######## design 1 ########
**Design 1: met3 routing**

Drawn at 3 px/µm. Cells faint in the background.
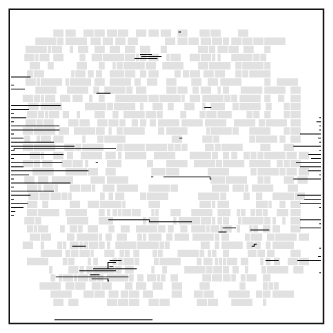

### src/rtl/hdu_pipe_tracker_pkg.sv
// rtl/hdu_pipe_tracker_pkg.sv - pipeline stage record layout and instruction field positions
package hdu_pipe_tracker_pkg;

    localparam int REG_W   = 5;
    localparam int RS1_LSB = 15;
    localparam int RS2_LSB = 20;
    localparam int RD_LSB  = 7;

    localparam logic [31:0] NOP_INSTR = 32'h0000_0013;

    typedef logic [REG_W-1:0] reg_addr_t;

    typedef struct packed {
        logic      valid;
        reg_addr_t rs1;
        reg_addr_t rs2;
        reg_addr_t rd;
        logic      rfen;
        logic      mrd;
    } stage_t;

    localparam stage_t STAGE_BUBBLE = '0;

    function automatic reg_addr_t reg_field(input logic [31:0] instr, input int lsb);
        return instr[lsb +: REG_W];
    endfunction

endpackage

### src/rtl/hdu_pipe_tracker_if.sv
// rtl/hdu_pipe_tracker_if.sv - fetch/CU/HDU signal bundle seen by the pipe tracker
interface hdu_pipe_tracker_if #(
    parameter int CNT_W = 16
);
    logic [31:0]      INSTR_IF_IN;
    logic             INSTR_VALID_IN;
    logic             STALL_IN;
    logic             FLUSH_IN;
    logic             WB_RFEN_IN;
    logic             M_RD_IN;

    logic [31:0]      ID_INSTR_OUT;
    logic             IF_HOLD_OUT;
    logic [4:0]       RS1_ID_OUT;
    logic [4:0]       RS2_ID_OUT;
    logic [4:0]       RS1_EXE_OUT;
    logic [4:0]       RS2_EXE_OUT;
    logic [4:0]       RD_EX_OUT;
    logic [4:0]       RD_MEM_OUT;
    logic [4:0]       RD_WB_OUT;
    logic             LOAD_EXE_OUT;
    logic             REG_WR_MEM_OUT;
    logic             REG_WR_WB_OUT;
    logic [CNT_W-1:0] STALL_CNT_OUT;
    logic [CNT_W-1:0] FLUSH_CNT_OUT;

    modport master (
        output INSTR_IF_IN, INSTR_VALID_IN, STALL_IN, FLUSH_IN, WB_RFEN_IN, M_RD_IN,
        input  ID_INSTR_OUT, IF_HOLD_OUT, RS1_ID_OUT, RS2_ID_OUT, RS1_EXE_OUT, RS2_EXE_OUT,
               RD_EX_OUT, RD_MEM_OUT, RD_WB_OUT, LOAD_EXE_OUT, REG_WR_MEM_OUT, REG_WR_WB_OUT,
               STALL_CNT_OUT, FLUSH_CNT_OUT
    );

    modport slave (
        input  INSTR_IF_IN, INSTR_VALID_IN, STALL_IN, FLUSH_IN, WB_RFEN_IN, M_RD_IN,
        output ID_INSTR_OUT, IF_HOLD_OUT, RS1_ID_OUT, RS2_ID_OUT, RS1_EXE_OUT, RS2_EXE_OUT,
               RD_EX_OUT, RD_MEM_OUT, RD_WB_OUT, LOAD_EXE_OUT, REG_WR_MEM_OUT, REG_WR_WB_OUT,
               STALL_CNT_OUT, FLUSH_CNT_OUT
    );

endinterface

### src/rtl/hdu_pipe_tracker_sat_counter.sv
// rtl/hdu_pipe_tracker_sat_counter.sv - saturating event counter with synchronous clear
module hdu_pipe_tracker_sat_counter #(
    parameter int CNT_W = 16
) (
    input  logic             clk,
    input  logic             clr,
    input  logic             en,
    output logic [CNT_W-1:0] count
);

    always_ff @(posedge clk) begin
        if (clr) begin
            count <= '0;
        end else if (en && (count != '1)) begin
            count <= count + 1'b1;
        end
    end

endmodule

### src/rtl/hdu_pipe_tracker.sv
// rtl/hdu_pipe_tracker.sv - carries hazard-relevant fields through ID/EX/MEM/WB and applies stall/flush
module hdu_pipe_tracker #(
    parameter int          CNT_W     = 16,
    parameter logic [31:0] NOP_INSTR = 32'h0000_0013
) (
    input  logic                     CLK,
    input  logic                     RST,
    hdu_pipe_tracker_if.slave        bus
);
    import hdu_pipe_tracker_pkg::*;

    logic        id_valid;
    logic [31:0] id_instr;
    stage_t      id_dec;
    stage_t      ex_q;
    stage_t      mem_q;
    stage_t      wb_q;

    // CU decode of a bubble is masked so EX never picks up stray rfen/mrd.
    always_comb begin
        id_dec       = STAGE_BUBBLE;
        id_dec.valid = id_valid;
        if (id_valid) begin
            id_dec.rs1  = reg_field(id_instr, RS1_LSB);
            id_dec.rs2  = reg_field(id_instr, RS2_LSB);
            id_dec.rd   = reg_field(id_instr, RD_LSB);
            id_dec.rfen = bus.WB_RFEN_IN;
            id_dec.mrd  = bus.M_RD_IN;
        end
    end

    always_ff @(posedge CLK) begin
        if (RST) begin
            id_valid <= 1'b0;
            id_instr <= '0;
            ex_q     <= STAGE_BUBBLE;
            mem_q    <= STAGE_BUBBLE;
            wb_q     <= STAGE_BUBBLE;
        end else begin
            mem_q <= ex_q;
            wb_q  <= mem_q;
            if (bus.FLUSH_IN) begin
                id_valid <= 1'b0;
                id_instr <= '0;
                ex_q     <= STAGE_BUBBLE;
            end else if (bus.STALL_IN) begin
                ex_q <= STAGE_BUBBLE;
            end else begin
                id_valid <= bus.INSTR_VALID_IN;
                id_instr <= bus.INSTR_IF_IN;
                ex_q     <= id_dec;
            end
        end
    end

    function automatic reg_addr_t gate(input logic valid, input reg_addr_t addr);
        return valid ? addr : '0;
    endfunction

    assign bus.ID_INSTR_OUT   = id_valid ? id_instr : NOP_INSTR;
    assign bus.IF_HOLD_OUT    = bus.STALL_IN & ~bus.FLUSH_IN;
    assign bus.RS1_ID_OUT     = id_dec.rs1;
    assign bus.RS2_ID_OUT     = id_dec.rs2;
    assign bus.RS1_EXE_OUT    = gate(ex_q.valid, ex_q.rs1);
    assign bus.RS2_EXE_OUT    = gate(ex_q.valid, ex_q.rs2);
    assign bus.RD_EX_OUT      = gate(ex_q.valid, ex_q.rd);
    assign bus.RD_MEM_OUT     = gate(mem_q.valid, mem_q.rd);
    assign bus.RD_WB_OUT      = gate(wb_q.valid, wb_q.rd);
    assign bus.LOAD_EXE_OUT   = ex_q.valid & ex_q.mrd;
    assign bus.REG_WR_MEM_OUT = mem_q.valid & mem_q.rfen;
    assign bus.REG_WR_WB_OUT  = wb_q.valid & wb_q.rfen;

    // A flush that coincides with a stall counts only as a flush.
    hdu_pipe_tracker_sat_counter #(.CNT_W(CNT_W)) u_stall_cnt (
        .clk   (CLK),
        .clr   (RST),
        .en    (bus.STALL_IN & ~bus.FLUSH_IN),
        .count (bus.STALL_CNT_OUT)
    );

    hdu_pipe_tracker_sat_counter #(.CNT_W(CNT_W)) u_flush_cnt (
        .clk   (CLK),
        .clr   (RST),
        .en    (bus.FLUSH_IN),
        .count (bus.FLUSH_CNT_OUT)
    );

endmodule

### src/flat_wrapper.sv
// flat-port wrapper written by rule: the top's interface ports become plain ports
module hdu_pipe_tracker_flat import hdu_pipe_tracker_pkg::*;
#(
    parameter int          CNT_W     = 16,
    parameter logic [31:0] NOP_INSTR = 32'h0000_0013
)
  (CLK, RST, bus_INSTR_IF_IN, bus_INSTR_VALID_IN, bus_STALL_IN, bus_FLUSH_IN, bus_WB_RFEN_IN, bus_M_RD_IN, bus_ID_INSTR_OUT, bus_IF_HOLD_OUT, bus_RS1_ID_OUT, bus_RS2_ID_OUT, bus_RS1_EXE_OUT, bus_RS2_EXE_OUT, bus_RD_EX_OUT, bus_RD_MEM_OUT, bus_RD_WB_OUT, bus_LOAD_EXE_OUT, bus_REG_WR_MEM_OUT, bus_REG_WR_WB_OUT, bus_STALL_CNT_OUT, bus_FLUSH_CNT_OUT);
  hdu_pipe_tracker_if #(.CNT_W(CNT_W)) bus_i ();
  input  logic CLK;
  input  logic RST;
  input wire logic [$bits(bus_i.INSTR_IF_IN)-1:0] bus_INSTR_IF_IN;
  input wire logic [$bits(bus_i.INSTR_VALID_IN)-1:0] bus_INSTR_VALID_IN;
  input wire logic [$bits(bus_i.STALL_IN)-1:0] bus_STALL_IN;
  input wire logic [$bits(bus_i.FLUSH_IN)-1:0] bus_FLUSH_IN;
  input wire logic [$bits(bus_i.WB_RFEN_IN)-1:0] bus_WB_RFEN_IN;
  input wire logic [$bits(bus_i.M_RD_IN)-1:0] bus_M_RD_IN;
  output wire logic [$bits(bus_i.ID_INSTR_OUT)-1:0] bus_ID_INSTR_OUT;
  output wire logic [$bits(bus_i.IF_HOLD_OUT)-1:0] bus_IF_HOLD_OUT;
  output wire logic [$bits(bus_i.RS1_ID_OUT)-1:0] bus_RS1_ID_OUT;
  output wire logic [$bits(bus_i.RS2_ID_OUT)-1:0] bus_RS2_ID_OUT;
  output wire logic [$bits(bus_i.RS1_EXE_OUT)-1:0] bus_RS1_EXE_OUT;
  output wire logic [$bits(bus_i.RS2_EXE_OUT)-1:0] bus_RS2_EXE_OUT;
  output wire logic [$bits(bus_i.RD_EX_OUT)-1:0] bus_RD_EX_OUT;
  output wire logic [$bits(bus_i.RD_MEM_OUT)-1:0] bus_RD_MEM_OUT;
  output wire logic [$bits(bus_i.RD_WB_OUT)-1:0] bus_RD_WB_OUT;
  output wire logic [$bits(bus_i.LOAD_EXE_OUT)-1:0] bus_LOAD_EXE_OUT;
  output wire logic [$bits(bus_i.REG_WR_MEM_OUT)-1:0] bus_REG_WR_MEM_OUT;
  output wire logic [$bits(bus_i.REG_WR_WB_OUT)-1:0] bus_REG_WR_WB_OUT;
  output wire logic [$bits(bus_i.STALL_CNT_OUT)-1:0] bus_STALL_CNT_OUT;
  output wire logic [$bits(bus_i.FLUSH_CNT_OUT)-1:0] bus_FLUSH_CNT_OUT;
  assign bus_i.INSTR_IF_IN = bus_INSTR_IF_IN;
  assign bus_i.INSTR_VALID_IN = bus_INSTR_VALID_IN;
  assign bus_i.STALL_IN = bus_STALL_IN;
  assign bus_i.FLUSH_IN = bus_FLUSH_IN;
  assign bus_i.WB_RFEN_IN = bus_WB_RFEN_IN;
  assign bus_i.M_RD_IN = bus_M_RD_IN;
  assign bus_ID_INSTR_OUT = bus_i.ID_INSTR_OUT;
  assign bus_IF_HOLD_OUT = bus_i.IF_HOLD_OUT;
  assign bus_RS1_ID_OUT = bus_i.RS1_ID_OUT;
  assign bus_RS2_ID_OUT = bus_i.RS2_ID_OUT;
  assign bus_RS1_EXE_OUT = bus_i.RS1_EXE_OUT;
  assign bus_RS2_EXE_OUT = bus_i.RS2_EXE_OUT;
  assign bus_RD_EX_OUT = bus_i.RD_EX_OUT;
  assign bus_RD_MEM_OUT = bus_i.RD_MEM_OUT;
  assign bus_RD_WB_OUT = bus_i.RD_WB_OUT;
  assign bus_LOAD_EXE_OUT = bus_i.LOAD_EXE_OUT;
  assign bus_REG_WR_MEM_OUT = bus_i.REG_WR_MEM_OUT;
  assign bus_REG_WR_WB_OUT = bus_i.REG_WR_WB_OUT;
  assign bus_STALL_CNT_OUT = bus_i.STALL_CNT_OUT;
  assign bus_FLUSH_CNT_OUT = bus_i.FLUSH_CNT_OUT;
  hdu_pipe_tracker #(.CNT_W(CNT_W), .NOP_INSTR(NOP_INSTR)) u_core (.CLK(CLK), .RST(RST), .bus(bus_i));
endmodule
### config.mk
export PLATFORM = sky130hd
export DESIGN_NAME = hdu_pipe_tracker_flat
export DESIGN_NICKNAME = d
export VERILOG_FILES = /design/src/rtl/hdu_pipe_tracker_pkg.sv /design/src/rtl/hdu_pipe_tracker_if.sv /design/src/rtl/hdu_pipe_tracker_sat_counter.sv /design/src/rtl/hdu_pipe_tracker.sv /design/src/flat_wrapper.sv
export SDC_FILE = /design/constraint.sdc
export NUM_CORES = 1
export LEC_CHECK = 0
export CORE_MARGIN = 4
export CORE_UTILIZATION = 45
export DETAILED_ROUTE_END_ITERATION = 8
export PLACE_DENSITY = 0.76
export SLEW_MARGIN = 20
export SYNTH_ARGS = -nofsm -noshare
export SYNTH_HDL_FRONTEND = slang
export SYNTH_SLANG_ARGS = --single-unit
### constraint.sdc
create_clock -name CLK -period 4.1 [get_ports CLK]
set_clock_uncertainty 0.2 [all_clocks]
set_input_delay 0.615 -clock CLK [delete_from_list [all_inputs] [get_ports CLK]]
set_output_delay 0.615 -clock CLK [all_outputs]
set_load 0.02 [all_outputs]
######## design 2 ########
<file path="src/rtl/pwm_bank_pkg.sv">
// Shared types and helpers for the multi-channel PWM bank.
// MAX_WIDTH bounds the WIDTH parameter of pwm_bank; narrower builds zero-extend into these fields.
package pwm_bank_pkg;

  localparam int MAX_WIDTH = 16;

  typedef struct packed {
    logic [MAX_WIDTH-1:0] duty;
    logic                 invert;
  } chan_cfg_t;

  // Zero duty is always off; otherwise the offset duty saturates at one full period.
  function automatic logic [MAX_WIDTH:0] effective_duty(
    input logic [MAX_WIDTH-1:0] duty,
    input logic [MAX_WIDTH-1:0] period,
    input logic [MAX_WIDTH-1:0] min_duty
  );
    logic [MAX_WIDTH:0] sum;
    logic [MAX_WIDTH:0] limit;
    sum   = {1'b0, duty} + {1'b0, min_duty};
    limit = {1'b0, period} + {{MAX_WIDTH{1'b0}}, 1'b1};
    if (duty == '0) begin
      effective_duty = '0;
    end else if (sum > limit) begin
      effective_duty = limit;
    end else begin
      effective_duty = sum;
    end
  endfunction

endpackage

</file>
<file path="src/rtl/pwm_bank_channel.sv">
// One PWM channel: shadow and active config registers, duty compare and registered output.
module pwm_bank_channel
  import pwm_bank_pkg::*;
#(
  parameter int WIDTH    = 8,
  parameter int MIN_DUTY = 0
) (
  input  logic             clock,
  input  logic             reset_n,
  input  logic             enable,
  input  logic             transfer,
  input  logic             wr_en,
  input  chan_cfg_t        wr_cfg,
  input  logic [WIDTH-1:0] counter,
  input  logic [WIDTH-1:0] period_active,
  output logic             pwm_out
);

  chan_cfg_t          shadow_q, shadow_d;
  chan_cfg_t          active_q, active_d;
  logic               pwm_q, pwm_d;
  logic [MAX_WIDTH:0] eff_duty;
  logic               raw;

  always_comb begin
    shadow_d = shadow_q;
    active_d = active_q;
    if (wr_en) begin
      shadow_d = wr_cfg;
    end
    // Transfer uses the pre-write shadow so a write never bypasses the boundary.
    if (transfer) begin
      active_d = shadow_q;
    end
    eff_duty = effective_duty(active_q.duty, MAX_WIDTH'(period_active), MAX_WIDTH'(MIN_DUTY));
    raw      = ((MAX_WIDTH+1)'(counter) < eff_duty);
    pwm_d    = enable ? (raw ^ active_q.invert) : active_q.invert;
  end

  always_ff @(posedge clock) begin
    if (!reset_n) begin
      shadow_q <= '0;
      active_q <= '0;
      pwm_q    <= 1'b0;
    end else begin
      shadow_q <= shadow_d;
      active_q <= active_d;
      pwm_q    <= pwm_d;
    end
  end

  assign pwm_out = pwm_q;

endmodule

</file>
<file path="src/rtl/pwm_bank.sv">
// Multi-channel PWM generator: shared period counter, write decode and boundary-aware ready.
module pwm_bank
  import pwm_bank_pkg::*;
#(
  parameter int CHANNELS = 4,
  parameter int WIDTH    = 8,
  parameter int MIN_DUTY = 0
) (
  input  logic                        clock,
  input  logic                        reset_n,
  input  logic                        enable,
  input  logic [WIDTH-1:0]            period,
  input  logic                        wr_valid,
  output logic                        wr_ready,
  input  logic [$clog2(CHANNELS)-1:0] wr_channel,
  input  logic [WIDTH-1:0]            wr_duty,
  input  logic                        wr_invert,
  output logic [CHANNELS-1:0]         pwm_out,
  output logic                        period_start
);

  localparam int CH_W = $clog2(CHANNELS);

  logic [WIDTH-1:0] counter_q, counter_d;
  logic [WIDTH-1:0] period_active_q, period_active_d;
  logic             period_start_q, period_start_d;
  logic             ready_q, ready_d;
  logic             boundary;
  logic             transfer;
  logic             wr_accept;
  chan_cfg_t        wr_cfg;

  always_comb begin
    boundary        = enable && (counter_q == period_active_q);
    transfer        = !enable || boundary;
    counter_d       = counter_q + WIDTH'(1);
    period_active_d = period_active_q;
    if (transfer) begin
      counter_d       = '0;
      period_active_d = period;
    end
    period_start_d = enable && (counter_q == '0);
    ready_d        = 1'b1;
    wr_ready       = ready_q && !boundary;
    wr_accept      = wr_valid && wr_ready;
    wr_cfg         = '{duty: MAX_WIDTH'(wr_duty), invert: wr_invert};
  end

  always_ff @(posedge clock) begin
    if (!reset_n) begin
      counter_q       <= '0;
      period_active_q <= '0;
      period_start_q  <= 1'b0;
      ready_q         <= 1'b0;
    end else begin
      counter_q       <= counter_d;
      period_active_q <= period_active_d;
      period_start_q  <= period_start_d;
      ready_q         <= ready_d;
    end
  end

  assign period_start = period_start_q;

  // Channel indices without a matching instance simply never decode, dropping the write.
  for (genvar i = 0; i < CHANNELS; i++) begin : g_ch
    pwm_bank_channel #(
      .WIDTH    (WIDTH),
      .MIN_DUTY (MIN_DUTY)
    ) u_channel (
      .clock         (clock),
      .reset_n       (reset_n),
      .enable        (enable),
      .transfer      (transfer),
      .wr_en         (wr_accept && (wr_channel == CH_W'(i))),
      .wr_cfg        (wr_cfg),
      .counter       (counter_q),
      .period_active (period_active_q),
      .pwm_out       (pwm_out[i])
    );
  end

endmodule

</file>
<file path="config.mk">
export PLATFORM = sky130hd
export DESIGN_NAME = pwm_bank
export DESIGN_NICKNAME = d
export VERILOG_FILES = /design/src/rtl/pwm_bank_pkg.sv /design/src/rtl/pwm_bank_channel.sv /design/src/rtl/pwm_bank.sv
export SDC_FILE = /design/constraint.sdc
export NUM_CORES = 1
export LEC_CHECK = 0
export CORE_UTILIZATION = 28
export CTS_CLUSTER_SIZE = 40
export DETAILED_ROUTE_END_ITERATION = 16
export PLACE_DENSITY = 0.51
export SETUP_SLACK_MARGIN = 0.02
export SLEW_MARGIN = 20
export SYNTH_ARGS = -nofsm -noshare
export SYNTH_HDL_FRONTEND = slang
export SYNTH_HIERARCHICAL = 1
export SYNTH_SLANG_ARGS = --single-unit
</file>
<file path="constraint.sdc">
create_clock -name clock -period 8.7 [get_ports clock]
set_clock_uncertainty 0.1 [all_clocks]
set_input_delay 2.175 -clock clock [delete_from_list [all_inputs] [get_ports clock]]
set_output_delay 2.175 -clock clock [all_outputs]
set_load 0.01 [all_outputs]
</file>

==> gallery <==
M1 wires.
Plate I
Drawn at 2 px/µm. Cells faint in the background.
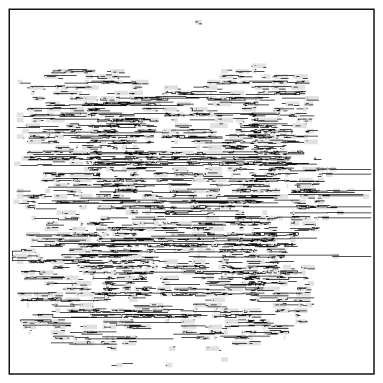
Plate II
Drawn at 4 px/µm. Cells faint in the background.
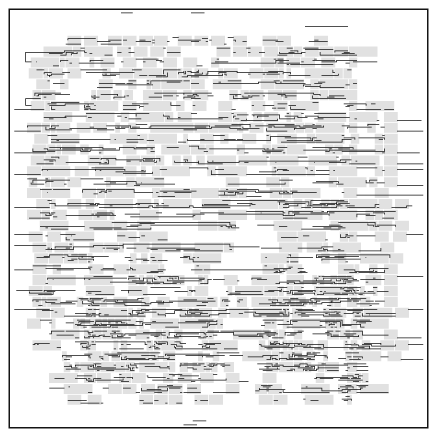
The one with the largest die is Plate I.
| picture | from |
|---|---|
| Plate II | design 1 |
| Plate I | design 2 |

**Design 1: the metal 2 layer**

Drawn at 4 px/µm.
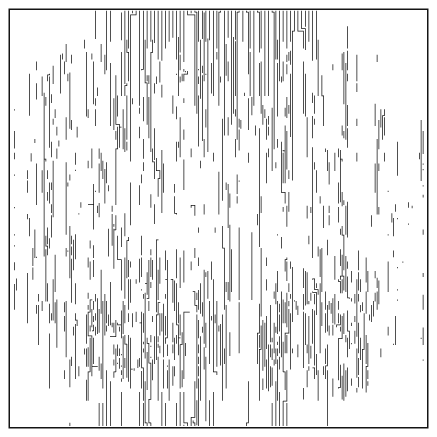
share of all routed wire	49%
longest straight run	40.8 µm
wire length on this layer	4880 µm

About 'met3 routing' of design 1:
longest straight run	33.8 µm
nets with wire on the layer	75

==> reports/metrics.yaml, design 1 <==
placement:
  placed_area_mm2: 0.005560
  port-buffer-count: 141
cells_and_area:
  non_clock_buffer_count: 144
  multi_input_comb_cells: 311
  final_cells: 685
  drive_gt1_frac: 0.05546
  final-seq-area_mm2: 0.001942
  clkbuf_count: 9
worst_setup_path:
  crit_path_cell_trace: "and2_1, clkdlybuf4s50_1"
  worstSetupPathType: "flip-flop to primary output"
  arrival_time_of_data_at_the_critical_path_endpoint_ns: 2.23
  critPathLaunchType: "flip-flop"
  critPathMaxFanout: 34
final_timing:
  max_slew_violation_total_from_the_final_report: 0
  worst_slack_ns: 1.051
  grt_setup_unrepaired: "false"
job:
  warning_total_across_the_stage_logs: 26
  max_cap_viol_count: 0
synthesis:
  edf_count: 0
  mappedNetlistArea_mm2: 0.004169
  synth_largest_type_area_fraction: 0.4658
  synth.yosys.seq_area_share: 0.4658
power_and_ir_drop:
  power_density_mw_per_mm2: 304.5
  power_leakage_uw: 0.002136
run_status:
  outcome: "complete, no violations"
clocking:
  tritoncts: "built"
  cts-htree-levels: 3
global_routing:
  grt_pass1_wl_um: 16530
  grt_use_met2: 0.3162
  grt_use_met3: 0.04966
routing:
  wire_per_inst_um: 14.67
  antenna_violation_net_count_after_detailed_routing: 0
  wl_met1_um: 4482
floorplan:
  pin_count: 142
  chip_area_mm2: 0.01087
-- design 1: final timing paths --
kind,from,to,slack (ns),cells past startpoint
hold reg to reg,u_core.ex_q[1]$_SDFF_PP0_,u_core.mem_q[1]$_SDFF_PP0_,0.25,1
setup reg to reg,u_core.u_stall_cnt.count[1]$_SDFFE_PP0P_,u_core.u_stall_cnt.count[9]$_SDFFE_PP0P_,1.76,5
hold / removal,u_core.ex_q[1]$_SDFF_PP0_,u_core.mem_q[1]$_SDFF_PP0_,0.25,1
setup / recovery,u_core.id_valid$_SDFFE_PP0N_,bus_RS2_ID_OUT[3],1.05,2
-- design 1: where the power goes --
| part | switching (µW) | internal (µW) | total [µW] |
|---|---|---|---|
| registers | 13.8 | 956 | 970 |
| clock network | 367 | 301 | 669 |
| logic | 53.6 | 67.9 | 121 |
| total | 435 | 1330 | 1760 |
-- design 1: flip-flops by register name, indices dropped and copies added (netlist names) --
signal                    cells
u_core.ex_q                  18
u_core.id_instr              32
u_core.id_valid               1
u_core.mem_q                  7
u_core.u_flush_cnt.count     16
u_core.u_stall_cnt.count     16
u_core.wb_q                   7
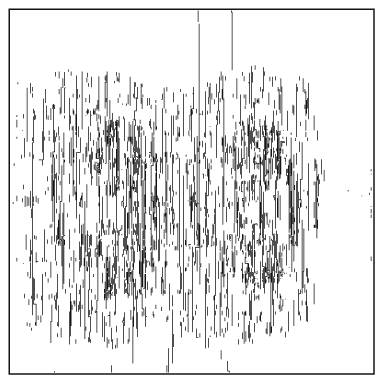
**Above:** design 2 (the metal 2 layer).
Drawn at 2 px/µm.
main direction	vertical
wire length on this layer	9580 µm
share of all routed wire	43%

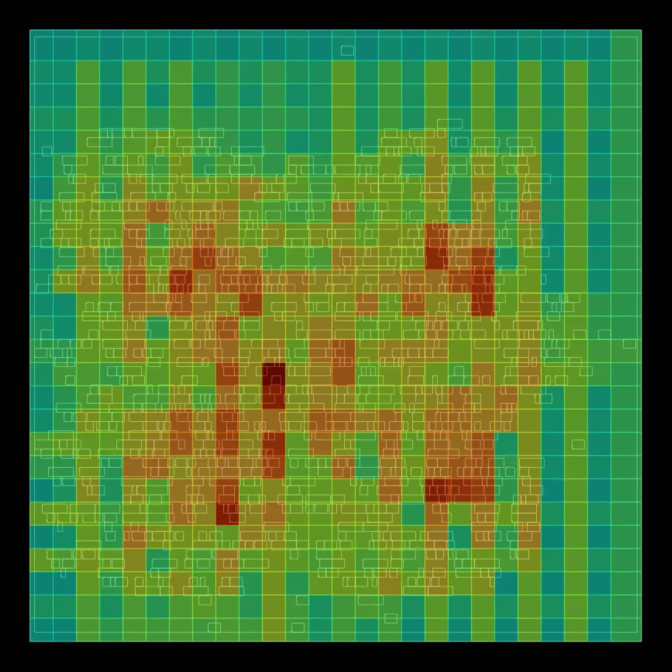
**Above:** design 2 (routing congestion map).
Util after Layout: 0.3289
met1 track demand over resource in global routing: 0.1929
met2 track demand over resource: 0.2080
busiest layer in global routing: met2

==> reports/metrics.yaml, design 2 <==
final_timing:
  max_slew_violation_total_from_the_final_report: 0
  finalCriticalPeriod_ns: 6.321
clocking:
  cts_buffer_depth: 2
  post_cts.resized_instances: 0
  clock_sinks: 158
worst_hold_path:
  worstHoldStart: "g_ch[0].u_channel/active_q[0]$_SDFFE_PN0P_"
synthesis:
  synth_register_bits: 158
  mean_post_synth_cell_area_um2: 9.605
  edf_count: 0
  synth_dominant_cell_count: "sky130_fd_sc_hd__dfxtp_1"
  async_reset_ff_frac: 0
floorplan:
  pin_count: 29
  placement_rows: 65
cells_and_area:
  area_growth_syn_to_layout_pct: 15.23
  sequential_cell_total: 158
power_and_ir_drop:
  vdd_ir_drop_max_uv: 94.83
routing:
  dr.pass1.iters: 5
  topRoutingLayerUsed: "met4"
global_routing:
  maximum_number_of_pins_on_one_net_before_global_route_repair: 99
run_status:
  outcome: "complete, no violations"
-- design 2: logic make-up after synthesis --
logic type	after synthesis	synth area share
compound gates	135	0.1128
mux	152	0.1691
xor+xnor	38	0.03686
fa+ha+maj	70	0.09701
other cells	1	0.0004153
simple gates	318	0.2033
flops	158	0.3503
buf+inv	68	0.03021
-- design 2: path summary, 6_finish.rpt --
check | slack (ns) | to | cells after the start
hold / removal | 0.37 | g_ch[0].u_channel/pwm_out$_SDFF_PN0_ | 2
setup / recovery | 2.38 | wr_ready | 3
setup reg to reg | 3.26 | g_ch[0].u_channel/pwm_out$_SDFF_PN0_ | 19
hold reg to reg | 0.37 | g_ch[0].u_channel/pwm_out$_SDFF_PN0_ | 2
-- design 2: power groups by stage --
stage	registers (µW)	logic (µW)	clock network (µW)
6_report	773	282	766
5_1_grt	776	313	826
4_1_cts	773	283	794
3_5_place_dp	789	281	0
3_3_place_gp	789	279	0
2_1_floorplan	778	206	0
-- design 2: critical path, stage by stage --
cell and delay [ns]:
sky130_fd_sc_hd__clkdlybuf4s50_1 0.69, sky130_fd_sc_hd__a31oi_1 0.53, sky130_fd_sc_hd__clkdlybuf4s50_1 0.64

######## design 3 ########
**Design 3: routing congestion map**

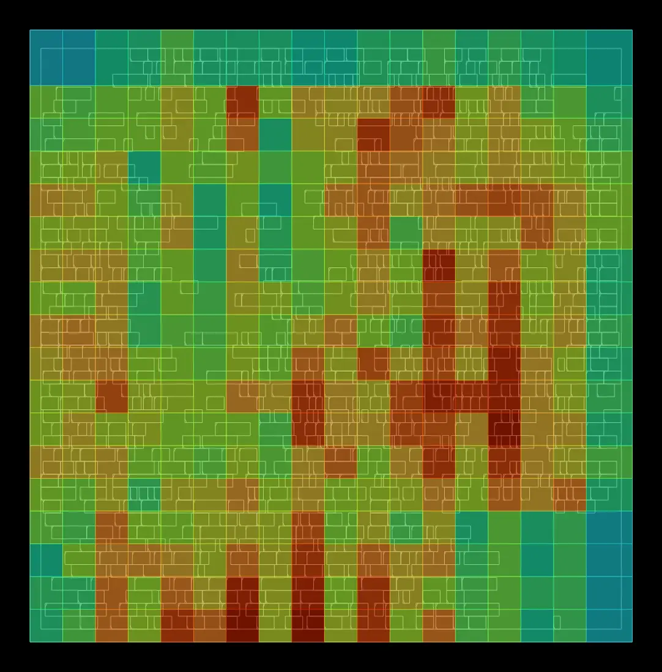

==> src/rtl/mem_access_unit.sv <==
// rtl/mem_access_unit.sv - MEM stage: loads, stores, LL/SC over a req/ack data bus
module mem_access_unit (
    input  logic        clk,
    input  logic        rst,
    input  logic        flush,
    input  logic [3:0]  mem_op_i,
    input  logic [31:0] mem_addr_i,
    input  logic [31:0] reg2_i,
    input  logic [4:0]  wd_i,
    input  logic        wreg_i,
    input  logic [31:0] wdata_i,
    input  logic        LLbit_i,
    input  logic        wb_LLbit_we_i,
    input  logic        wb_LLbit_value_i,
    output logic        bus_req_o,
    output logic        bus_we_o,
    output logic [31:0] bus_addr_o,
    output logic [3:0]  bus_sel_o,
    output logic [31:0] bus_wdata_o,
    input  logic [31:0] bus_rdata_i,
    input  logic        bus_ack_i,
    output logic [4:0]  wd_o,
    output logic        wreg_o,
    output logic [31:0] wdata_o,
    output logic        LLbit_we_o,
    output logic        LLbit_value_o,
    output logic        stallreq_o,
    output logic        exc_adel_o,
    output logic        exc_ades_o
);

    typedef enum logic [1:0] {
        S_IDLE = 2'd0,
        S_BUSY = 2'd1,
        S_DONE = 2'd2
    } state_t;

    state_t state, state_nxt;

    logic [31:0] rdata_q;

    logic op_lb, op_lbu, op_lh, op_lhu, op_lw, op_sb, op_sh, op_sw, op_ll, op_sc;
    logic size_byte, size_half, size_word;
    logic is_load, is_store, misaligned, llbit_eff, sc_fail, access_req;
    logic [3:0]  sel_nxt;
    logic [31:0] wdata_nxt;
    logic [7:0]  load_byte;
    logic [15:0] load_half;
    logic [31:0] load_data;

    assign op_lb  = (mem_op_i == 4'd1);
    assign op_lbu = (mem_op_i == 4'd2);
    assign op_lh  = (mem_op_i == 4'd3);
    assign op_lhu = (mem_op_i == 4'd4);
    assign op_lw  = (mem_op_i == 4'd5);
    assign op_sb  = (mem_op_i == 4'd6);
    assign op_sh  = (mem_op_i == 4'd7);
    assign op_sw  = (mem_op_i == 4'd8);
    assign op_ll  = (mem_op_i == 4'd9);
    assign op_sc  = (mem_op_i == 4'd10);

    assign size_byte = op_lb | op_lbu | op_sb;
    assign size_half = op_lh | op_lhu | op_sh;
    assign size_word = op_lw | op_sw | op_ll | op_sc;
    assign is_load   = op_lb | op_lbu | op_lh | op_lhu | op_lw | op_ll;
    assign is_store  = op_sb | op_sh | op_sw | op_sc;

    assign misaligned = (size_half & mem_addr_i[0]) | (size_word & (mem_addr_i[1:0] != 2'b00));
    // A WB-stage LLbit write this cycle is newer than the LLbit register output
    assign llbit_eff  = wb_LLbit_we_i ? wb_LLbit_value_i : LLbit_i;
    assign sc_fail    = op_sc & ~llbit_eff;
    assign access_req = (is_load | is_store) & ~misaligned & ~sc_fail;

    // Byte-lane select and replicated store data for the pending access
    always_comb begin
        sel_nxt   = 4'b0000;
        wdata_nxt = reg2_i;
        if (size_byte) begin
            sel_nxt   = 4'b1000 >> mem_addr_i[1:0];
            wdata_nxt = {4{reg2_i[7:0]}};
        end else if (size_half) begin
            sel_nxt   = mem_addr_i[1] ? 4'b0011 : 4'b1100;
            wdata_nxt = {2{reg2_i[15:0]}};
        end else if (size_word) begin
            sel_nxt   = 4'b1111;
        end
    end

    // Extract the addressed lane from the captured read data (big-endian)
    always_comb begin
        load_byte = rdata_q[31:24];
        case (mem_addr_i[1:0])
            2'b00:   load_byte = rdata_q[31:24];
            2'b01:   load_byte = rdata_q[23:16];
            2'b10:   load_byte = rdata_q[15:8];
            default: load_byte = rdata_q[7:0];
        endcase
        load_half = mem_addr_i[1] ? rdata_q[15:0] : rdata_q[31:16];
        load_data = rdata_q;
        if (op_lb)
            load_data = {{24{load_byte[7]}}, load_byte};
        else if (op_lbu)
            load_data = {24'h0, load_byte};
        else if (op_lh)
            load_data = {{16{load_half[15]}}, load_half};
        else if (op_lhu)
            load_data = {16'h0, load_half};
    end

    // State register; flush aborts any access in flight
    always_ff @(posedge clk) begin
        if (rst)
            state <= S_IDLE;
        else if (flush)
            state <= S_IDLE;
        else
            state <= state_nxt;
    end

    // Next-state logic
    always_comb begin
        state_nxt = state;
        case (state)
            S_IDLE:  if (access_req) state_nxt = S_BUSY;
            S_BUSY:  if (bus_ack_i) state_nxt = S_DONE;
            S_DONE:  state_nxt = S_IDLE;
            default: state_nxt = S_IDLE;
        endcase
    end

    // Bus outputs: loaded when the access starts, held through BUSY, cleared on ack
    always_ff @(posedge clk) begin
        if (rst || flush) begin
            bus_req_o   <= 1'b0;
            bus_we_o    <= 1'b0;
            bus_sel_o   <= 4'b0000;
            bus_addr_o  <= 32'h0;
            bus_wdata_o <= 32'h0;
        end else if (state == S_IDLE && access_req) begin
            bus_req_o   <= 1'b1;
            bus_we_o    <= is_store;
            bus_sel_o   <= sel_nxt;
            bus_addr_o  <= {mem_addr_i[31:2], 2'b00};
            bus_wdata_o <= is_store ? wdata_nxt : 32'h0;
        end else if (state == S_BUSY && bus_ack_i) begin
            bus_req_o   <= 1'b0;
            bus_we_o    <= 1'b0;
            bus_sel_o   <= 4'b0000;
            bus_addr_o  <= 32'h0;
            bus_wdata_o <= 32'h0;
        end
    end

    // Capture read data on the acknowledge
    always_ff @(posedge clk) begin
        if (rst || flush)
            rdata_q <= 32'h0;
        else if (state == S_BUSY && bus_ack_i)
            rdata_q <= bus_rdata_i;
    end

    // Pipeline-side outputs; SC success is decided in IDLE only, once launched it completes as a store
    always_comb begin
        wd_o          = wd_i;
        wreg_o        = wreg_i;
        wdata_o       = wdata_i;
        LLbit_we_o    = 1'b0;
        LLbit_value_o = 1'b0;
        stallreq_o    = 1'b0;
        exc_adel_o    = 1'b0;
        exc_ades_o    = 1'b0;
        case (state)
            S_IDLE: begin
                if ((is_load | is_store) && misaligned) begin
                    wreg_o     = 1'b0;
                    exc_adel_o = is_load;
                    exc_ades_o = is_store;
                end else if (sc_fail) begin
                    wdata_o = 32'h0;
                end else if (access_req) begin
                    stallreq_o = 1'b1;
                end
            end
            S_BUSY: stallreq_o = 1'b1;
            S_DONE: begin
                if (is_load)
                    wdata_o = load_data;
                if (op_ll) begin
                    LLbit_we_o    = 1'b1;
                    LLbit_value_o = 1'b1;
                end
                if (op_sc) begin
                    wdata_o       = 32'h1;
                    LLbit_we_o    = 1'b1;
                    LLbit_value_o = 1'b0;
                end
            end
            default: ;
        endcase
    end

endmodule

==> config.mk <==
export PLATFORM = sky130hd
export DESIGN_NAME = mem_access_unit
export DESIGN_NICKNAME = d
export VERILOG_FILES = /design/src/rtl/mem_access_unit.sv
export SDC_FILE = /design/constraint.sdc
export NUM_CORES = 1
export LEC_CHECK = 0
export CORE_AREA = 2 2 125 127
export DETAILED_ROUTE_END_ITERATION = 6
export DIE_AREA = 0 0 127 129
export GPL_ROUTABILITY_DRIVEN = 0
export PLACE_DENSITY = 0.75
export SLEW_MARGIN = 25
export SYNTH_ARGS = -nofsm -noshare
export SYNTH_HDL_FRONTEND = slang
export SYNTH_SLANG_ARGS = --single-unit
==> constraint.sdc <==
create_clock -name clk -period 6.2 [get_ports clk]
set_input_delay 0.93 -clock clk [delete_from_list [all_inputs] [get_ports clk]]
set_output_delay 0.93 -clock clk [all_outputs]
set_load 0.02 [all_outputs]
######## design 4 ########
## config.mk

```make
export PLATFORM = sky130hd
export DESIGN_NAME = ysyx_210238_sync_fifo
export DESIGN_NICKNAME = d
export VERILOG_FILES = /design/src/rtl/ysyx_210238_sync_fifo.sv
export SDC_FILE = /design/constraint.sdc
export NUM_CORES = 1
export LEC_CHECK = 0
export ABC_AREA = 1
export CAP_MARGIN = 20
export CORE_MARGIN = 2
export CORE_UTILIZATION = 60
export DETAILED_ROUTE_END_ITERATION = 6
export PLACE_DENSITY_LB_ADDON = 0.3
export SKIP_LAST_GASP = 1
export SYNTH_ARGS = -nofsm -noshare
export SYNTH_HDL_FRONTEND = slang
export SYNTH_SLANG_ARGS = --single-unit
```

## constraint.sdc

```tcl
create_clock -name clk -period 2.8 [get_ports clk]
set_input_delay 0.56 -clock clk [delete_from_list [all_inputs] [get_ports clk]]
set_output_delay 0.56 -clock clk [all_outputs]
set_load 0.03 [all_outputs]
```

## src/rtl/ysyx_210238_sync_fifo.sv

```systemverilog
// Multi-entry synchronous FIFO with a first-word-fall-through read port.
// It buffers in-flight bus requests and responses between the core and the
// AXI bridge. It reports back-pressure (full, almost_full), occupancy (empty,
// count), and one-cycle pulses when a write is dropped or a read is ignored.
module ysyx_210238_sync_fifo #(
  parameter int unsigned FIFO_WIDTH = 32,
  parameter int unsigned FIFO_DEPTH = 4,
  parameter int unsigned AF_LEVEL   = 3
) (
  input  logic                        clk,
  input  logic                        rst_n,
  input  logic                        write,
  input  logic [FIFO_WIDTH-1:0]       fifo_in,
  input  logic                        read,
  output logic [FIFO_WIDTH-1:0]       fifo_out,
  output logic                        fifo_empty,
  output logic                        fifo_full,
  output logic                        almost_full,
  output logic [$clog2(FIFO_DEPTH):0] count,
  output logic                        overflow,
  output logic                        underflow
);

  localparam int unsigned PtrW = $clog2(FIFO_DEPTH);
  localparam int unsigned CntW = PtrW + 1;

  logic [FIFO_WIDTH-1:0] r_mem [FIFO_DEPTH];
  logic [PtrW-1:0]       r_wr_ptr;
  logic [PtrW-1:0]       r_rd_ptr;
  logic [CntW-1:0]       r_count;
  logic                  r_empty;
  logic                  r_full;
  logic                  r_almost_full;
  logic                  r_overflow;
  logic                  r_underflow;

  logic                  w_push_ok;
  logic                  w_pop_ok;
  logic [CntW-1:0]       w_count_next;

  // A pop on a full FIFO frees a slot in the same cycle. A pop on an empty FIFO
  // is never accepted, so an incoming write does not bypass the storage.
  assign w_push_ok = write && (!r_full || read);
  assign w_pop_ok  = read && !r_empty;

  // Work out the next occupancy. Every flag is registered from this value.
  always_comb begin
    w_count_next = r_count;
    unique case ({w_push_ok, w_pop_ok})
      2'b10:   w_count_next = r_count + CntW'(1);
      2'b01:   w_count_next = r_count - CntW'(1);
      default: w_count_next = r_count;
    endcase
  end

  // Update the storage and pointers. Popped entries are left in place.
  always_ff @(posedge clk or negedge rst_n) begin
    if (!rst_n) begin
      for (int i = 0; i < int'(FIFO_DEPTH); i++) begin
        r_mem[i] <= '0;
      end
      r_wr_ptr <= '0;
      r_rd_ptr <= '0;
    end else begin
      if (w_push_ok) begin
        r_mem[r_wr_ptr] <= fifo_in;
        r_wr_ptr        <= r_wr_ptr + PtrW'(1);
      end
      if (w_pop_ok) begin
        r_rd_ptr <= r_rd_ptr + PtrW'(1);
      end
    end
  end

  // Register the occupancy, the status flags and the error pulses.
  always_ff @(posedge clk or negedge rst_n) begin
    if (!rst_n) begin
      r_count       <= '0;
      r_empty       <= 1'b1;
      r_full        <= 1'b0;
      r_almost_full <= 1'b0;
      r_overflow    <= 1'b0;
      r_underflow   <= 1'b0;
    end else begin
      r_count       <= w_count_next;
      r_empty       <= (w_count_next == '0);
      r_full        <= (w_count_next == CntW'(FIFO_DEPTH));
      r_almost_full <= (w_count_next >= CntW'(AF_LEVEL));
      r_overflow    <= write && !w_push_ok;
      r_underflow   <= read && r_empty;
    end
  end

  assign fifo_out    = r_mem[r_rd_ptr];
  assign fifo_empty  = r_empty;
  assign fifo_full   = r_full;
  assign almost_full = r_almost_full;
  assign count       = r_count;
  assign overflow    = r_overflow;
  assign underflow   = r_underflow;

endmodule

```

**Design 4: M1 wires**

Drawn at 3 px/µm. Cells faint in the background.
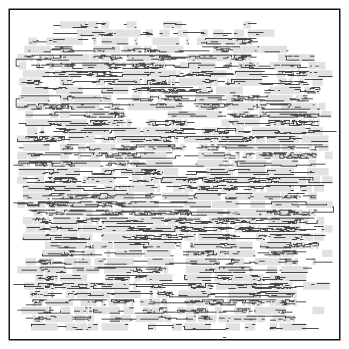
main direction	horizontal
longest straight run	35.4 µm
nets with wire on the layer	716
met1 track demand over resource in global routing: 0.3291
total number of vias: 4992
wire length after detailed routing: 14300 µm

==> reports/metrics.yaml, design 4 <==
final_timing:
  grt_setup_unrepaired: "false"
  finalHoldViolCount: 1
  final.hold.worst_slack_ns: -0.002240
placement:
  gp_congestion: 0.7691
  dpl.hpwl_um: 8530
clocking:
  postCtsSetupBuffers: 0
  post_cts.resized_instances: 0
floorplan:
  chip_area_mm2: 0.01203
  core_mm2: 0.01089
  pin_count: 76
cells_and_area:
  area_growth_syn_to_layout_pct: 16.26
  layout.area.top_class: "sequential cells"
  drive_gt1_frac: 0.2722
  antennaDiodeCount: 0
  fill_cells: 796
power_and_ir_drop:
  total_power_uw: 10660
  seqPwrFrac: 0.326
synthesis:
  ys_top_cells_by_area: "sky130_fd_sc_hd__dfrtp_1, sky130_fd_sc_hd__o21ai_2, sky130_fd_sc_hd__nand2_1"
  synth_largest_type_area_fraction: 0.5189
  mean_post_synth_cell_area_um2: 9.842
  edf_count: 0
run_status:
  outcome: "complete, but fails checks"
  violations_in_the_final_reports: "hold timing"
worst_setup_path:
  cp_slowest_stage_delay_ns: 0.52
  critPathMaxFanout: 30
routing:
  drtIter0Drc: 278
design 4: registers in the layout, indices dropped and copies added (netlist names):
name / count
almost_full: 1
count: 3
fifo_empty: 1
fifo_full: 1
overflow: 1
r_mem: 128
r_rd_ptr: 2
r_wr_ptr: 2
underflow: 1
design 4: kinds of logic (layout without fill, tap and decap cells):
kind of cell / Yosys count / in the layout / synth area share
simple gates: 214 / 214 / 0.1318
buf+inv: 89 / 161 / 0.07934
compound gates: 227 / 227 / 0.2472
fa+ha+maj: 6 / 6 / 0.01232
flops: 140 / 140 / 0.5229
xor+xnor: 5 / 5 / 0.006533
design 4: per-layer routing:
metal	wire length (µm)	up-vias	global-route usage
li1	-	2386	-
met1	6093	2459	0.3291
met2	7315	130	0.4369
met3	685	17	0.06224
met4	202	0	0.09494
met5	0	-	0
design 4: worst reg2reg max path, delay by kind of cell (launching register included):
| family | cells | cell delay (ns) |
|---|---|---|
| adder cells (fa/ha/maj) | 2 | 0.72 |
| flip-flops | 1 | 0.54 |
| buffers and inverters | 2 | 0.11 |
| AND/OR/NAND/NOR | 2 | 0.18 |
| AND-OR/OR-AND | 2 | 0.36 |
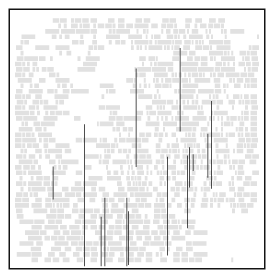
**Above:** design 3 (metal 4).
Drawn at 2 px/µm. Cells faint in the background.
longest straight run	70.7 µm
main direction	vertical
wire length on this layer	475 µm
nets with wire on the layer	13

## Picture notes: 'routing congestion map' of design 3
met2 track demand over resource: 0.3922
busiest layer in global routing: met2
met1 track demand over resource in global routing: 0.3205
GR met3 Demand/Resource: 0.07443

==> reports/metrics.yaml, design 3 <==
run_status:
  outcome: "complete, no violations"
global_routing:
  grt_antenna_before_repair: 1
cells_and_area:
  signal_buffer_area_fraction: 0.2991
  multi_input_comb_cells: 533
  layout.area.top_class: "combinational gates"
clocking:
  post_cts.resized_instances: 0
  cts-root-buf: "sky130_fd_sc_hd__clkbuf_16"
routing:
  dr_wl_met2_um: 9629
worst_setup_path:
  worst_path_max_delay_cell: "sky130_fd_sc_hd__clkdlybuf4s50_1"
  critPathMaxFanout: 28
  worstSetupPathType: "primary input to primary output"
  setup.worst_path.end_class: "primary output"
power_and_ir_drop:
  power.combinational.total_uw: 397
  power_density_mw_per_mm2: 186.8
  switching_share_of_power: 0.2912
  sequential_cell_power_uw: 683
  intPower_uw: 1137
job:
  warning_total_across_the_stage_logs: 26
synthesis:
  most_used_standard_cells_in_the_synthesized_netlist: "sky130_fd_sc_hd__nand2_1, sky130_fd_sc_hd__a21oi_1, sky130_fd_sc_hd__dfxtp_1"
  yosys_most_used_dff: "sky130_fd_sc_hd__dfxtp_1"
placement:
  dpl.hpwl_um: 14490
final_timing:
  relative_slew_slack: 0.3684
design 3: path summary, 6_finish.rpt:
path | startpoint | to | cells past startpoint
setup / recovery | mem_op_i[2] | wdata_o[19] | 6
hold reg to reg | bus_we_o$_SDFFE_PP0P_ | bus_we_o$_SDFFE_PP0P_ | 1
setup reg to reg | state[1]$_SDFFE_PP0P_ | bus_wdata_o[9]$_SDFFE_PP0P_ | 4
hold / removal | bus_we_o$_SDFFE_PP0P_ | bus_we_o$_SDFFE_PP0P_ | 1
design 3: cell families after synthesis:
| logic type | Yosys count | share of synthesized area |
|---|---|---|
| AND-OR/OR-AND | 273 | 0.3225 |
| AND/OR/NAND/NOR | 215 | 0.1701 |
| flip-flops | 102 | 0.3483 |
| buffers and inverters | 84 | 0.06807 |
| multiplexers | 40 | 0.08557 |
| adder cells (fa/ha/maj) | 2 | 0.003415 |
| other | 1 | 0.0006396 |
| XOR/XNOR | 1 | 0.001494 |
design 3: per-stage QoR:
step | worst slack, ns | total power (µW)
2_1_floorplan | 2.603 | 909.5
3_3_place_gp | 0.9293 | 1091
3_5_place_dp | 0.7867 | 1094
4_1_cts | 0.7797 | 1616
5_1_grt | 0.5279 | 1679
6_report | 0.7233 | 1604

==> layout pictures side by side <==
Met3 routing.
Drawn at 2 px/µm. Cells faint in the background.
picture 1
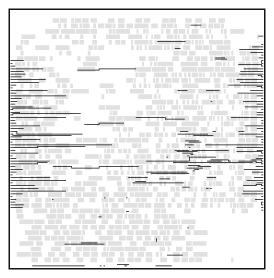
picture 2
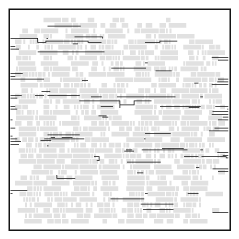
picture 1: design 3
picture 2: design 4
The one with the largest die is picture 1.


######## design 5 ########
**Design 5: M1 wires**

Drawn at 4 px/µm. Cells faint in the background.
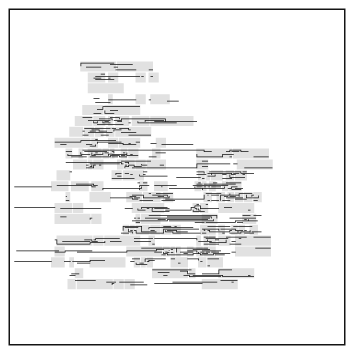

$ cat config.mk
export PLATFORM = sky130hd
export DESIGN_NAME = usbdev_aon_resume_tx
export DESIGN_NICKNAME = d
export VERILOG_FILES = /design/src/rtl/usbdev_pkg.sv /design/src/rtl/usbdev_aon_line_state.sv /design/src/rtl/usbdev_aon_resume_tx.sv
export SDC_FILE = /design/constraint.sdc
export NUM_CORES = 1
export LEC_CHECK = 0
export CAP_MARGIN = 0
export CORE_MARGIN = 10
export CORE_UTILIZATION = 27
export CTS_CLUSTER_DIAMETER = 200
export CTS_CLUSTER_SIZE = 40
export DETAILED_ROUTE_END_ITERATION = 6
export PLACE_DENSITY_LB_ADDON = 0.2
export SETUP_SLACK_MARGIN = 0.4
export SKIP_CTS_REPAIR_TIMING = 1
export SLEW_MARGIN = 20
export SYNTH_ARGS = -nofsm -noshare
export SYNTH_HDL_FRONTEND = slang
export SYNTH_HIERARCHICAL = 1
export SYNTH_SLANG_ARGS = --single-unit
export TNS_END_PERCENT = 5
$ cat constraint.sdc
create_clock -name clk_aon_i -period 2.3 [get_ports clk_aon_i]
set_clock_uncertainty 0.05 [all_clocks]
set_input_delay 0.46 -clock clk_aon_i [delete_from_list [all_inputs] [get_ports clk_aon_i]]
set_output_delay 0.46 -clock clk_aon_i [all_outputs]
set_load 0.1 [all_outputs]
$ cat src/rtl/usbdev_pkg.sv
// Shared USB device types and constants used by the always-on blocks.
package usbdev_pkg;

   typedef enum logic [1:0] {
      RtxIdle,
      RtxWaitIdle,
      RtxDriveK,
      RtxRelease
   } resume_tx_state_e;

   typedef enum logic [1:0] {
      LsJ,
      LsK,
      LsSe0,
      LsSe1
   } line_state_e;

   // Full-speed idle/resume encodings as {dp,dn} with no pin flip.
   localparam logic [1:0] UsbJFs = 2'b10;
   localparam logic [1:0] UsbKFs = 2'b01;

   // A flipped pad pair presents {dn,dp}, so swap the two bits.
   function automatic logic [1:0] flip_pins(input logic [1:0] v, input logic flip);
      return flip ? {v[0], v[1]} : v;
   endfunction

endpackage

$ cat src/rtl/usbdev_aon_line_state.sv
// Combinational J/K/SE0/SE1 decode of the synchronized bus pair, honouring pin flip.
module usbdev_aon_line_state
   import usbdev_pkg::*;
(
   input  logic        usb_dp_i,
   input  logic        usb_dn_i,
   input  logic        pinflip_i,
   output line_state_e line_state_o
);

   logic [1:0] pins;

   assign pins = {usb_dp_i, usb_dn_i};

   always_comb begin
      line_state_o = LsSe1;
      if (pins == 2'b00) begin
         line_state_o = LsSe0;
      end else if (pins == flip_pins(UsbJFs, pinflip_i)) begin
         line_state_o = LsJ;
      end else if (pins == flip_pins(UsbKFs, pinflip_i)) begin
         line_state_o = LsK;
      end
   end

endmodule

$ cat src/rtl/usbdev_aon_resume_tx.sv
// Always-on remote-wakeup transmitter: waits for a quiet J bus while suspended,
// drives K for a fixed time, then releases the pads.
module usbdev_aon_resume_tx
   import usbdev_pkg::*;
#(
   parameter int unsigned IdleMinCycles = 1000,
   parameter int unsigned ResumeCycles  = 2000,
   parameter int unsigned CntW          = 11
) (
   input  logic clk_aon_i,
   input  logic rst_aon_i,
   input  logic usb_dp_i,
   input  logic usb_dn_i,
   input  logic pinflip_i,
   input  logic suspended_i,
   input  logic rwake_en_i,
   input  logic wake_req_i,
   output logic usb_oe_o,
   output logic usb_dp_o,
   output logic usb_dn_o,
   output logic busy_o,
   output logic done_o,
   output logic aborted_o
);

   localparam logic [CntW-1:0] IdleLast   = CntW'(IdleMinCycles - 1);
   localparam logic [CntW-1:0] ResumeLast = CntW'(ResumeCycles - 1);

   resume_tx_state_e state_q;
   logic [CntW-1:0]  cnt_q;
   logic             armed_q;
   logic             oe_q, dp_q, dn_q, busy_q, done_q, aborted_q;

   line_state_e line_state;
   logic        line_j;
   logic        abort_cond;
   logic        req_edge;
   logic [1:0]  k_val;

   usbdev_aon_line_state u_line_state (
      .usb_dp_i     (usb_dp_i),
      .usb_dn_i     (usb_dn_i),
      .pinflip_i    (pinflip_i),
      .line_state_o (line_state)
   );

   assign line_j     = (line_state == LsJ);
   assign abort_cond = !suspended_i || !rwake_en_i;
   // Level request is only honoured once it has been seen low since the last use.
   assign req_edge   = wake_req_i && armed_q;
   assign k_val      = flip_pins(UsbKFs, pinflip_i);

   always_ff @(posedge clk_aon_i or posedge rst_aon_i) begin
      if (rst_aon_i) begin
         state_q   <= RtxIdle;
         cnt_q     <= '0;
         armed_q   <= 1'b0;
         oe_q      <= 1'b0;
         dp_q      <= 1'b0;
         dn_q      <= 1'b0;
         busy_q    <= 1'b0;
         done_q    <= 1'b0;
         aborted_q <= 1'b0;
      end else begin
         // Outputs follow the state one cycle later.
         oe_q      <= (state_q == RtxDriveK);
         dp_q      <= (state_q == RtxDriveK) ? k_val[1] : 1'b0;
         dn_q      <= (state_q == RtxDriveK) ? k_val[0] : 1'b0;
         busy_q    <= (state_q != RtxIdle);
         done_q    <= (state_q == RtxRelease);
         aborted_q <= 1'b0;

         if (!wake_req_i) begin
            armed_q <= 1'b1;
         end

         case (state_q)
            RtxIdle: begin
               if (req_edge) begin
                  armed_q <= 1'b0;
                  if (abort_cond) begin
                     aborted_q <= 1'b1;
                  end else begin
                     state_q <= RtxWaitIdle;
                     cnt_q   <= '0;
                  end
               end
            end
            RtxWaitIdle: begin
               if (abort_cond) begin
                  state_q   <= RtxIdle;
                  cnt_q     <= '0;
                  aborted_q <= 1'b1;
               end else if (!line_j) begin
                  cnt_q <= '0;
               end else if (cnt_q == IdleLast) begin
                  state_q <= RtxDriveK;
                  cnt_q   <= '0;
               end else begin
                  cnt_q <= cnt_q + 1'b1;
               end
            end
            RtxDriveK: begin
               // Abort wins over the terminal count so done_o never follows a cancel.
               if (abort_cond) begin
                  state_q   <= RtxIdle;
                  cnt_q     <= '0;
                  aborted_q <= 1'b1;
               end else if (cnt_q == ResumeLast) begin
                  state_q <= RtxRelease;
                  cnt_q   <= '0;
               end else begin
                  cnt_q <= cnt_q + 1'b1;
               end
            end
            RtxRelease: begin
               state_q <= RtxIdle;
               cnt_q   <= '0;
            end
            default: begin
               state_q <= RtxIdle;
               cnt_q   <= '0;
            end
         endcase
      end
   end

   assign usb_oe_o  = oe_q;
   assign usb_dp_o  = dp_q;
   assign usb_dn_o  = dn_q;
   assign busy_o    = busy_q;
   assign done_o    = done_q;
   assign aborted_o = aborted_q;

endmodule

######## design 6 ########
==> src/rtl/clock_pkg.sv <==
// Shared mode encodings and field limits for the clock time controller.
// Imported by the controller and its testbench.
package clock_pkg;

    typedef enum logic [1:0] {
        MODE_RUN      = 2'd0,
        MODE_SET_HOUR = 2'd1,
        MODE_SET_MIN  = 2'd2,
        MODE_SET_SEC  = 2'd3
    } mode_e;

    localparam int HOUR_MAX = 23;
    localparam int MIN_MAX  = 59;
    localparam int SEC_MAX  = 59;

endpackage

==> src/rtl/wrap_counter.sv <==
// Modulo (MAX+1) counter with synchronous clear and a combinational
// carry that fires on the increment that wraps MAX back to zero.
module wrap_counter #(
    parameter int WIDTH = 6,
    parameter int MAX   = 59
) (
    input  logic             clk,
    input  logic             rst,
    input  logic             inc,
    input  logic             clr,
    output logic [WIDTH-1:0] value,
    output logic             carry
);

    localparam logic [WIDTH-1:0] L_MAX = WIDTH'(MAX);

    logic [WIDTH-1:0] r_value;

    assign value = r_value;
    assign carry = inc && (r_value == L_MAX);

    // Count up with wrap at MAX; clear takes priority over increment
    always_ff @(posedge clk) begin
        if (rst || clr) begin
            r_value <= '0;
        end else if (inc) begin
            r_value <= (r_value == L_MAX) ? '0 : r_value + 1'b1;
        end
    end

endmodule

==> src/rtl/clock_time_controller.sv <==
// hh:mm:ss time keeper with a RUN/SET mode FSM, set-mode blink
// and an idle timeout that drops back to RUN.
module clock_time_controller
    import clock_pkg::*;
#(
    parameter int TIMEOUT_S = 30
) (
    input  logic       clk,
    input  logic       rst,
    input  logic       tick_1hz,
    input  logic       btn_mode,
    input  logic       btn_inc,
    output logic [4:0] hour,
    output logic [5:0] min,
    output logic [5:0] sec,
    output logic [1:0] mode,
    output logic       blink
);

    localparam logic [5:0] L_IDLE_LAST = 6'(TIMEOUT_S - 1);

    mode_e      r_state;
    mode_e      w_state_nxt;
    logic       r_blink;
    logic       w_blink_nxt;
    logic [5:0] r_idle;
    logic [5:0] w_idle_nxt;

    logic w_run;
    logic w_inc_btn;
    logic w_sec_inc;
    logic w_sec_clr;
    logic w_min_inc;
    logic w_hour_inc;
    logic w_sec_carry;
    logic w_min_carry;
    logic w_unused_hour_carry;

    // btn_mode wins over btn_inc in the same cycle
    assign w_inc_btn = btn_inc && !btn_mode;
    assign w_run     = (r_state == MODE_RUN);

    // Carries chain only while running; SET modes touch one field each
    assign w_sec_inc  = w_run && tick_1hz;
    assign w_sec_clr  = (r_state == MODE_SET_SEC) && w_inc_btn;
    assign w_min_inc  = w_run ? w_sec_carry
                              : (r_state == MODE_SET_MIN) && w_inc_btn;
    assign w_hour_inc = w_run ? w_min_carry
                              : (r_state == MODE_SET_HOUR) && w_inc_btn;

    wrap_counter #(.WIDTH(6), .MAX(SEC_MAX)) u_sec (
        .clk   (clk),
        .rst   (rst),
        .inc   (w_sec_inc),
        .clr   (w_sec_clr),
        .value (sec),
        .carry (w_sec_carry)
    );

    wrap_counter #(.WIDTH(6), .MAX(MIN_MAX)) u_min (
        .clk   (clk),
        .rst   (rst),
        .inc   (w_min_inc),
        .clr   (1'b0),
        .value (min),
        .carry (w_min_carry)
    );

    wrap_counter #(.WIDTH(5), .MAX(HOUR_MAX)) u_hour (
        .clk   (clk),
        .rst   (rst),
        .inc   (w_hour_inc),
        .clr   (1'b0),
        .value (hour),
        .carry (w_unused_hour_carry)
    );

    // Mode, blink and idle-counter registers
    always_ff @(posedge clk) begin
        if (rst) begin
            r_state <= MODE_RUN;
            r_blink <= 1'b0;
            r_idle  <= '0;
        end else begin
            r_state <= w_state_nxt;
            r_blink <= w_blink_nxt;
            r_idle  <= w_idle_nxt;
        end
    end

    // Next mode, blink phase and idle count from buttons and ticks
    always_comb begin
        w_state_nxt = r_state;
        w_blink_nxt = r_blink;
        w_idle_nxt  = r_idle;
        if (btn_mode) begin
            w_idle_nxt = '0;
            unique case (r_state)
                MODE_RUN:      w_state_nxt = MODE_SET_HOUR;
                MODE_SET_HOUR: w_state_nxt = MODE_SET_MIN;
                MODE_SET_MIN:  w_state_nxt = MODE_SET_SEC;
                MODE_SET_SEC:  w_state_nxt = MODE_RUN;
                default:       w_state_nxt = MODE_RUN;
            endcase
            w_blink_nxt = (w_state_nxt != MODE_RUN);
        end else if (w_run) begin
            w_blink_nxt = 1'b0;
            w_idle_nxt  = '0;
        end else if (btn_inc) begin
            w_idle_nxt = '0;
        end else if (tick_1hz) begin
            if (r_idle == L_IDLE_LAST) begin
                w_state_nxt = MODE_RUN;
                w_blink_nxt = 1'b0;
                w_idle_nxt  = '0;
            end else begin
                w_idle_nxt  = r_idle + 6'd1;
                w_blink_nxt = !r_blink;
            end
        end
    end

    assign mode  = r_state;
    assign blink = r_blink;

endmodule

==> config.mk <==
export PLATFORM = sky130hd
export DESIGN_NAME = clock_time_controller
export DESIGN_NICKNAME = d
export VERILOG_FILES = /design/src/rtl/clock_pkg.sv /design/src/rtl/wrap_counter.sv /design/src/rtl/clock_time_controller.sv
export SDC_FILE = /design/constraint.sdc
export NUM_CORES = 1
export LEC_CHECK = 0
export ABC_AREA = 0
export CAP_MARGIN = 20
export CORE_UTILIZATION = 61
export DETAILED_ROUTE_END_ITERATION = 12
export DONT_BUFFER_PORTS = 1
export PLACE_DENSITY = 0.8
export SLEW_MARGIN = 10
export SYNTH_ARGS = -nofsm -noshare
export SYNTH_HDL_FRONTEND = slang
export SYNTH_HIERARCHICAL = 1
export SYNTH_SLANG_ARGS = --single-unit
export TNS_END_PERCENT = 100
==> constraint.sdc <==
create_clock -name clk -period 3.2 [get_ports clk]
set_clock_uncertainty 0.05 [all_clocks]
set_input_delay 0.32 -clock clk [delete_from_list [all_inputs] [get_ports clk]]
set_output_delay 0.32 -clock clk [all_outputs]
set_load 0.1 [all_outputs]
######## design 7 ########
**config.mk**
```make
export PLATFORM = sky130hd
export DESIGN_NAME = mac3_pipe_flat
export DESIGN_NICKNAME = d
export VERILOG_FILES = /design/src/rtl/mac3_pkg.sv /design/src/rtl/mac3_pipe_if.sv /design/src/rtl/mac3_window.sv /design/src/rtl/mac3_pipe.sv /design/src/flat_wrapper.sv
export SDC_FILE = /design/constraint.sdc
export NUM_CORES = 1
export LEC_CHECK = 0
export CORE_MARGIN = 3
export CORE_UTILIZATION = 68
export DETAILED_ROUTE_END_ITERATION = 8
export PLACE_DENSITY = 0.84
export SLEW_MARGIN = 10
export SYNTH_ARGS = -nofsm -noshare
export SYNTH_HDL_FRONTEND = slang
export SYNTH_SLANG_ARGS = --single-unit
```
**constraint.sdc**
```tcl
create_clock -name clk -period 13.2 [get_ports clk]
set_input_delay 2.64 -clock clk [delete_from_list [all_inputs] [get_ports clk]]
set_output_delay 2.64 -clock clk [all_outputs]
set_load 0.01 [all_outputs]
```
**src/rtl/mac3_pkg.sv**
```systemverilog
// Shared constants and types for the three-tap multiply-accumulate pipeline.
package mac3_pkg;
    localparam int DATA_W  = 32;
    localparam int RUN_LEN = 3;

    typedef logic [DATA_W-1:0] data_t;
    typedef logic [1:0]        run_cnt_t;

    localparam run_cnt_t RUN_CNT_MAX  = run_cnt_t'(RUN_LEN);
    localparam run_cnt_t RUN_CNT_FULL = run_cnt_t'(RUN_LEN - 1);
endpackage

```
**src/rtl/mac3_pipe_if.sv**
```systemverilog
// Sample-in / result-out bus for mac3_pipe.
interface mac3_if #(parameter int DATA_W = mac3_pkg::DATA_W);
    // validi qualifies data_in on every rising edge; there is no ready, the block
    // never stalls. valido marks data_out as a result; data_out is zero otherwise.
    logic              validi;
    logic [DATA_W-1:0] data_in;
    logic              valido;
    logic [DATA_W-1:0] data_out;

    modport master (output validi, data_in, input valido, data_out);
    modport slave  (input validi, data_in, output valido, data_out);
endinterface

```
**src/rtl/mac3_window.sv**
```systemverilog
// Run counter and two-deep sample history; window_full_o flags a third consecutive sample.
module mac3_window #(
    parameter int DATA_W = mac3_pkg::DATA_W
) (
    input  logic              clk,
    input  logic              rst_,
    input  logic              validi_i,
    input  logic [DATA_W-1:0] data_i,
    output logic [DATA_W-1:0] h0_o,
    output logic [DATA_W-1:0] h1_o,
    output logic              window_full_o
);
    import mac3_pkg::*;

    run_cnt_t          cnt_q, cnt_d;
    logic [DATA_W-1:0] h0_q, h0_d;
    logic [DATA_W-1:0] h1_q, h1_d;

    always_comb begin
        cnt_d = cnt_q;
        h0_d  = h0_q;
        h1_d  = h1_q;
        if (validi_i) begin
            cnt_d = (cnt_q == RUN_CNT_MAX) ? cnt_q : cnt_q + 2'd1;
            h0_d  = data_i;
            h1_d  = h0_q;
        end else begin
            // A gap breaks the run; history is stale but is never used until refilled.
            cnt_d = '0;
        end
    end

    always_ff @(posedge clk) begin
        if (!rst_) begin
            cnt_q <= '0;
            h0_q  <= '0;
            h1_q  <= '0;
        end else begin
            cnt_q <= cnt_d;
            h0_q  <= h0_d;
            h1_q  <= h1_d;
        end
    end

    assign h0_o          = h0_q;
    assign h1_o          = h1_q;
    assign window_full_o = validi_i && (cnt_q >= RUN_CNT_FULL);
endmodule

```
**src/rtl/mac3_pipe.sv**
```systemverilog
// Sliding three-sample MAC: data_out = h1*h0 + data_in once three samples are in a row.
// Define MAC3_SAT_EN to saturate to all-ones instead of wrapping modulo 2^DATA_W.
module mac3_pipe #(
    parameter int DATA_W = mac3_pkg::DATA_W
) (
    input  logic clk,
    input  logic rst_,
    mac3_if.slave bus
);
    import mac3_pkg::*;

    logic [DATA_W-1:0] h0, h1;
    logic              window_full;
    logic [DATA_W-1:0] result;

    logic              valid_q, valid_d;
    logic [DATA_W-1:0] data_q, data_d;

    mac3_window #(.DATA_W(DATA_W)) u_window (
        .clk           (clk),
        .rst_          (rst_),
        .validi_i      (bus.validi),
        .data_i        (bus.data_in),
        .h0_o          (h0),
        .h1_o          (h1),
        .window_full_o (window_full)
    );

`ifdef MAC3_SAT_EN
    logic [2*DATA_W:0] exact;
    assign exact  = (2*DATA_W+1)'(h1) * (2*DATA_W+1)'(h0) + (2*DATA_W+1)'(bus.data_in);
    assign result = (|exact[2*DATA_W:DATA_W]) ? '1 : exact[DATA_W-1:0];
`else
    assign result = h1 * h0 + bus.data_in;
`endif

    always_comb begin
        valid_d = window_full;
        data_d  = window_full ? result : '0;
    end

    always_ff @(posedge clk) begin
        if (!rst_) begin
            valid_q <= 1'b0;
            data_q  <= '0;
        end else begin
            valid_q <= valid_d;
            data_q  <= data_d;
        end
    end

    assign bus.valido   = valid_q;
    assign bus.data_out = data_q;
endmodule

```
**src/flat_wrapper.sv**
```systemverilog
// flat-port wrapper written by rule: the top's interface ports become plain ports
module mac3_pipe_flat import mac3_pkg::*;
#(
    parameter int DATA_W = mac3_pkg::DATA_W
)
  (clk, rst_, bus_validi, bus_data_in, bus_valido, bus_data_out);
  mac3_if #(.DATA_W(DATA_W)) bus_i ();
  input  logic clk;
  input  logic rst_;
  input wire logic [$bits(bus_i.validi)-1:0] bus_validi;
  input wire logic [$bits(bus_i.data_in)-1:0] bus_data_in;
  output wire logic [$bits(bus_i.valido)-1:0] bus_valido;
  output wire logic [$bits(bus_i.data_out)-1:0] bus_data_out;
  assign bus_i.validi = bus_validi;
  assign bus_i.data_in = bus_data_in;
  assign bus_valido = bus_i.valido;
  assign bus_data_out = bus_i.data_out;
  mac3_pipe #(.DATA_W(DATA_W)) u_core (.clk(clk), .rst_(rst_), .bus(bus_i));
endmodule
```
**Design 7: metal 4**

Drawn at 1.5 px/µm. Cells faint in the background.
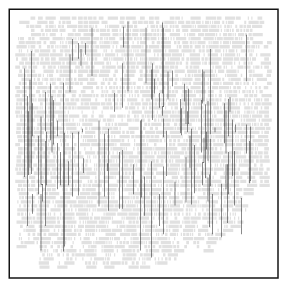
longest straight run	112 µm
wire length on this layer	3190 µm
nets with wire on the layer	73
main direction	vertical
wire length after detailed routing: 54010 µm
total number of vias: 14900

==> reports/metrics.yaml, design 7 <==
run_status:
  outcome: "complete, no violations"
routing:
  via_per_instance_ratio: 5.776
  drtIter0Drc: 1339
worst_setup_path:
  rr_endpoint: "u_core.bus.data_out[28]$_SDFF_PN0_"
  worstSetupPathType: "primary input to flip-flop"
  path_delay_family: "adder cells"
  crit_path_cell_trace: "clkdlybuf4s50_1, inv_1, fa_1, fa_1, inv_1, fa_1, inv_1, fa_1, inv_1, fa_1, fa_1, inv_1, fa_1, fa_1, inv_1, ha_1, a21o_1, a21o_1, a221oi_1, o21bai_1, a32oi_1, a31oi_1, xnor2_1, nor2_1"
synthesis:
  synth.net_count: 2791
  mean_post_synth_cell_area_um2: 9.197
  synth_register_bits: 99
  mappedNetlistArea_mm2: 0.02016
  most_used_standard_cells_in_the_synthesized_netlist: "sky130_fd_sc_hd__inv_1, sky130_fd_sc_hd__fa_1, sky130_fd_sc_hd__and2_1"
clocking:
  tritoncts: "built"
  cts-htree-levels: 3
  cts.reportedPaths.clkPinSlew_ns: 0.08
  post_cts.resized_instances: 0
  cts-root-buf: "sky130_fd_sc_hd__clkbuf_16"
  postCtsSetupBuffers: 0
  clk_latency_ns: 0.37
floorplan:
  chip_area_mm2: 0.03175
  horizontal_die_size_um: 178.2
  core_mm2: 0.02894
  floorplan.die.height_um: 178.2
final_timing:
  finalHoldViolCount: 0
  fin_tns_setup_ns: 0
  fmax_mhz: 105.0
placement:
  placed_area_mm2: 0.02113
  placed_instance_count: 2563
  pre_cts_setup_slack_ns: 3.452
cells_and_area:
  antennaDiodeCount: 0
  area_growth_syn_to_layout_pct: 6.287
  finish.utilization: 0.7406
power_and_ir_drop:
  seqPwrFrac: 0.305
  power.clock.total_uw: 283
  power_leakage_uw: 0.01039
  power.combinational.total_uw: 505
  sequential_cell_power_uw: 346
[design 7: layout make-up]
class / count / area (µm²) / area share
multi-input combinational: 1477 / 15860 / 0.7402
sequential: 99 / 1982 / 0.09249
inverter: 502 / 1884 / 0.08794
timing repair buffer: 101 / 918.4 / 0.04286
tap: 384 / 480.5 / 0.02242
clock buffer: 9 / 225.2 / 0.01051
clock inverter: 7 / 77.57 / 0.003620
[design 7: metal layers]
layer	global-route usage	share of wire
met1	0.4654	0.37
met2	0.6008	0.47
met3	0.07982	0.10
met4	0.1734	0.059
met5	0	0.00050
[design 7: cell families (layout without fill, tap and decap cells)]
| kind of cell | Yosys count | after routing | share of synthesized area |
|---|---|---|---|
| xor gates and xnor gates | 82 | 82 | 0.03668 |
| buffers and inverters | 616 | 619 | 0.1150 |
| and+or+nand+nor | 685 | 685 | 0.1790 |
| adders and majority gates | 564 | 564 | 0.5131 |
| AOI/OAI and AO/OA | 82 | 82 | 0.02607 |
| muxes | 64 | 64 | 0.03178 |
| DFF | 99 | 99 | 0.09831 |
[design 7: tightest hold or removal path, delay by kind of cell, from the launching register on]
family / cells / cell delay [ns]
simple gates: 1 / 0.06
mux: 1 / 0.11
flops: 1 / 0.31
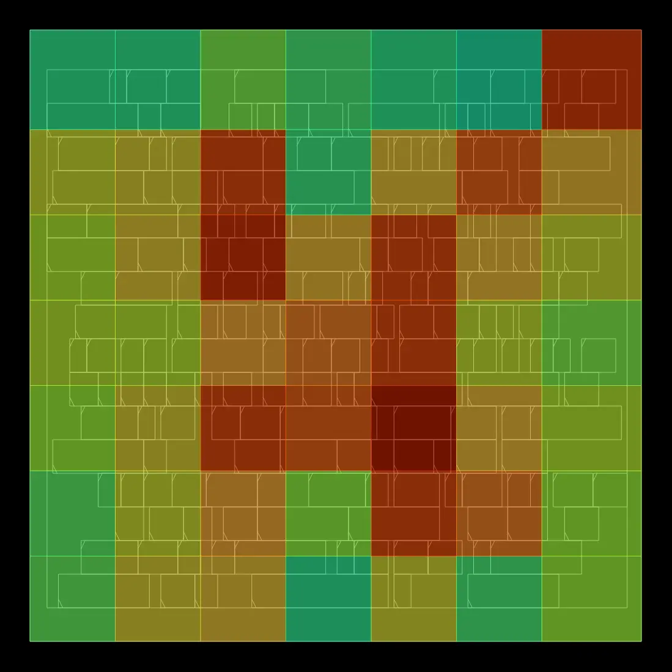
**Above:** design 6 (routing congestion map).
GR met3 Demand/Resource: 0.07716
busiest layer in global routing: met2
average detailed-routed wire length per instance: 14.67 µm

==> reports/metrics.yaml, design 6 <==
routing:
  drtIter0Drc: 20
  dr.pass1.iters: 4
  via_per_instance_ratio: 6.000
worst_setup_path:
  cp_common_cell: "sky130_fd_sc_hd__nand2_1"
  rr_endpoint: "u_hour/value[4]$_SDFFE_PP0P_"
  cp_slowest_stage_delay_ns: 0.40
  crit_path_cell_trace: "inv_1, ha_1, and2_2, nand2_1, nor2_1, nand2_1, o21ai_0, buf_4, nand2_1, nor2_1, nand2_1, o21ai_2, nand3_2, or3b_1, a21boi_1"
  critPathMaxFanout: 7
  arrival_time_of_data_at_the_critical_path_endpoint_ns: 3.10
final_timing:
  timing_worst_slew_pin_value_ns: 0.9969
  worst_slack_ns: 0.3238
  finalCriticalPeriod_ns: 2.876
worst_hold_path:
  worstHoldStart: "rst"
  timing.hold.worst.class: "primary input to flip-flop"
  worst_hold_path.endpoint: "mode[1]$_SDFFE_PP0P_"
power_and_ir_drop:
  power.share.combinational: 0.141
  intPower_uw: 481.0
  seqPwrFrac: 0.516
cells_and_area:
  antennaDiodeCount: 0
  layout_top_cell_excl_fill_tap: "sky130_fd_sc_hd__dfxtp_1"
global_routing:
  grt_pass1_wl_um: 4961
  grt_remaining_overflow: 0
job:
  warning_total_across_the_stage_logs: 31
placement:
  dpl.hpwl_um: 2335
floorplan:
  fp_util: 0.6728
run_status:
  outcome: "complete, no violations"
clocking:
  tritoncts: "built"
[design 6: layer usage]
metal / vias up / share of wire / global-route usage / wire length (µm)
li1: 608 / - / - / -
met1: 591 / 0.40 / 0.2697 / 1206
met2: 37 / 0.53 / 0.4909 / 1612
met3: 12 / 0.050 / 0.07716 / 152
met4: 0 / 0.026 / 0.1000 / 80
met5: - / 0 / 0 / 0
[design 6: per-stage QoR]
| stage | area, µm² | util | std cells | hold slack [ns] |
|---|---|---|---|---|
| 3_3_place_gp | 1575 | 0.7714 | 203 | 0.3490 |
| 2_1_floorplan | 1395 | - | 157 | 0.3468 |
| 5_1_grt | 1643 | 0.8045 | 208 | 0.01782 |
| 6_report | 1643 | 0.8045 | 208 | 0.01148 |
| 4_1_cts | 1638 | 0.8021 | 208 | 0.005845 |
| 3_5_place_dp | 1575 | 0.7714 | 203 | 0.3519 |
[design 6: layout make-up]
class | count | area (µm²)
clock buffers | 3 | 22.52
clock inverters | 1 | 30.03
fillers | 144 | 399.1
inverters | 3 | 11.26
multi-input cells | 127 | 862.1
flip-flops and latches | 26 | 523.0
well taps | 27 | 33.78
repair buffers | 21 | 160.2
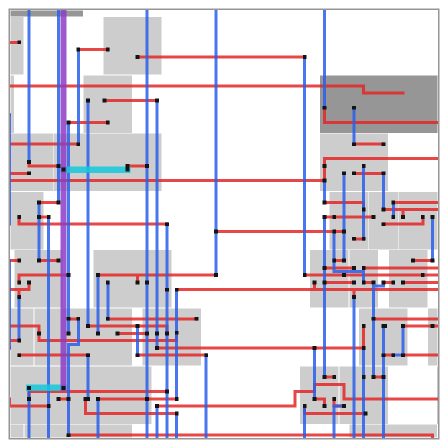
**Above:** design 5 (layout detail).
Window x 32 to 52, y 32 to 52 µm. Cells in grey, sequential cells in the stronger grey; small squares are vias.
layer	colour
metal 1	red
metal 2	blue
metal 3	cyan
metal 4	purple
cells with their middle in the window	20
netlist names of flops here include	cnt_q (1)
sequential cells in the window	1

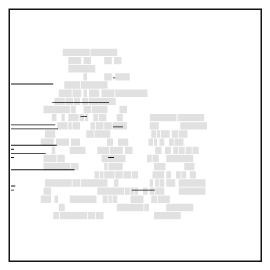
**Above:** design 5 (met3 routing).
Drawn at 3 px/µm. Cells faint in the background.
wire length on this layer	127 µm
share of all routed wire	4.8%

## Picture notes: 'M1 wires' of design 5
nets with wire on the layer	135
share of all routed wire	48%
wire length on this layer	1270 µm
longest straight run	30.4 µm

==> reports/metrics.yaml, design 5 <==
run_status:
  outcome: "complete, no violations"
routing:
  dr_wl_met2_um: 1203
  wl_met1_um: 1272
power_and_ir_drop:
  power_leakage_uw: 0.0006864
  vdd_ir_drop_max_uv: 530.3
  power_leader: "combinational cells"
  switching_share_of_power: 0.4140
final_timing:
  fin_tns_setup_ns: 0
  finalCriticalPeriod_ns: 2.001
  timing_worst_slew_pin_value_ns: 0.3634
synthesis:
  yosys_most_used_dff: "sky130_fd_sc_hd__dfrtp_1"
  yosys.area_share.aoi: 0.1655
  async_reset_ff_frac: 1.000
cells_and_area:
  finish.utilization: 0.3754
  antennaDiodeCount: 0
  final-seq-area_um2: 500.5
placement:
  pre_cts_setup_slack_ns: -0.1403
global_routing:
  grt_antenna_before_repair: 0
  grt_pass1_wl_um: 4195
job:
  warning_total_across_the_stage_logs: 31
worst_setup_path:
  worstSetupPathType: "flip-flop to flip-flop"
  critPathMaxFanout: 7
floorplan:
  placement_rows: 23
## design 5: worst paths after layout
check / cells past startpoint / slack [ns] / end
min: 2 / 0.40 / usb_dp_o$_DFF_PP0_
max: 7 / 0.30 / cnt_q[0]$_DFFE_PP0P_
max in group asynchronous: 3 / 1.30 / cnt_q[8]$_DFFE_PP0P_
max reg2reg: 7 / 0.30 / cnt_q[0]$_DFFE_PP0P_
min reg2reg: 2 / 0.50 / armed_q$_DFF_PP0_
min in group clk_aon_i: 3 / 0.46 / usb_dn_o$_DFF_PP0_
## design 5: per-layer routing
layer / up-vias / track usage
met5: - / 0
met4: 0 / 0.03044
met3: 5 / 0.02441
met2: 17 / 0.1074
met1: 471 / 0.08515
li1: 456 / -
## design 5: final cells by class
cell class / count / share of cell area
well taps: 50 / 0.04227
clock inverters: 1 / 0.02029
repair buffers: 25 / 0.1437
inverters: 6 / 0.01691
clock buffers: 3 / 0.02790
multi-input cells: 80 / 0.4108
flip-flops and latches: 20 / 0.3381
## design 5: sequential cells by signal, indices dropped and copies added (netlist names)
signal and cells:
usb_dp_o 1, usb_oe_o 1, done_o 1, state_q 2, aborted_o 1, armed_q 1, busy_o 1, cnt_q 11
usb_dn_o 1

######## design 8 ########
**Design 8: routing congestion map**

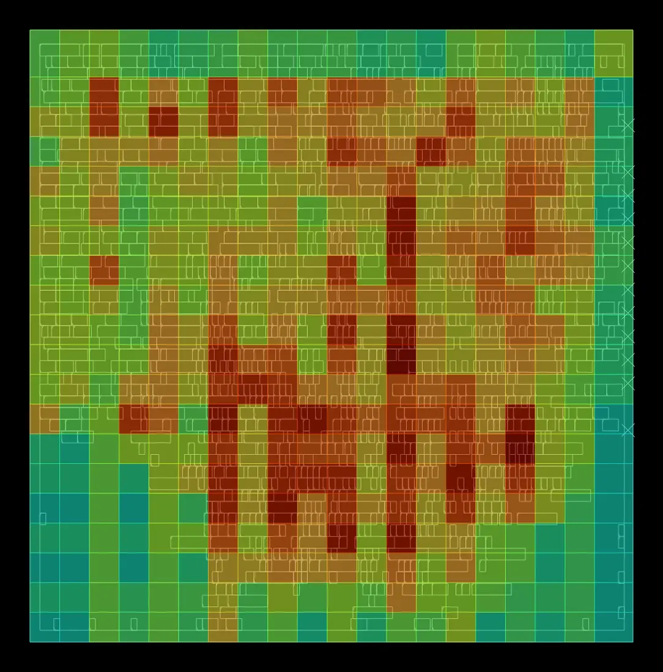

`config.mk`:
```
export PLATFORM = sky130hd
export DESIGN_NAME = dma_to_sdram
export DESIGN_NICKNAME = d
export VERILOG_FILES = /design/src/rtl/dma_pkg.sv /design/src/rtl/dma_to_sdram.sv
export SDC_FILE = /design/constraint.sdc
export NUM_CORES = 1
export LEC_CHECK = 0
export ABC_AREA = 1
export CORE_AREA = 2 2 138 140
export DETAILED_ROUTE_END_ITERATION = 8
export DIE_AREA = 0 0 140 142
export PLACE_DENSITY = 0.8
export SYNTH_ARGS = -nofsm -noshare
export SYNTH_HDL_FRONTEND = slang
export SYNTH_SLANG_ARGS = --single-unit
```
`constraint.sdc`:
```
create_clock -name clk -period 7 [get_ports clk]
set_input_delay 1.05 -clock clk [delete_from_list [all_inputs] [get_ports clk]]
set_output_delay 1.05 -clock clk [all_outputs]
set_load 0.01 [all_outputs]
```
`src/rtl/dma_pkg.sv`:
```
// Shared definitions for the SDRAM DMA engines: state encoding, Avalon constants and
// default widths.
package dma_pkg;

  localparam int unsigned DMA_ADDR_W  = 29;
  localparam int unsigned DMA_SRC_AW  = 10;
  localparam int unsigned DMA_SRC_DW  = 48;
  localparam int unsigned DMA_SRC_LAT = 1;

  // Single-beat, full-width writes only
  localparam logic [7:0] DMA_BURST = 8'd1;
  localparam logic [7:0] DMA_BE    = 8'hFF;

  typedef enum logic [2:0] {
    StIdle  = 3'd0,
    StFetch = 3'd1,
    StLatch = 3'd2,
    StWrite = 3'd3,
    StDone  = 3'd4
  } dma_state_e;

endpackage

```
`src/rtl/dma_to_sdram.sv`:
```
// Write-direction DMA: copies a frame from local dist RAM into SDRAM, one zero-extended
// word per single-beat Avalon-MM write.
// Optional macro DMA_TO_SDRAM_ABORT_EN adds an abort input that ends the transfer early.
module dma_to_sdram
  import dma_pkg::*;
#(
  parameter int unsigned ADDR_W  = DMA_ADDR_W,
  parameter int unsigned SRC_AW  = DMA_SRC_AW,
  parameter int unsigned SRC_DW  = DMA_SRC_DW,
  parameter int unsigned SRC_LAT = DMA_SRC_LAT
) (
  input  logic              clk,
  input  logic              rst,
  input  logic              start,
  input  logic [ADDR_W-1:0] begin_address,
  input  logic [31:0]       size_buffer,
  output logic              busy,
  output logic              done,
  output logic [SRC_AW-1:0] src_address,
  input  logic [SRC_DW-1:0] src_data,
  output logic [ADDR_W-1:0] sdram0_data_address,
  output logic              sdram0_data_write,
  output logic [63:0]       sdram0_data_writedata,
  output logic [7:0]        sdram0_data_byteenable,
  output logic [7:0]        sdram0_data_burstcount,
`ifdef DMA_TO_SDRAM_ABORT_EN
  input  logic              abort,
`endif
  input  logic              sdram0_data_waitrequest
);

  localparam int unsigned LatW = (SRC_LAT > 1) ? $clog2(SRC_LAT) : 1;
  localparam logic [LatW-1:0] LatLast = LatW'(SRC_LAT - 1);

  dma_state_e        state_q, state_d;
  logic [ADDR_W-1:0] address_q, address_d;
  logic [63:0]       writedata_q, writedata_d;
  logic [SRC_AW-1:0] src_address_q, src_address_d;
  logic [31:0]       count_q, count_d;
  logic [31:0]       size_q, size_d;
  logic [LatW-1:0]   lat_q, lat_d;
  logic              abort_pend_q, abort_pend_d;
  logic              write_q, write_d;
  logic              busy_q, busy_d;
  logic              done_q, done_d;
  logic              abort_in;

`ifdef DMA_TO_SDRAM_ABORT_EN
  assign abort_in = abort;
`else
  assign abort_in = 1'b0;
`endif

  // Next-state and datapath updates for the fetch/latch/write sequence
  always_comb begin
    state_d       = state_q;
    address_d     = address_q;
    writedata_d   = writedata_q;
    src_address_d = src_address_q;
    count_d       = count_q;
    size_d        = size_q;
    lat_d         = lat_q;
    abort_pend_d  = abort_pend_q;

    unique case (state_q)
      StIdle: begin
        if (start) begin
          address_d     = begin_address;
          size_d        = size_buffer;
          src_address_d = '0;
          count_d       = '0;
          lat_d         = '0;
          abort_pend_d  = 1'b0;
          state_d       = (size_buffer == 32'd0) ? StDone : StFetch;
        end
      end
      StFetch: begin
        if (abort_in) begin
          lat_d   = '0;
          state_d = StDone;
        end else if (lat_q == LatLast) begin
          lat_d   = '0;
          state_d = StLatch;
        end else begin
          lat_d = lat_q + LatW'(1);
        end
      end
      StLatch: begin
        if (abort_in) begin
          state_d = StDone;
        end else begin
          writedata_d = 64'(src_data);
          state_d     = StWrite;
        end
      end
      StWrite: begin
        // Abort cannot cut a held Avalon write short; remember it until acceptance
        if (abort_in) begin
          abort_pend_d = 1'b1;
        end
        if (!sdram0_data_waitrequest) begin
          count_d       = count_q + 32'd1;
          address_d     = address_q + ADDR_W'(1);
          src_address_d = src_address_q + SRC_AW'(1);
          if ((count_q + 32'd1 == size_q) || abort_in || abort_pend_q) begin
            state_d = StDone;
          end else begin
            state_d = StFetch;
          end
        end
      end
      StDone: begin
        abort_pend_d = 1'b0;
        state_d      = StIdle;
      end
      default: state_d = StIdle;
    endcase

    write_d = (state_d == StWrite);
    busy_d  = (state_d != StIdle);
    // Pulse lands as busy drops, so a new start is taken in the same cycle as done
    done_d  = (state_q == StDone);
  end

  // State and datapath registers
  always_ff @(posedge clk or posedge rst) begin
    if (rst) begin
      state_q       <= StIdle;
      address_q     <= '0;
      writedata_q   <= '0;
      src_address_q <= '0;
      count_q       <= '0;
      size_q        <= '0;
      lat_q         <= '0;
      abort_pend_q  <= 1'b0;
      write_q       <= 1'b0;
      busy_q        <= 1'b0;
      done_q        <= 1'b0;
    end else begin
      state_q       <= state_d;
      address_q     <= address_d;
      writedata_q   <= writedata_d;
      src_address_q <= src_address_d;
      count_q       <= count_d;
      size_q        <= size_d;
      lat_q         <= lat_d;
      abort_pend_q  <= abort_pend_d;
      write_q       <= write_d;
      busy_q        <= busy_d;
      done_q        <= done_d;
    end
  end

  assign busy                   = busy_q;
  assign done                   = done_q;
  assign src_address            = src_address_q;
  assign sdram0_data_address    = address_q;
  assign sdram0_data_write      = write_q;
  assign sdram0_data_writedata  = writedata_q;
  assign sdram0_data_byteenable = DMA_BE;
  assign sdram0_data_burstcount = DMA_BURST;

endmodule

```
######## design 9 ########
### src/rtl/icache_assoc_if.sv
// Fetch-side and memory-side signals of the instruction cache, bundled for port lists.
// The cache takes the slave view; the datapath/memory side takes the master view.
interface icache_assoc_if;
  logic        imemREN;
  logic [31:0] imemaddr;
  logic        iflush;
  logic        ihit;
  logic [31:0] imemload;
  logic        iREN;
  logic [31:0] iaddr;
  logic        iwait;
  logic [31:0] iload;
  logic [31:0] miss_count;

  modport slave (
    input  imemREN, imemaddr, iflush, iwait, iload,
    output ihit, imemload, iREN, iaddr, miss_count
  );

  modport master (
    output imemREN, imemaddr, iflush, iwait, iload,
    input  ihit, imemload, iREN, iaddr, miss_count
  );
endinterface

### src/rtl/icache_assoc.sv
// Set-associative instruction cache: combinational hits, multi-word block fill on miss,
// round-robin victim per set, synchronous flush and a free-running miss counter.
module icache_assoc #(
  parameter int WAYS  = 2,
  parameter int SETS  = 8,
  parameter int WORDS = 2
) (
  input  logic         CLK,
  input  logic         nRST,
  icache_assoc_if.slave bus
);

  localparam int WB    = $clog2(WORDS);
  localparam int IB    = $clog2(SETS);
  localparam int TAG_W = 30 - WB - IB;
  localparam int OW    = (WB > 0) ? WB : 1;
  localparam int PW    = (WAYS > 1) ? $clog2(WAYS) : 1;
  localparam logic [31:0]   BLK_MASK = 32'(WORDS * 4 - 1);
  localparam logic [OW-1:0] LAST     = OW'(WORDS - 1);

  typedef enum logic {S_COMPARE, S_FILL} state_e;

  state_e                               state_q, state_d;
  logic [WAYS-1:0][SETS-1:0]            valid_q, valid_d;
  logic [WAYS-1:0][SETS-1:0][TAG_W-1:0] tag_q, tag_d;
  logic [SETS-1:0][PW-1:0]              ptr_q, ptr_d;
  logic [OW-1:0]                        cnt_q, cnt_d;
  logic [31:0]                          base_q, base_d;
  logic [WORDS-1:0][31:0]               fill_q, fill_d;
  logic [31:0]                          miss_q, miss_d;
  logic [31:0]                          data_mem [WAYS][SETS][WORDS];

  function automatic logic [OW-1:0] woff_of(logic [31:0] a);
    return OW'((a >> 2) & 32'(WORDS - 1));
  endfunction

  function automatic logic [IB-1:0] idx_of(logic [31:0] a);
    return IB'((a >> (2 + WB)) & 32'(SETS - 1));
  endfunction

  function automatic logic [TAG_W-1:0] tag_of(logic [31:0] a);
    return TAG_W'(a >> (2 + WB + IB));
  endfunction

  logic [IB-1:0]    req_idx, fill_idx;
  logic [TAG_W-1:0] req_tag;
  logic [OW-1:0]    req_woff;
  logic             hit;
  logic [PW-1:0]    hit_way, victim, victim_next;
  logic [31:0]      hit_word;
  logic             install;
  logic             ihit, iren;
  logic [31:0]      imemload, iaddr;

  assign req_idx  = idx_of(bus.imemaddr);
  assign req_tag  = tag_of(bus.imemaddr);
  assign req_woff = woff_of(bus.imemaddr);
  assign fill_idx = idx_of(base_q);

  // NOTE: every variable assigned in an always_comb gets a default first, so no path can leave it unassigned and infer a latch.
  always_comb begin
    hit     = 1'b0;
    hit_way = '0;
    for (int w = 0; w < WAYS; w++) begin
      if (valid_q[w][req_idx] && tag_q[w][req_idx] == req_tag) begin
        hit     = 1'b1;
        hit_way = PW'(w);
      end
    end
  end

  assign hit_word = data_mem[hit_way][req_idx][req_woff];

  // Lowest invalid way wins; the descending scan leaves the smallest index last.
  always_comb begin
    victim = ptr_q[fill_idx];
    for (int w = WAYS - 1; w >= 0; w--) begin
      if (!valid_q[w][fill_idx]) victim = PW'(w);
    end
    victim_next = PW'((32'(victim) + 32'd1) % 32'(WAYS));
  end

  always_comb begin
    state_d  = state_q;
    valid_d  = valid_q;
    tag_d    = tag_q;
    ptr_d    = ptr_q;
    cnt_d    = cnt_q;
    base_d   = base_q;
    fill_d   = fill_q;
    miss_d   = miss_q;
    install  = 1'b0;
    ihit     = 1'b0;
    imemload = '0;
    iren     = 1'b0;
    iaddr    = '0;

    case (state_q)
      S_COMPARE: begin
        if (bus.imemREN && !bus.iflush) begin
          if (hit) begin
            ihit     = 1'b1;
            imemload = hit_word;
          end else begin
            miss_d  = miss_q + 32'd1;
            base_d  = bus.imemaddr & ~BLK_MASK;
            cnt_d   = '0;
            state_d = S_FILL;
          end
        end
      end
      S_FILL: begin
        iren  = 1'b1;
        iaddr = base_q + (32'(cnt_q) << 2);
        if (!bus.iwait) begin
          fill_d[cnt_q] = bus.iload;
          cnt_d         = cnt_q + 1'b1;
          if (cnt_q == LAST) begin
            install                   = 1'b1;
            valid_d[victim][fill_idx] = 1'b1;
            tag_d[victim][fill_idx]   = tag_of(base_q);
            ptr_d[fill_idx]           = victim_next;
            cnt_d                     = '0;
            state_d                   = S_COMPARE;
          end
        end
      end
      default: state_d = S_COMPARE;
    endcase

    // Flush overrides hits and a same-cycle final-word install; the miss counter is untouched.
    if (bus.iflush) begin
      valid_d = '0;
      ptr_d   = '0;
      cnt_d   = '0;
      install = 1'b0;
      state_d = S_COMPARE;
    end
  end

  // NOTE: sequential state uses non-blocking assignments so every flop samples pre-edge values regardless of statement order.
  always_ff @(posedge CLK or negedge nRST) begin
    if (!nRST) begin
      state_q <= S_COMPARE;
      valid_q <= '0;
      tag_q   <= '0;
      ptr_q   <= '0;
      cnt_q   <= '0;
      base_q  <= '0;
      fill_q  <= '0;
      miss_q  <= '0;
    end else begin
      state_q <= state_d;
      valid_q <= valid_d;
      tag_q   <= tag_d;
      ptr_q   <= ptr_d;
      cnt_q   <= cnt_d;
      base_q  <= base_d;
      fill_q  <= fill_d;
      miss_q  <= miss_d;
    end
  end

  // NOTE: the data array has no reset; the valid bits already make stale contents unobservable.
  always_ff @(posedge CLK) begin
    if (install) begin
      for (int k = 0; k < WORDS; k++) data_mem[victim][fill_idx][k] <= fill_d[k];
    end
  end

  assign bus.ihit       = ihit;
  assign bus.imemload   = imemload;
  assign bus.iREN       = iren;
  assign bus.iaddr      = iaddr;
  assign bus.miss_count = miss_q;

endmodule

### src/flat_wrapper.sv
// flat-port wrapper written by rule: the top's interface ports become plain ports
module icache_assoc_flat 
#(
  parameter int WAYS  = 2,
  parameter int SETS  = 8,
  parameter int WORDS = 2
)
  (CLK, nRST, bus_imemREN, bus_imemaddr, bus_iflush, bus_iwait, bus_iload, bus_ihit, bus_imemload, bus_iREN, bus_iaddr, bus_miss_count);
  icache_assoc_if bus_i ();
  input  logic CLK;
  input  logic nRST;
  input wire logic [$bits(bus_i.imemREN)-1:0] bus_imemREN;
  input wire logic [$bits(bus_i.imemaddr)-1:0] bus_imemaddr;
  input wire logic [$bits(bus_i.iflush)-1:0] bus_iflush;
  input wire logic [$bits(bus_i.iwait)-1:0] bus_iwait;
  input wire logic [$bits(bus_i.iload)-1:0] bus_iload;
  output wire logic [$bits(bus_i.ihit)-1:0] bus_ihit;
  output wire logic [$bits(bus_i.imemload)-1:0] bus_imemload;
  output wire logic [$bits(bus_i.iREN)-1:0] bus_iREN;
  output wire logic [$bits(bus_i.iaddr)-1:0] bus_iaddr;
  output wire logic [$bits(bus_i.miss_count)-1:0] bus_miss_count;
  assign bus_i.imemREN = bus_imemREN;
  assign bus_i.imemaddr = bus_imemaddr;
  assign bus_i.iflush = bus_iflush;
  assign bus_i.iwait = bus_iwait;
  assign bus_i.iload = bus_iload;
  assign bus_ihit = bus_i.ihit;
  assign bus_imemload = bus_i.imemload;
  assign bus_iREN = bus_i.iREN;
  assign bus_iaddr = bus_i.iaddr;
  assign bus_miss_count = bus_i.miss_count;
  icache_assoc #(.WAYS(WAYS), .SETS(SETS), .WORDS(WORDS)) u_core (.CLK(CLK), .nRST(nRST), .bus(bus_i));
endmodule
### config.mk
export PLATFORM = sky130hd
export DESIGN_NAME = icache_assoc_flat
export DESIGN_NICKNAME = d
export VERILOG_FILES = /design/src/rtl/icache_assoc_if.sv /design/src/rtl/icache_assoc.sv /design/src/flat_wrapper.sv
export SDC_FILE = /design/constraint.sdc
export NUM_CORES = 2
export LEC_CHECK = 0
export CORE_MARGIN = 2
export CORE_UTILIZATION = 45
export CTS_CLUSTER_SIZE = 40
export DETAILED_ROUTE_END_ITERATION = 16
export GPL_TIMING_DRIVEN = 0
export PLACE_DENSITY = 0.67
export SYNTH_ARGS = -nofsm -noshare
export SYNTH_HDL_FRONTEND = slang
export SYNTH_SLANG_ARGS = --single-unit
### constraint.sdc
create_clock -name CLK -period 6.5 [get_ports CLK]
set_input_delay 0.975 -clock CLK [delete_from_list [all_inputs] [get_ports CLK]]
set_output_delay 0.975 -clock CLK [all_outputs]
set_load 0.01 [all_outputs]
######## design 10 ########
[src/rtl/neuron_feeder.sv]
// neuron_feeder: buffers an upstream sample stream in a small FIFO and feeds
// one frame of NUM_WEIGHT samples into a neuron, then captures the neuron's
// output as the frame result and holds it until downstream accepts it.
//
// Ports
//   clk, rst_n             : clock, asynchronous active-low reset
//   s_data/s_valid/s_ready : upstream sample stream (s_ready = FIFO not full)
//   n_input/n_freeze/n_pause : drive the neuron's myinput/freeze/pause
//   n_out                  : the neuron's activated output
//   m_data/m_valid/m_ready : frame result handshake
//   busy                   : high in any state except IDLE
//   sample_cnt             : samples issued in the current frame
//
// All outputs come straight from flops; each is loaded with the value it
// must show in the cycle after the edge, computed from next-state terms.
module neuron_feeder #(
  parameter int unsigned NUM_WEIGHT = 784,
  parameter int unsigned DATA_WIDTH = 16,
  parameter int unsigned FIFO_DEPTH = 4
) (
  input  logic                                clk,
  input  logic                                rst_n,
  input  logic [DATA_WIDTH-1:0]               s_data,
  input  logic                                s_valid,
  output logic                                s_ready,
  output logic [DATA_WIDTH-1:0]               n_input,
  output logic                                n_freeze,
  output logic                                n_pause,
  input  logic [DATA_WIDTH-1:0]               n_out,
  output logic [DATA_WIDTH-1:0]               m_data,
  output logic                                m_valid,
  input  logic                                m_ready,
  output logic                                busy,
  output logic [$clog2(NUM_WEIGHT+1)-1:0]     sample_cnt
);

  localparam int unsigned CNT_W = $clog2(NUM_WEIGHT + 1);
  localparam int unsigned PTR_W = $clog2(FIFO_DEPTH);
  localparam int unsigned OCC_W = $clog2(FIFO_DEPTH + 1);

  typedef enum logic [1:0] {
    IDLE    = 2'd0,
    RUN     = 2'd1,
    CAPTURE = 2'd2,
    DONE    = 2'd3
  } state_t;

  state_t                  state, state_d;

  logic [DATA_WIDTH-1:0]   mem [FIFO_DEPTH];
  logic [PTR_W-1:0]        wr_ptr, wr_ptr_d;
  logic [PTR_W-1:0]        rd_ptr, rd_ptr_d;
  logic [OCC_W-1:0]        occ, occ_d;
  logic                    push, pop;
  logic [DATA_WIDTH-1:0]   head_d;

  logic [CNT_W-1:0]        cnt_d;
  logic [DATA_WIDTH-1:0]   m_data_d;
  logic                    m_valid_d;
  logic [DATA_WIDTH-1:0]   n_input_d;
  logic                    n_freeze_d;
  logic                    n_pause_d;
  logic                    s_ready_d;
  logic                    busy_d;

  // FIFO bookkeeping; pointers wrap naturally because FIFO_DEPTH is a power of two
  always_comb begin : fifo_next
    push     = s_valid && s_ready;
    pop      = (state == RUN) && (occ != '0);
    wr_ptr_d = wr_ptr + PTR_W'(push);
    rd_ptr_d = rd_ptr + PTR_W'(pop);
    occ_d    = occ + OCC_W'(push) - OCC_W'(pop);
    // A word written this edge into the slot that becomes the head is not yet in mem
    head_d   = (push && (wr_ptr == rd_ptr_d)) ? s_data : mem[rd_ptr_d];
  end

  // Sample storage; contents are only meaningful under the occupancy count
  always_ff @(posedge clk) begin : fifo_mem
    if (push) begin
      mem[wr_ptr] <= s_data;
    end
  end

  // Frame sequencing and next values of the registered outputs
  always_comb begin : fsm_next
    state_d   = state;
    cnt_d     = sample_cnt;
    m_data_d  = m_data;
    m_valid_d = m_valid;

    unique case (state)
      IDLE: begin
        if (occ != '0) begin
          state_d = RUN;
        end
      end
      RUN: begin
        if (pop) begin
          cnt_d = sample_cnt + CNT_W'(1);
          if (sample_cnt == CNT_W'(NUM_WEIGHT - 1)) begin
            state_d = CAPTURE;
          end
        end
      end
      CAPTURE: begin
        m_data_d  = n_out;
        m_valid_d = 1'b1;
        state_d   = DONE;
      end
      DONE: begin
        if (m_ready) begin
          m_valid_d = 1'b0;
          cnt_d     = '0;
          state_d   = IDLE;
        end
      end
      default: begin
        state_d = IDLE;
      end
    endcase

    n_freeze_d = (state_d != RUN);
    n_pause_d  = (state_d == RUN) && (occ_d == '0);
    s_ready_d  = (occ_d != OCC_W'(FIFO_DEPTH));
    busy_d     = (state_d != IDLE);

    // While paused in RUN the last issued sample stays on the neuron input
    if (occ_d != '0) begin
      n_input_d = head_d;
    end else if (state_d == RUN) begin
      n_input_d = n_input;
    end else begin
      n_input_d = '0;
    end
  end

  // State, FIFO pointers and registered outputs
  always_ff @(posedge clk or negedge rst_n) begin : regs
    if (!rst_n) begin
      state      <= IDLE;
      wr_ptr     <= '0;
      rd_ptr     <= '0;
      occ        <= '0;
      sample_cnt <= '0;
      m_data     <= '0;
      m_valid    <= 1'b0;
      n_input    <= '0;
      n_freeze   <= 1'b1;
      n_pause    <= 1'b0;
      s_ready    <= 1'b1;
      busy       <= 1'b0;
    end else begin
      state      <= state_d;
      wr_ptr     <= wr_ptr_d;
      rd_ptr     <= rd_ptr_d;
      occ        <= occ_d;
      sample_cnt <= cnt_d;
      m_data     <= m_data_d;
      m_valid    <= m_valid_d;
      n_input    <= n_input_d;
      n_freeze   <= n_freeze_d;
      n_pause    <= n_pause_d;
      s_ready    <= s_ready_d;
      busy       <= busy_d;
    end
  end

endmodule

[config.mk]
export PLATFORM = sky130hd
export DESIGN_NAME = neuron_feeder
export DESIGN_NICKNAME = d
export VERILOG_FILES = /design/src/rtl/neuron_feeder.sv
export SDC_FILE = /design/constraint.sdc
export NUM_CORES = 1
export LEC_CHECK = 0
export CAP_MARGIN = 20
export CORE_MARGIN = 8
export CORE_UTILIZATION = 50
export DETAILED_ROUTE_END_ITERATION = 7
export PLACE_DENSITY = 0.87
export SLEW_MARGIN = 20
export SYNTH_ARGS = -nofsm -noshare
export SYNTH_HDL_FRONTEND = slang
export SYNTH_SLANG_ARGS = --single-unit
[constraint.sdc]
create_clock -name clk -period 3.4 [get_ports clk]
set_input_delay 0.68 -clock clk [delete_from_list [all_inputs] [get_ports clk]]
set_output_delay 0.68 -clock clk [all_outputs]
set_load 0.03 [all_outputs]
######## design 11 ########
[src/rtl/spi_ram_master.sv]
// SPI master for a serial RAM: each host request becomes two 10-bit frames
// (command + address, then command + data), with an optional read-back phase.
module spi_ram_master #(
  parameter int unsigned ADDR_SIZE   = 8,
  parameter int unsigned TURN_CYCLES = 2
) (
  input  logic                 CLK,
  input  logic                 rst_n,
  input  logic                 req_valid,
  output logic                 req_ready,
  input  logic                 req_wr,
  input  logic [ADDR_SIZE-1:0] req_addr,
  input  logic [7:0]           req_wdata,
  output logic                 rsp_valid,
  output logic [7:0]           rsp_data,
  output logic                 busy,
  output logic                 SS_n,
  output logic                 MOSI,
  input  logic                 MISO
);

  typedef enum logic [2:0] {IDLE, CMD, SHIFT, TURN, RECV, GAP} state_t;

  state_t      state;
  logic [3:0]  cnt;
  logic        second;
  logic        is_wr;
  logic [7:0]  wdata_q;
  logic [9:0]  frame;
  logic [7:0]  rx;
  logic [7:0]  addr_ext;

  assign addr_ext  = 8'(req_addr);
  assign req_ready = (state == IDLE);
  assign busy      = (state != IDLE);

  always_ff @(posedge CLK or negedge rst_n) begin
    if (!rst_n) begin
      state     <= IDLE;
      cnt       <= '0;
      second    <= 1'b0;
      is_wr     <= 1'b0;
      wdata_q   <= '0;
      frame     <= '0;
      rx        <= '0;
      rsp_valid <= 1'b0;
      rsp_data  <= '0;
      SS_n      <= 1'b1;
      MOSI      <= 1'b0;
    end else begin
      rsp_valid <= 1'b0;
      case (state)
        IDLE: begin
          if (req_valid) begin
            is_wr   <= req_wr;
            wdata_q <= req_wdata;
            frame   <= {req_wr ? 2'b00 : 2'b10, addr_ext};
            MOSI    <= ~req_wr;
            SS_n    <= 1'b0;
            second  <= 1'b0;
            state   <= CMD;
          end
        end
        CMD: begin
          cnt   <= '0;
          state <= SHIFT;
        end
        SHIFT: begin
          // MOSI already shows the current bit; preload the next one so the
          // output stays a plain register.
          if (cnt == 4'd9) begin
            cnt  <= '0;
            MOSI <= 1'b0;
            if (!second || is_wr) begin
              SS_n  <= 1'b1;
              state <= GAP;
            end else if (TURN_CYCLES == 0) begin
              state <= RECV;
            end else begin
              state <= TURN;
            end
          end else begin
            MOSI  <= frame[8];
            frame <= {frame[8:0], 1'b0};
            cnt   <= cnt + 4'd1;
          end
        end
        TURN: begin
          if (cnt == 4'(TURN_CYCLES - 1)) begin
            cnt   <= '0;
            state <= RECV;
          end else begin
            cnt <= cnt + 4'd1;
          end
        end
        RECV: begin
          rx <= {rx[6:0], MISO};
          if (cnt == 4'd7) begin
            rsp_data  <= {rx[6:0], MISO};
            rsp_valid <= 1'b1;
            SS_n      <= 1'b1;
            cnt       <= '0;
            state     <= GAP;
          end else begin
            cnt <= cnt + 4'd1;
          end
        end
        GAP: begin
          if (!second) begin
            second <= 1'b1;
            frame  <= is_wr ? {2'b01, wdata_q} : {2'b11, 8'h00};
            MOSI   <= ~is_wr;
            SS_n   <= 1'b0;
            state  <= CMD;
          end else begin
            state <= IDLE;
          end
        end
        default: state <= IDLE;
      endcase
    end
  end

endmodule

[config.mk]
export PLATFORM = sky130hd
export DESIGN_NAME = spi_ram_master
export DESIGN_NICKNAME = d
export VERILOG_FILES = /design/src/rtl/spi_ram_master.sv
export SDC_FILE = /design/constraint.sdc
export NUM_CORES = 1
export LEC_CHECK = 0
export CORE_ASPECT_RATIO = 0.75
export CORE_UTILIZATION = 45
export CTS_CLUSTER_SIZE = 8
export DETAILED_ROUTE_END_ITERATION = 7
export PLACE_DENSITY = 0.66
export SLEW_MARGIN = 40
export SYNTH_ARGS = -nofsm -noshare
export SYNTH_HDL_FRONTEND = slang
export SYNTH_SLANG_ARGS = --single-unit
export TNS_END_PERCENT = 100
[constraint.sdc]
create_clock -name CLK -period 5.08 [get_ports CLK]
set_clock_uncertainty 0.1 [all_clocks]
set_input_delay 1.016 -clock CLK [delete_from_list [all_inputs] [get_ports CLK]]
set_output_delay 1.016 -clock CLK [all_outputs]
set_load 0.1 [all_outputs]

==> notes/layouts.md <==
Pictures saved along the way, in no particular order.

M1 wires.
image #1
Drawn at 4 px/µm. Cells faint in the background.
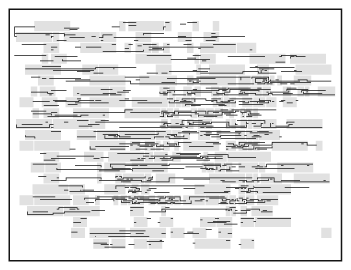
image #2
Drawn at 3 px/µm. Cells faint in the background.
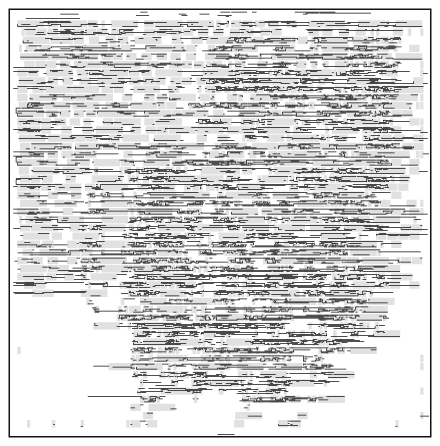
image #3
Drawn at 3 px/µm. Cells faint in the background.
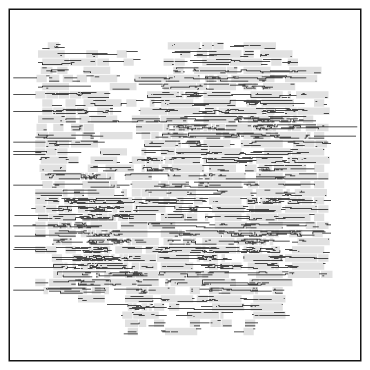
image #4
Drawn at 1 px/µm. Cells faint in the background.
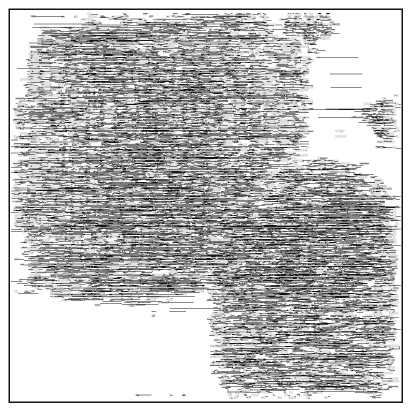
design 8 -> image #2
design 9 -> image #4
design 10 -> image #3
design 11 -> image #1
The one with the smallest die is image #1.
The one with the largest die is image #4.

Key to image #3:
main direction	horizontal
share of all routed wire	39%
wire length on this layer	4710 µm
nets with wire on the layer	442
longest straight run	25.3 µm

**Design 10: the metal 2 layer**

Drawn at 4 px/µm.
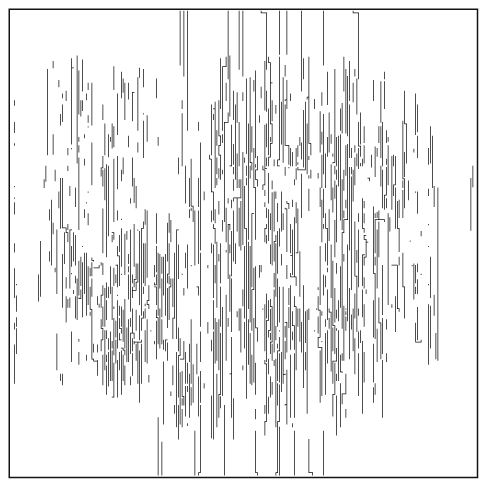
nets with wire on the layer	452
main direction	vertical
total number of vias: 3376
wire length after detailed routing: 12060 µm

==> reports/metrics.yaml, design 10 <==
final_timing:
  fmax_mhz: 314.3
  worst_slack_ns: 0.2186
  final.hold.worst_slack_ns: 0.3237
synthesis:
  async_reset_ff_frac: 0.4667
  synth.cellmix.simpleShare: 0.08025
  yosys.area_share.aoi: 0.08074
  edf_count: 64
cells_and_area:
  drive_gt1_frac: 0.1970
  area_growth_syn_to_layout_pct: 31.83
  comb_share: 0.2334
  antennaDiodeCount: 0
  non_clock_buffer_count: 95
run_status:
  outcome: "complete, no violations"
clocking:
  post_cts.resized_instances: 0
  cts_hold_buf: 0
  cts_buffers: 17
  cts-htree-levels: 4
  cts_buffer_depth: 2
floorplan:
  chip_area_mm2: 0.01361
  floorplan.die.height_um: 116.7
worst_setup_path:
  crit_buf_inv: 2
  path_delay_family: "adder cells"
  cp_slowest_stage_delay_ns: 0.45
  timing.reg2reg.worst_path_depth: 11
routing:
  dr.pass1.iters: 4
  drc: 0
  drtIter0Drc: 233
power_and_ir_drop:
  power.combinational.total_uw: 3200
  power_leakage_uw: 0.002632
placement:
  dpl.hpwl_um: 7760
==> design 10: cell usage after synthesis, drive strengths merged (2+ instances only) <==
cell	n	area, µm²
and3	3	18.77
o31ai	4	30.03
xor3	2	47.55
nand2	25	93.84
a21oi	7	35.03
dfstp	2	52.55
nand4	2	12.51
inv	25	93.84
xnor2	2	17.52
nand3	4	20.02
buf	13	92.59
mux2	32	360.4
edfxtp	64	1922
ha	5	62.56
dfrtp	54	1351
nor2	22	90.09
or3	3	18.77
nor3b	3	33.78
o32ai	32	280.3
xor2	4	42.55
nor4	2	12.51
o21ai	4	20.02
clkbuf	5	18.77
nor3	5	47.54
or4	4	30.03
mux2i	17	170.2
==> design 10: layer usage <==
layer,global-route usage,up-vias,part of all wire,routed length [µm]
met5,0,-,0,0
met4,0.07679,0,0.023,278
met3,0.08635,26,0.091,1095
met2,0.3159,125,0.50,5974
met1,0.2079,1713,0.39,4711
li1,-,1512,-,-
==> design 10: registers in the layout, indices dropped and copies added (netlist names), 2 cells and up <==
| signal | count |
|---|---|
| m_data | 16 |
| mem | 64 |
| n_input | 16 |
| occ | 3 |
| rd_ptr | 2 |
| sample_cnt | 10 |
| state | 2 |
| wr_ptr | 2 |
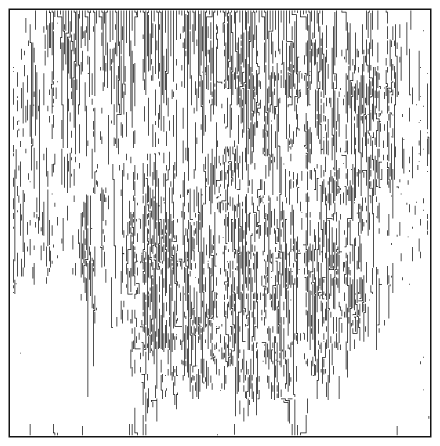
**Above:** design 8 (the metal 2 layer).
Drawn at 3 px/µm.
nets with wire on the layer	1253
wire length on this layer	12300 µm
share of all routed wire	48%

## Picture notes: 'routing congestion map' of design 8
average detailed-routed wire length per instance: 16.28 µm
Util after Layout: 0.6343
GR met3 Demand/Resource: 0.05552

==> reports/metrics.yaml, design 8 <==
run_status:
  outcome: "complete, but fails checks"
  violations_in_the_final_reports: "DRC"
clocking:
  cts-root-buf: "sky130_fd_sc_hd__clkbuf_16"
  tritoncts: "built"
  cts.reportedPaths.clkPinSlew_ns: 0.07
  postCtsSetupBuffers: 0
  clock_sinks: 157
routing:
  route.final.wire_length_um: 25880
  num_vias: 8508
  drc: 12
synthesis:
  yosys_most_used_dff: "sky130_fd_sc_hd__dfrtp_1"
  synth_largest_type_area_fraction: 0.4371
  synthMuxAreaShare: 0.06126
  synthDistinctLibCells: 45
worst_setup_path:
  critPathMaxFanout: 62
  worst_path_max_delay_cell: "sky130_fd_sc_hd__nor2_2"
final_timing:
  final.hold.worst_slack_ns: 0.4942
  relative_slew_slack: 0.3928
placement:
  placed_instance_count: 1558
power_and_ir_drop:
  power_density_mw_per_mm2: 426.5
[design 8: area by class of cell]
type | count | area [µm²] | area share
Timing Repair Buffer | 207 | 2059 | 0.1759
Tap cell | 234 | 292.8 | 0.02501
Inverter | 136 | 515.5 | 0.04404
Multi-Input combinational cell | 824 | 4318 | 0.3689
Clock inverter | 15 | 166.4 | 0.01422
Sequential cell | 157 | 3929 | 0.3356
Clock buffer | 17 | 425.4 | 0.03634
[design 8: per-layer routing]
metal / vias up / wire length [µm] / share of wire / track usage
met5: - / 0 / 0 / 0
met1: 3997 / 10890 / 0.42 / 0.3474
met4: 0 / 623 / 0.024 / 0.08506
li1: 4089 / - / - / -
met2: 374 / 12330 / 0.48 / 0.4257
met3: 48 / 2033 / 0.079 / 0.05552
[design 8: logic make-up after synthesis]
| family | after synthesis |
|---|---|
| xor gates and xnor gates | 22 |
| adders and majority gates | 3 |
| other | 2 |
| buffers and inverters | 197 |
| AOI/OAI and AO/OA | 135 |
| DFF | 157 |
| muxes | 49 |
| and+or+nand+nor | 583 |
[design 8: state kept, by name, summed over array words and instances, names as in the netlist]
signal	count
busy	1
count_q	32
done	1
sdram0_data_address	29
sdram0_data_write	1
sdram0_data_writedata	48
size_q	32
src_address	10
state_q	3
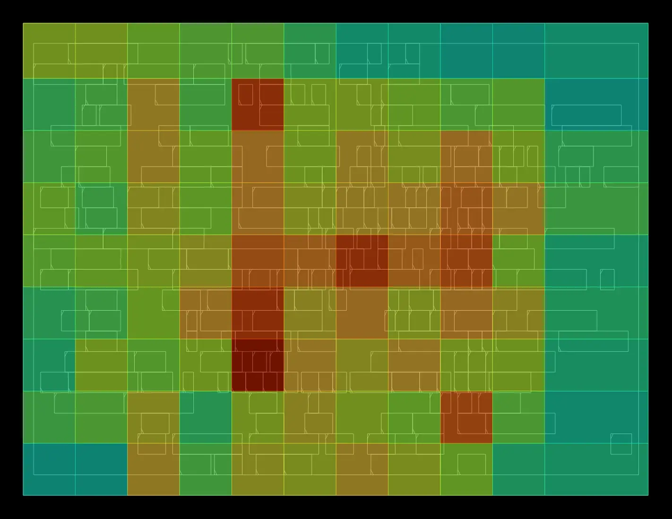
**Above:** design 11 (routing congestion map).
busiest layer in global routing: met1
average detailed-routed wire length per instance: 15.64 µm

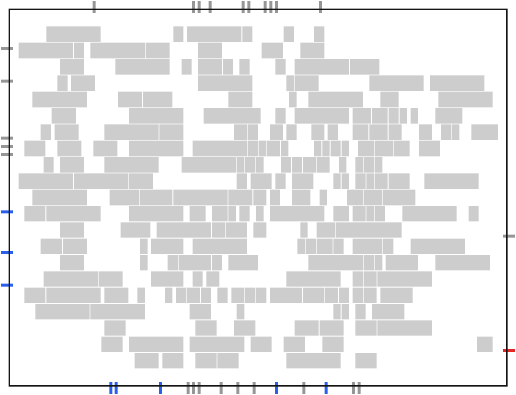
**Above:** design 11 (pin placement).
Drawn at 6 px/µm. Pins as bars across the die edge, other pins in grey.
port	colour	pins	direction	edge
rst_n	red	1	input	right
req_wdata	blue	8	input	5 bottom, 3 left
height of the die: 62.52 µm
horizontal die size: 82.69 µm
number of port buffers: 33

==> reports/metrics.yaml, design 11 <==
clocking:
  clk_latency_ns: 0.30
  cts_hold_buf: 0
  cts_buffers: 5
  tritoncts: "built"
  cts_buffer_depth: 2
final_timing:
  finalHoldViolCount: 0
  grt_setup_unrepaired: "false"
  finalCriticalPeriod_ns: 2.955
  fin_tns_setup_ns: 0
synthesis:
  ys_top_cells_by_area: "sky130_fd_sc_hd__dfrtp_1, sky130_fd_sc_hd__mux2_2, sky130_fd_sc_hd__mux2_4"
  mappedNetlistArea_mm2: 0.002197
  yosys.area_share.xor_xnor: 0.003986
run_status:
  outcome: "complete, no violations"
worst_setup_path:
  critPathLaunchType: "flip-flop"
  reg_to_reg_critical_path_startpoint: "state[2]$_DFFE_PN0P_"
  cp_data_required_time_ns: 3.96
cells_and_area:
  area_growth_syn_to_layout_pct: 17.37
  layout_top_cell_excl_fill_tap: "sky130_fd_sc_hd__dfrtp_1"
routing:
  wl_met1_um: 2103
global_routing:
  grt_use_met2: 0.2807
  grt_antenna_before_repair: 0
  maximum_number_of_pins_on_one_net_before_global_route_repair: 45
job:
  max_cap_viol_count: 0
[design 11: power by group]
part	switching (µW)	internal (µW)	leakage [µW]	total, µW
combinational	434	338	0.000520	772
sequential	149	497	0.000529	646
clock	126	161	0.0000614	286
[design 11: logic make-up (layout without fill, tap and decap cells)]
logic type / Yosys count / in the layout
AOI/OAI and AO/OA: 50 / 50
and+or+nand+nor: 46 / 46
DFF: 44 / 44
muxes: 35 / 35
buffers and inverters: 19 / 48
adders and majority gates: 2 / 2
xor gates and xnor gates: 1 / 1
[design 11: area by class of cell]
cell class / instances / area share
Sequential cell: 44 / 0.4275
Multi-Input combinational cell: 134 / 0.3857
Inverter: 7 / 0.01019
Tap cell: 57 / 0.02766
Timing Repair Buffer: 33 / 0.1019
Clock buffer: 6 / 0.03202
Clock inverter: 2 / 0.01504
[design 11: flip-flops by register name, summed over array words and instances, names as in the netlist, 3 cells and up]
signal,cells
rx,7
wdata_q,8
rsp_data,8
state,3
cnt,4
frame,9
[design 11: stage by stage]
stage / util / power (µW) / instances
global route: 0.5640 / 1818 / 283
floorplan: - / 1294 / 197
CTS: 0.5640 / 1710 / 283
finish: 0.5640 / 1705 / 283
global placement: 0.5512 / 1412 / 275
detailed placement: 0.5375 / 1420 / 275
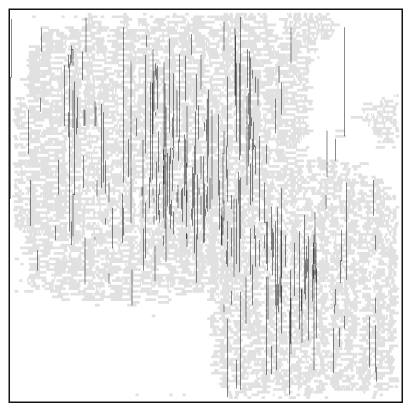
**Above:** design 9 (metal 4).
Drawn at 1 px/µm. Cells faint in the background.
wire length on this layer	10600 µm
share of all routed wire	5.0%
nets with wire on the layer	155
main direction	vertical
longest straight run	167 µm
wire length after detailed routing: 213900 µm
total number of vias: 43300

==> reports/metrics.yaml, design 9 <==
run_status:
  outcome: "complete, but fails checks"
  violations_in_the_final_reports: "capacitance limit, slew limit"
worst_hold_path:
  timing.hold.worst.class: "flip-flop to flip-flop"
  hold_path_depth: 1
synthesis:
  synth_largest_type_area_fraction: 0.4548
  edf_count: 1024
final_timing:
  max_slew_violation_total_from_the_final_report: 22
  relative_slew_slack: -0.02072
  timing_worst_slew_pin_value_ns: 1.525
worst_setup_path:
  critPathCapture: "bus_imemload[21]"
  critPathLaunchType: "primary input"
job:
  max_cap_viol_count: 2
routing:
  antenna_violation_net_count_after_detailed_routing: 0
power_and_ir_drop:
  power.clock.total_uw: 9410
cells_and_area:
  drive_gt1_frac: 0.2363
[design 9: metrics by stage]
stage	std cells	worst slack [ns]	power [µW]	cell area, µm²	util
2_1_floorplan	4527	0.7603	13020	67610	-
3_3_place_gp	6703	-21.62	13880	71740	0.4801
3_5_place_dp	6753	-2.970	13960	72930	0.4881
4_1_cts	7061	-0.02892	23290	79210	0.5301
5_1_grt	7062	-0.02889	23940	79380	0.5312
6_report	7063	0.002323	23270	79380	0.5312
[design 9: per-layer routing]
metal | routed length [µm] | GRT usage | part of all wire
met1 | 82030 | 0.3688 | 0.38
met3 | 23060 | 0.06881 | 0.11
met5 | 0 | 0.0003190 | 0
met2 | 98170 | 0.4312 | 0.46
met4 | 10610 | 0.1286 | 0.050
[design 9: synth_stat cells, drive strengths merged (4+ instances only)]
cell type  count
a211oi        60
a21oi        409
a221oi        44
a22o           4
a22oi          9
a32oi         64
and2          34
and3           7
buf           99
clkbuf       214
dfrtp        567
edfxtp      1024
inv           57
mux2         490
mux2i        366
mux4         166
nand2        252
nand2b         7
nand3         26
nand4         17
nor2         336
nor2b         40
nor3          47
nor4          10
o21ai         15
o22ai         48
or2           10
or3            4
xnor2         40
xor2          35


==> gallery <==
Met3 routing.
panel A
Drawn at 1 px/µm. Cells faint in the background.
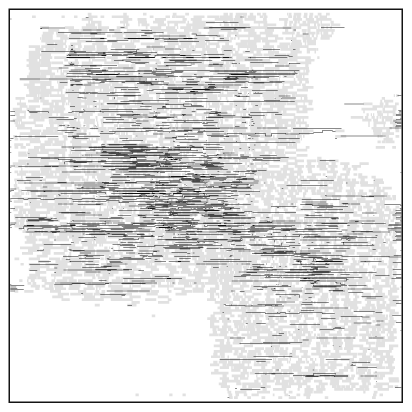
panel B
Drawn at 1.5 px/µm. Cells faint in the background.
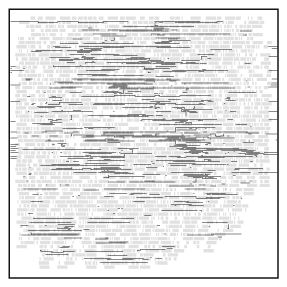
panel C
Drawn at 3 px/µm. Cells faint in the background.
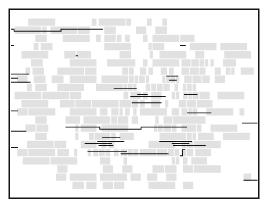
panel D
Drawn at 1.5 px/µm. Cells faint in the background.
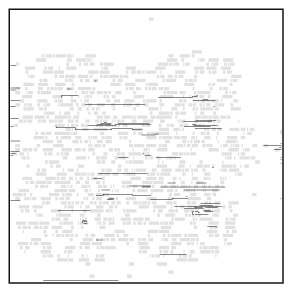
panel E
Drawn at 2 px/µm. Cells faint in the background.
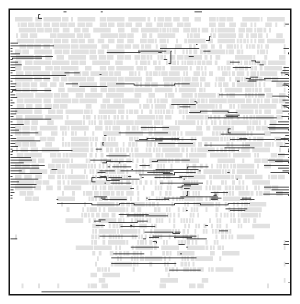
panel F
Drawn at 2 px/µm. Cells faint in the background.
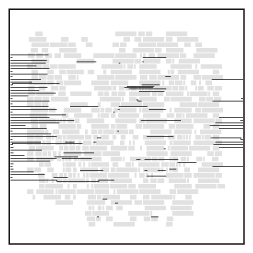
- design 11 = panel C
- design 10 = panel F
- design 2 = panel D
- design 9 = panel A
- design 7 = panel B
- design 8 = panel E
The one with the largest die is panel A.
The one with the smallest die is panel C.


==> layout pictures side by side <==
Routing congestion map.
(a)
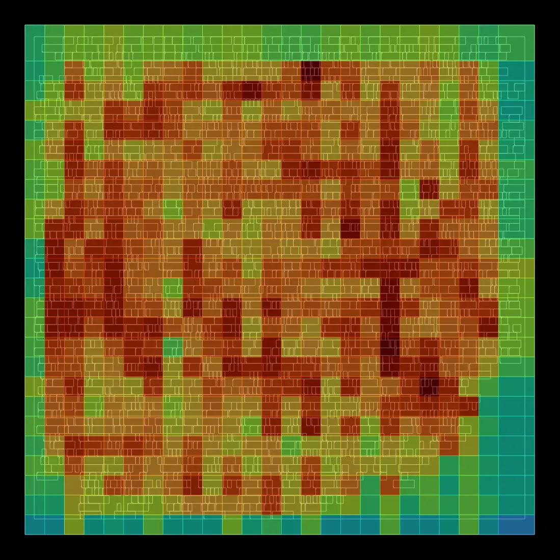
(b)
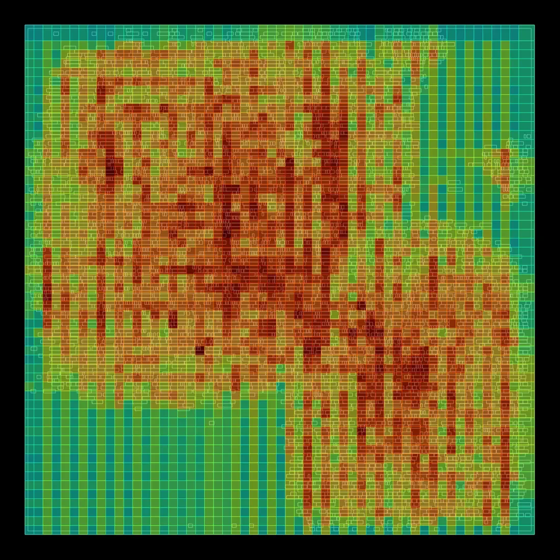
(c)
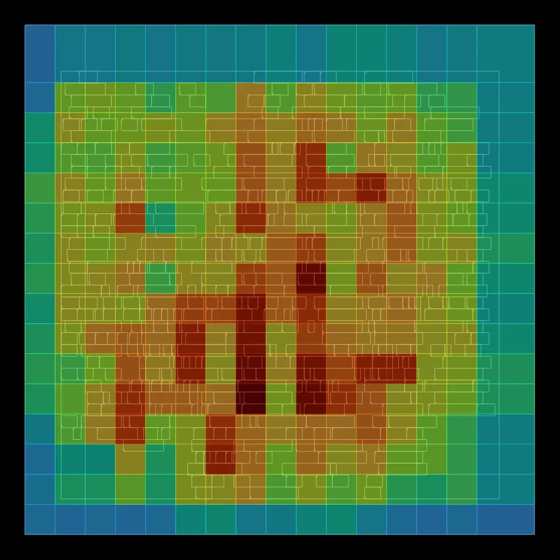
(d)
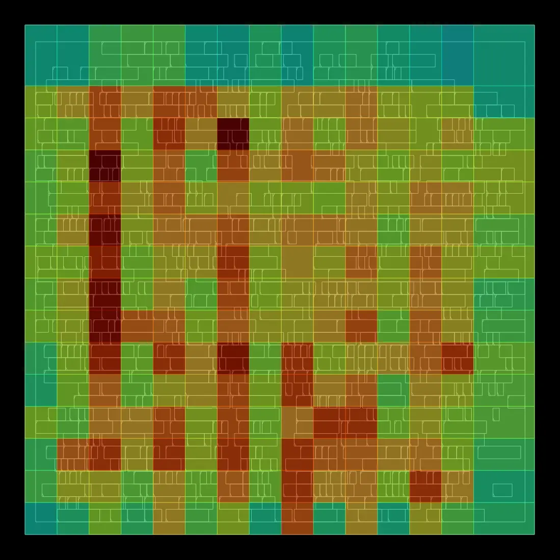
(e)
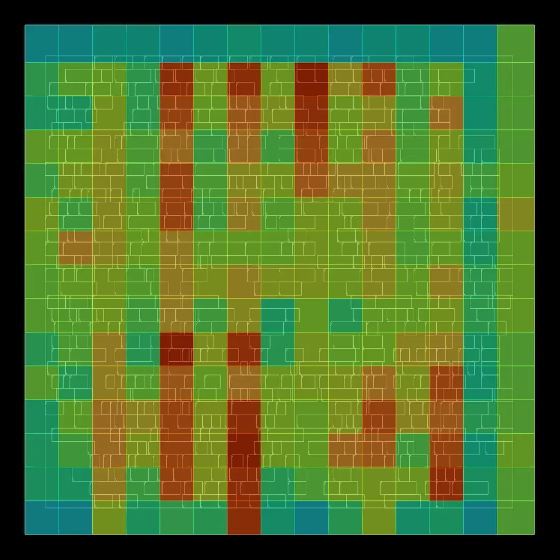
Design 7 is (a).
Design 9 is (b).
Design 10 is (c).
Design 4 is (d).
Design 1 is (e).
Of these, lowest utilization: (b)
Of these, highest track usage: (a)

Power is estimated from default activity; no workload was simulated.
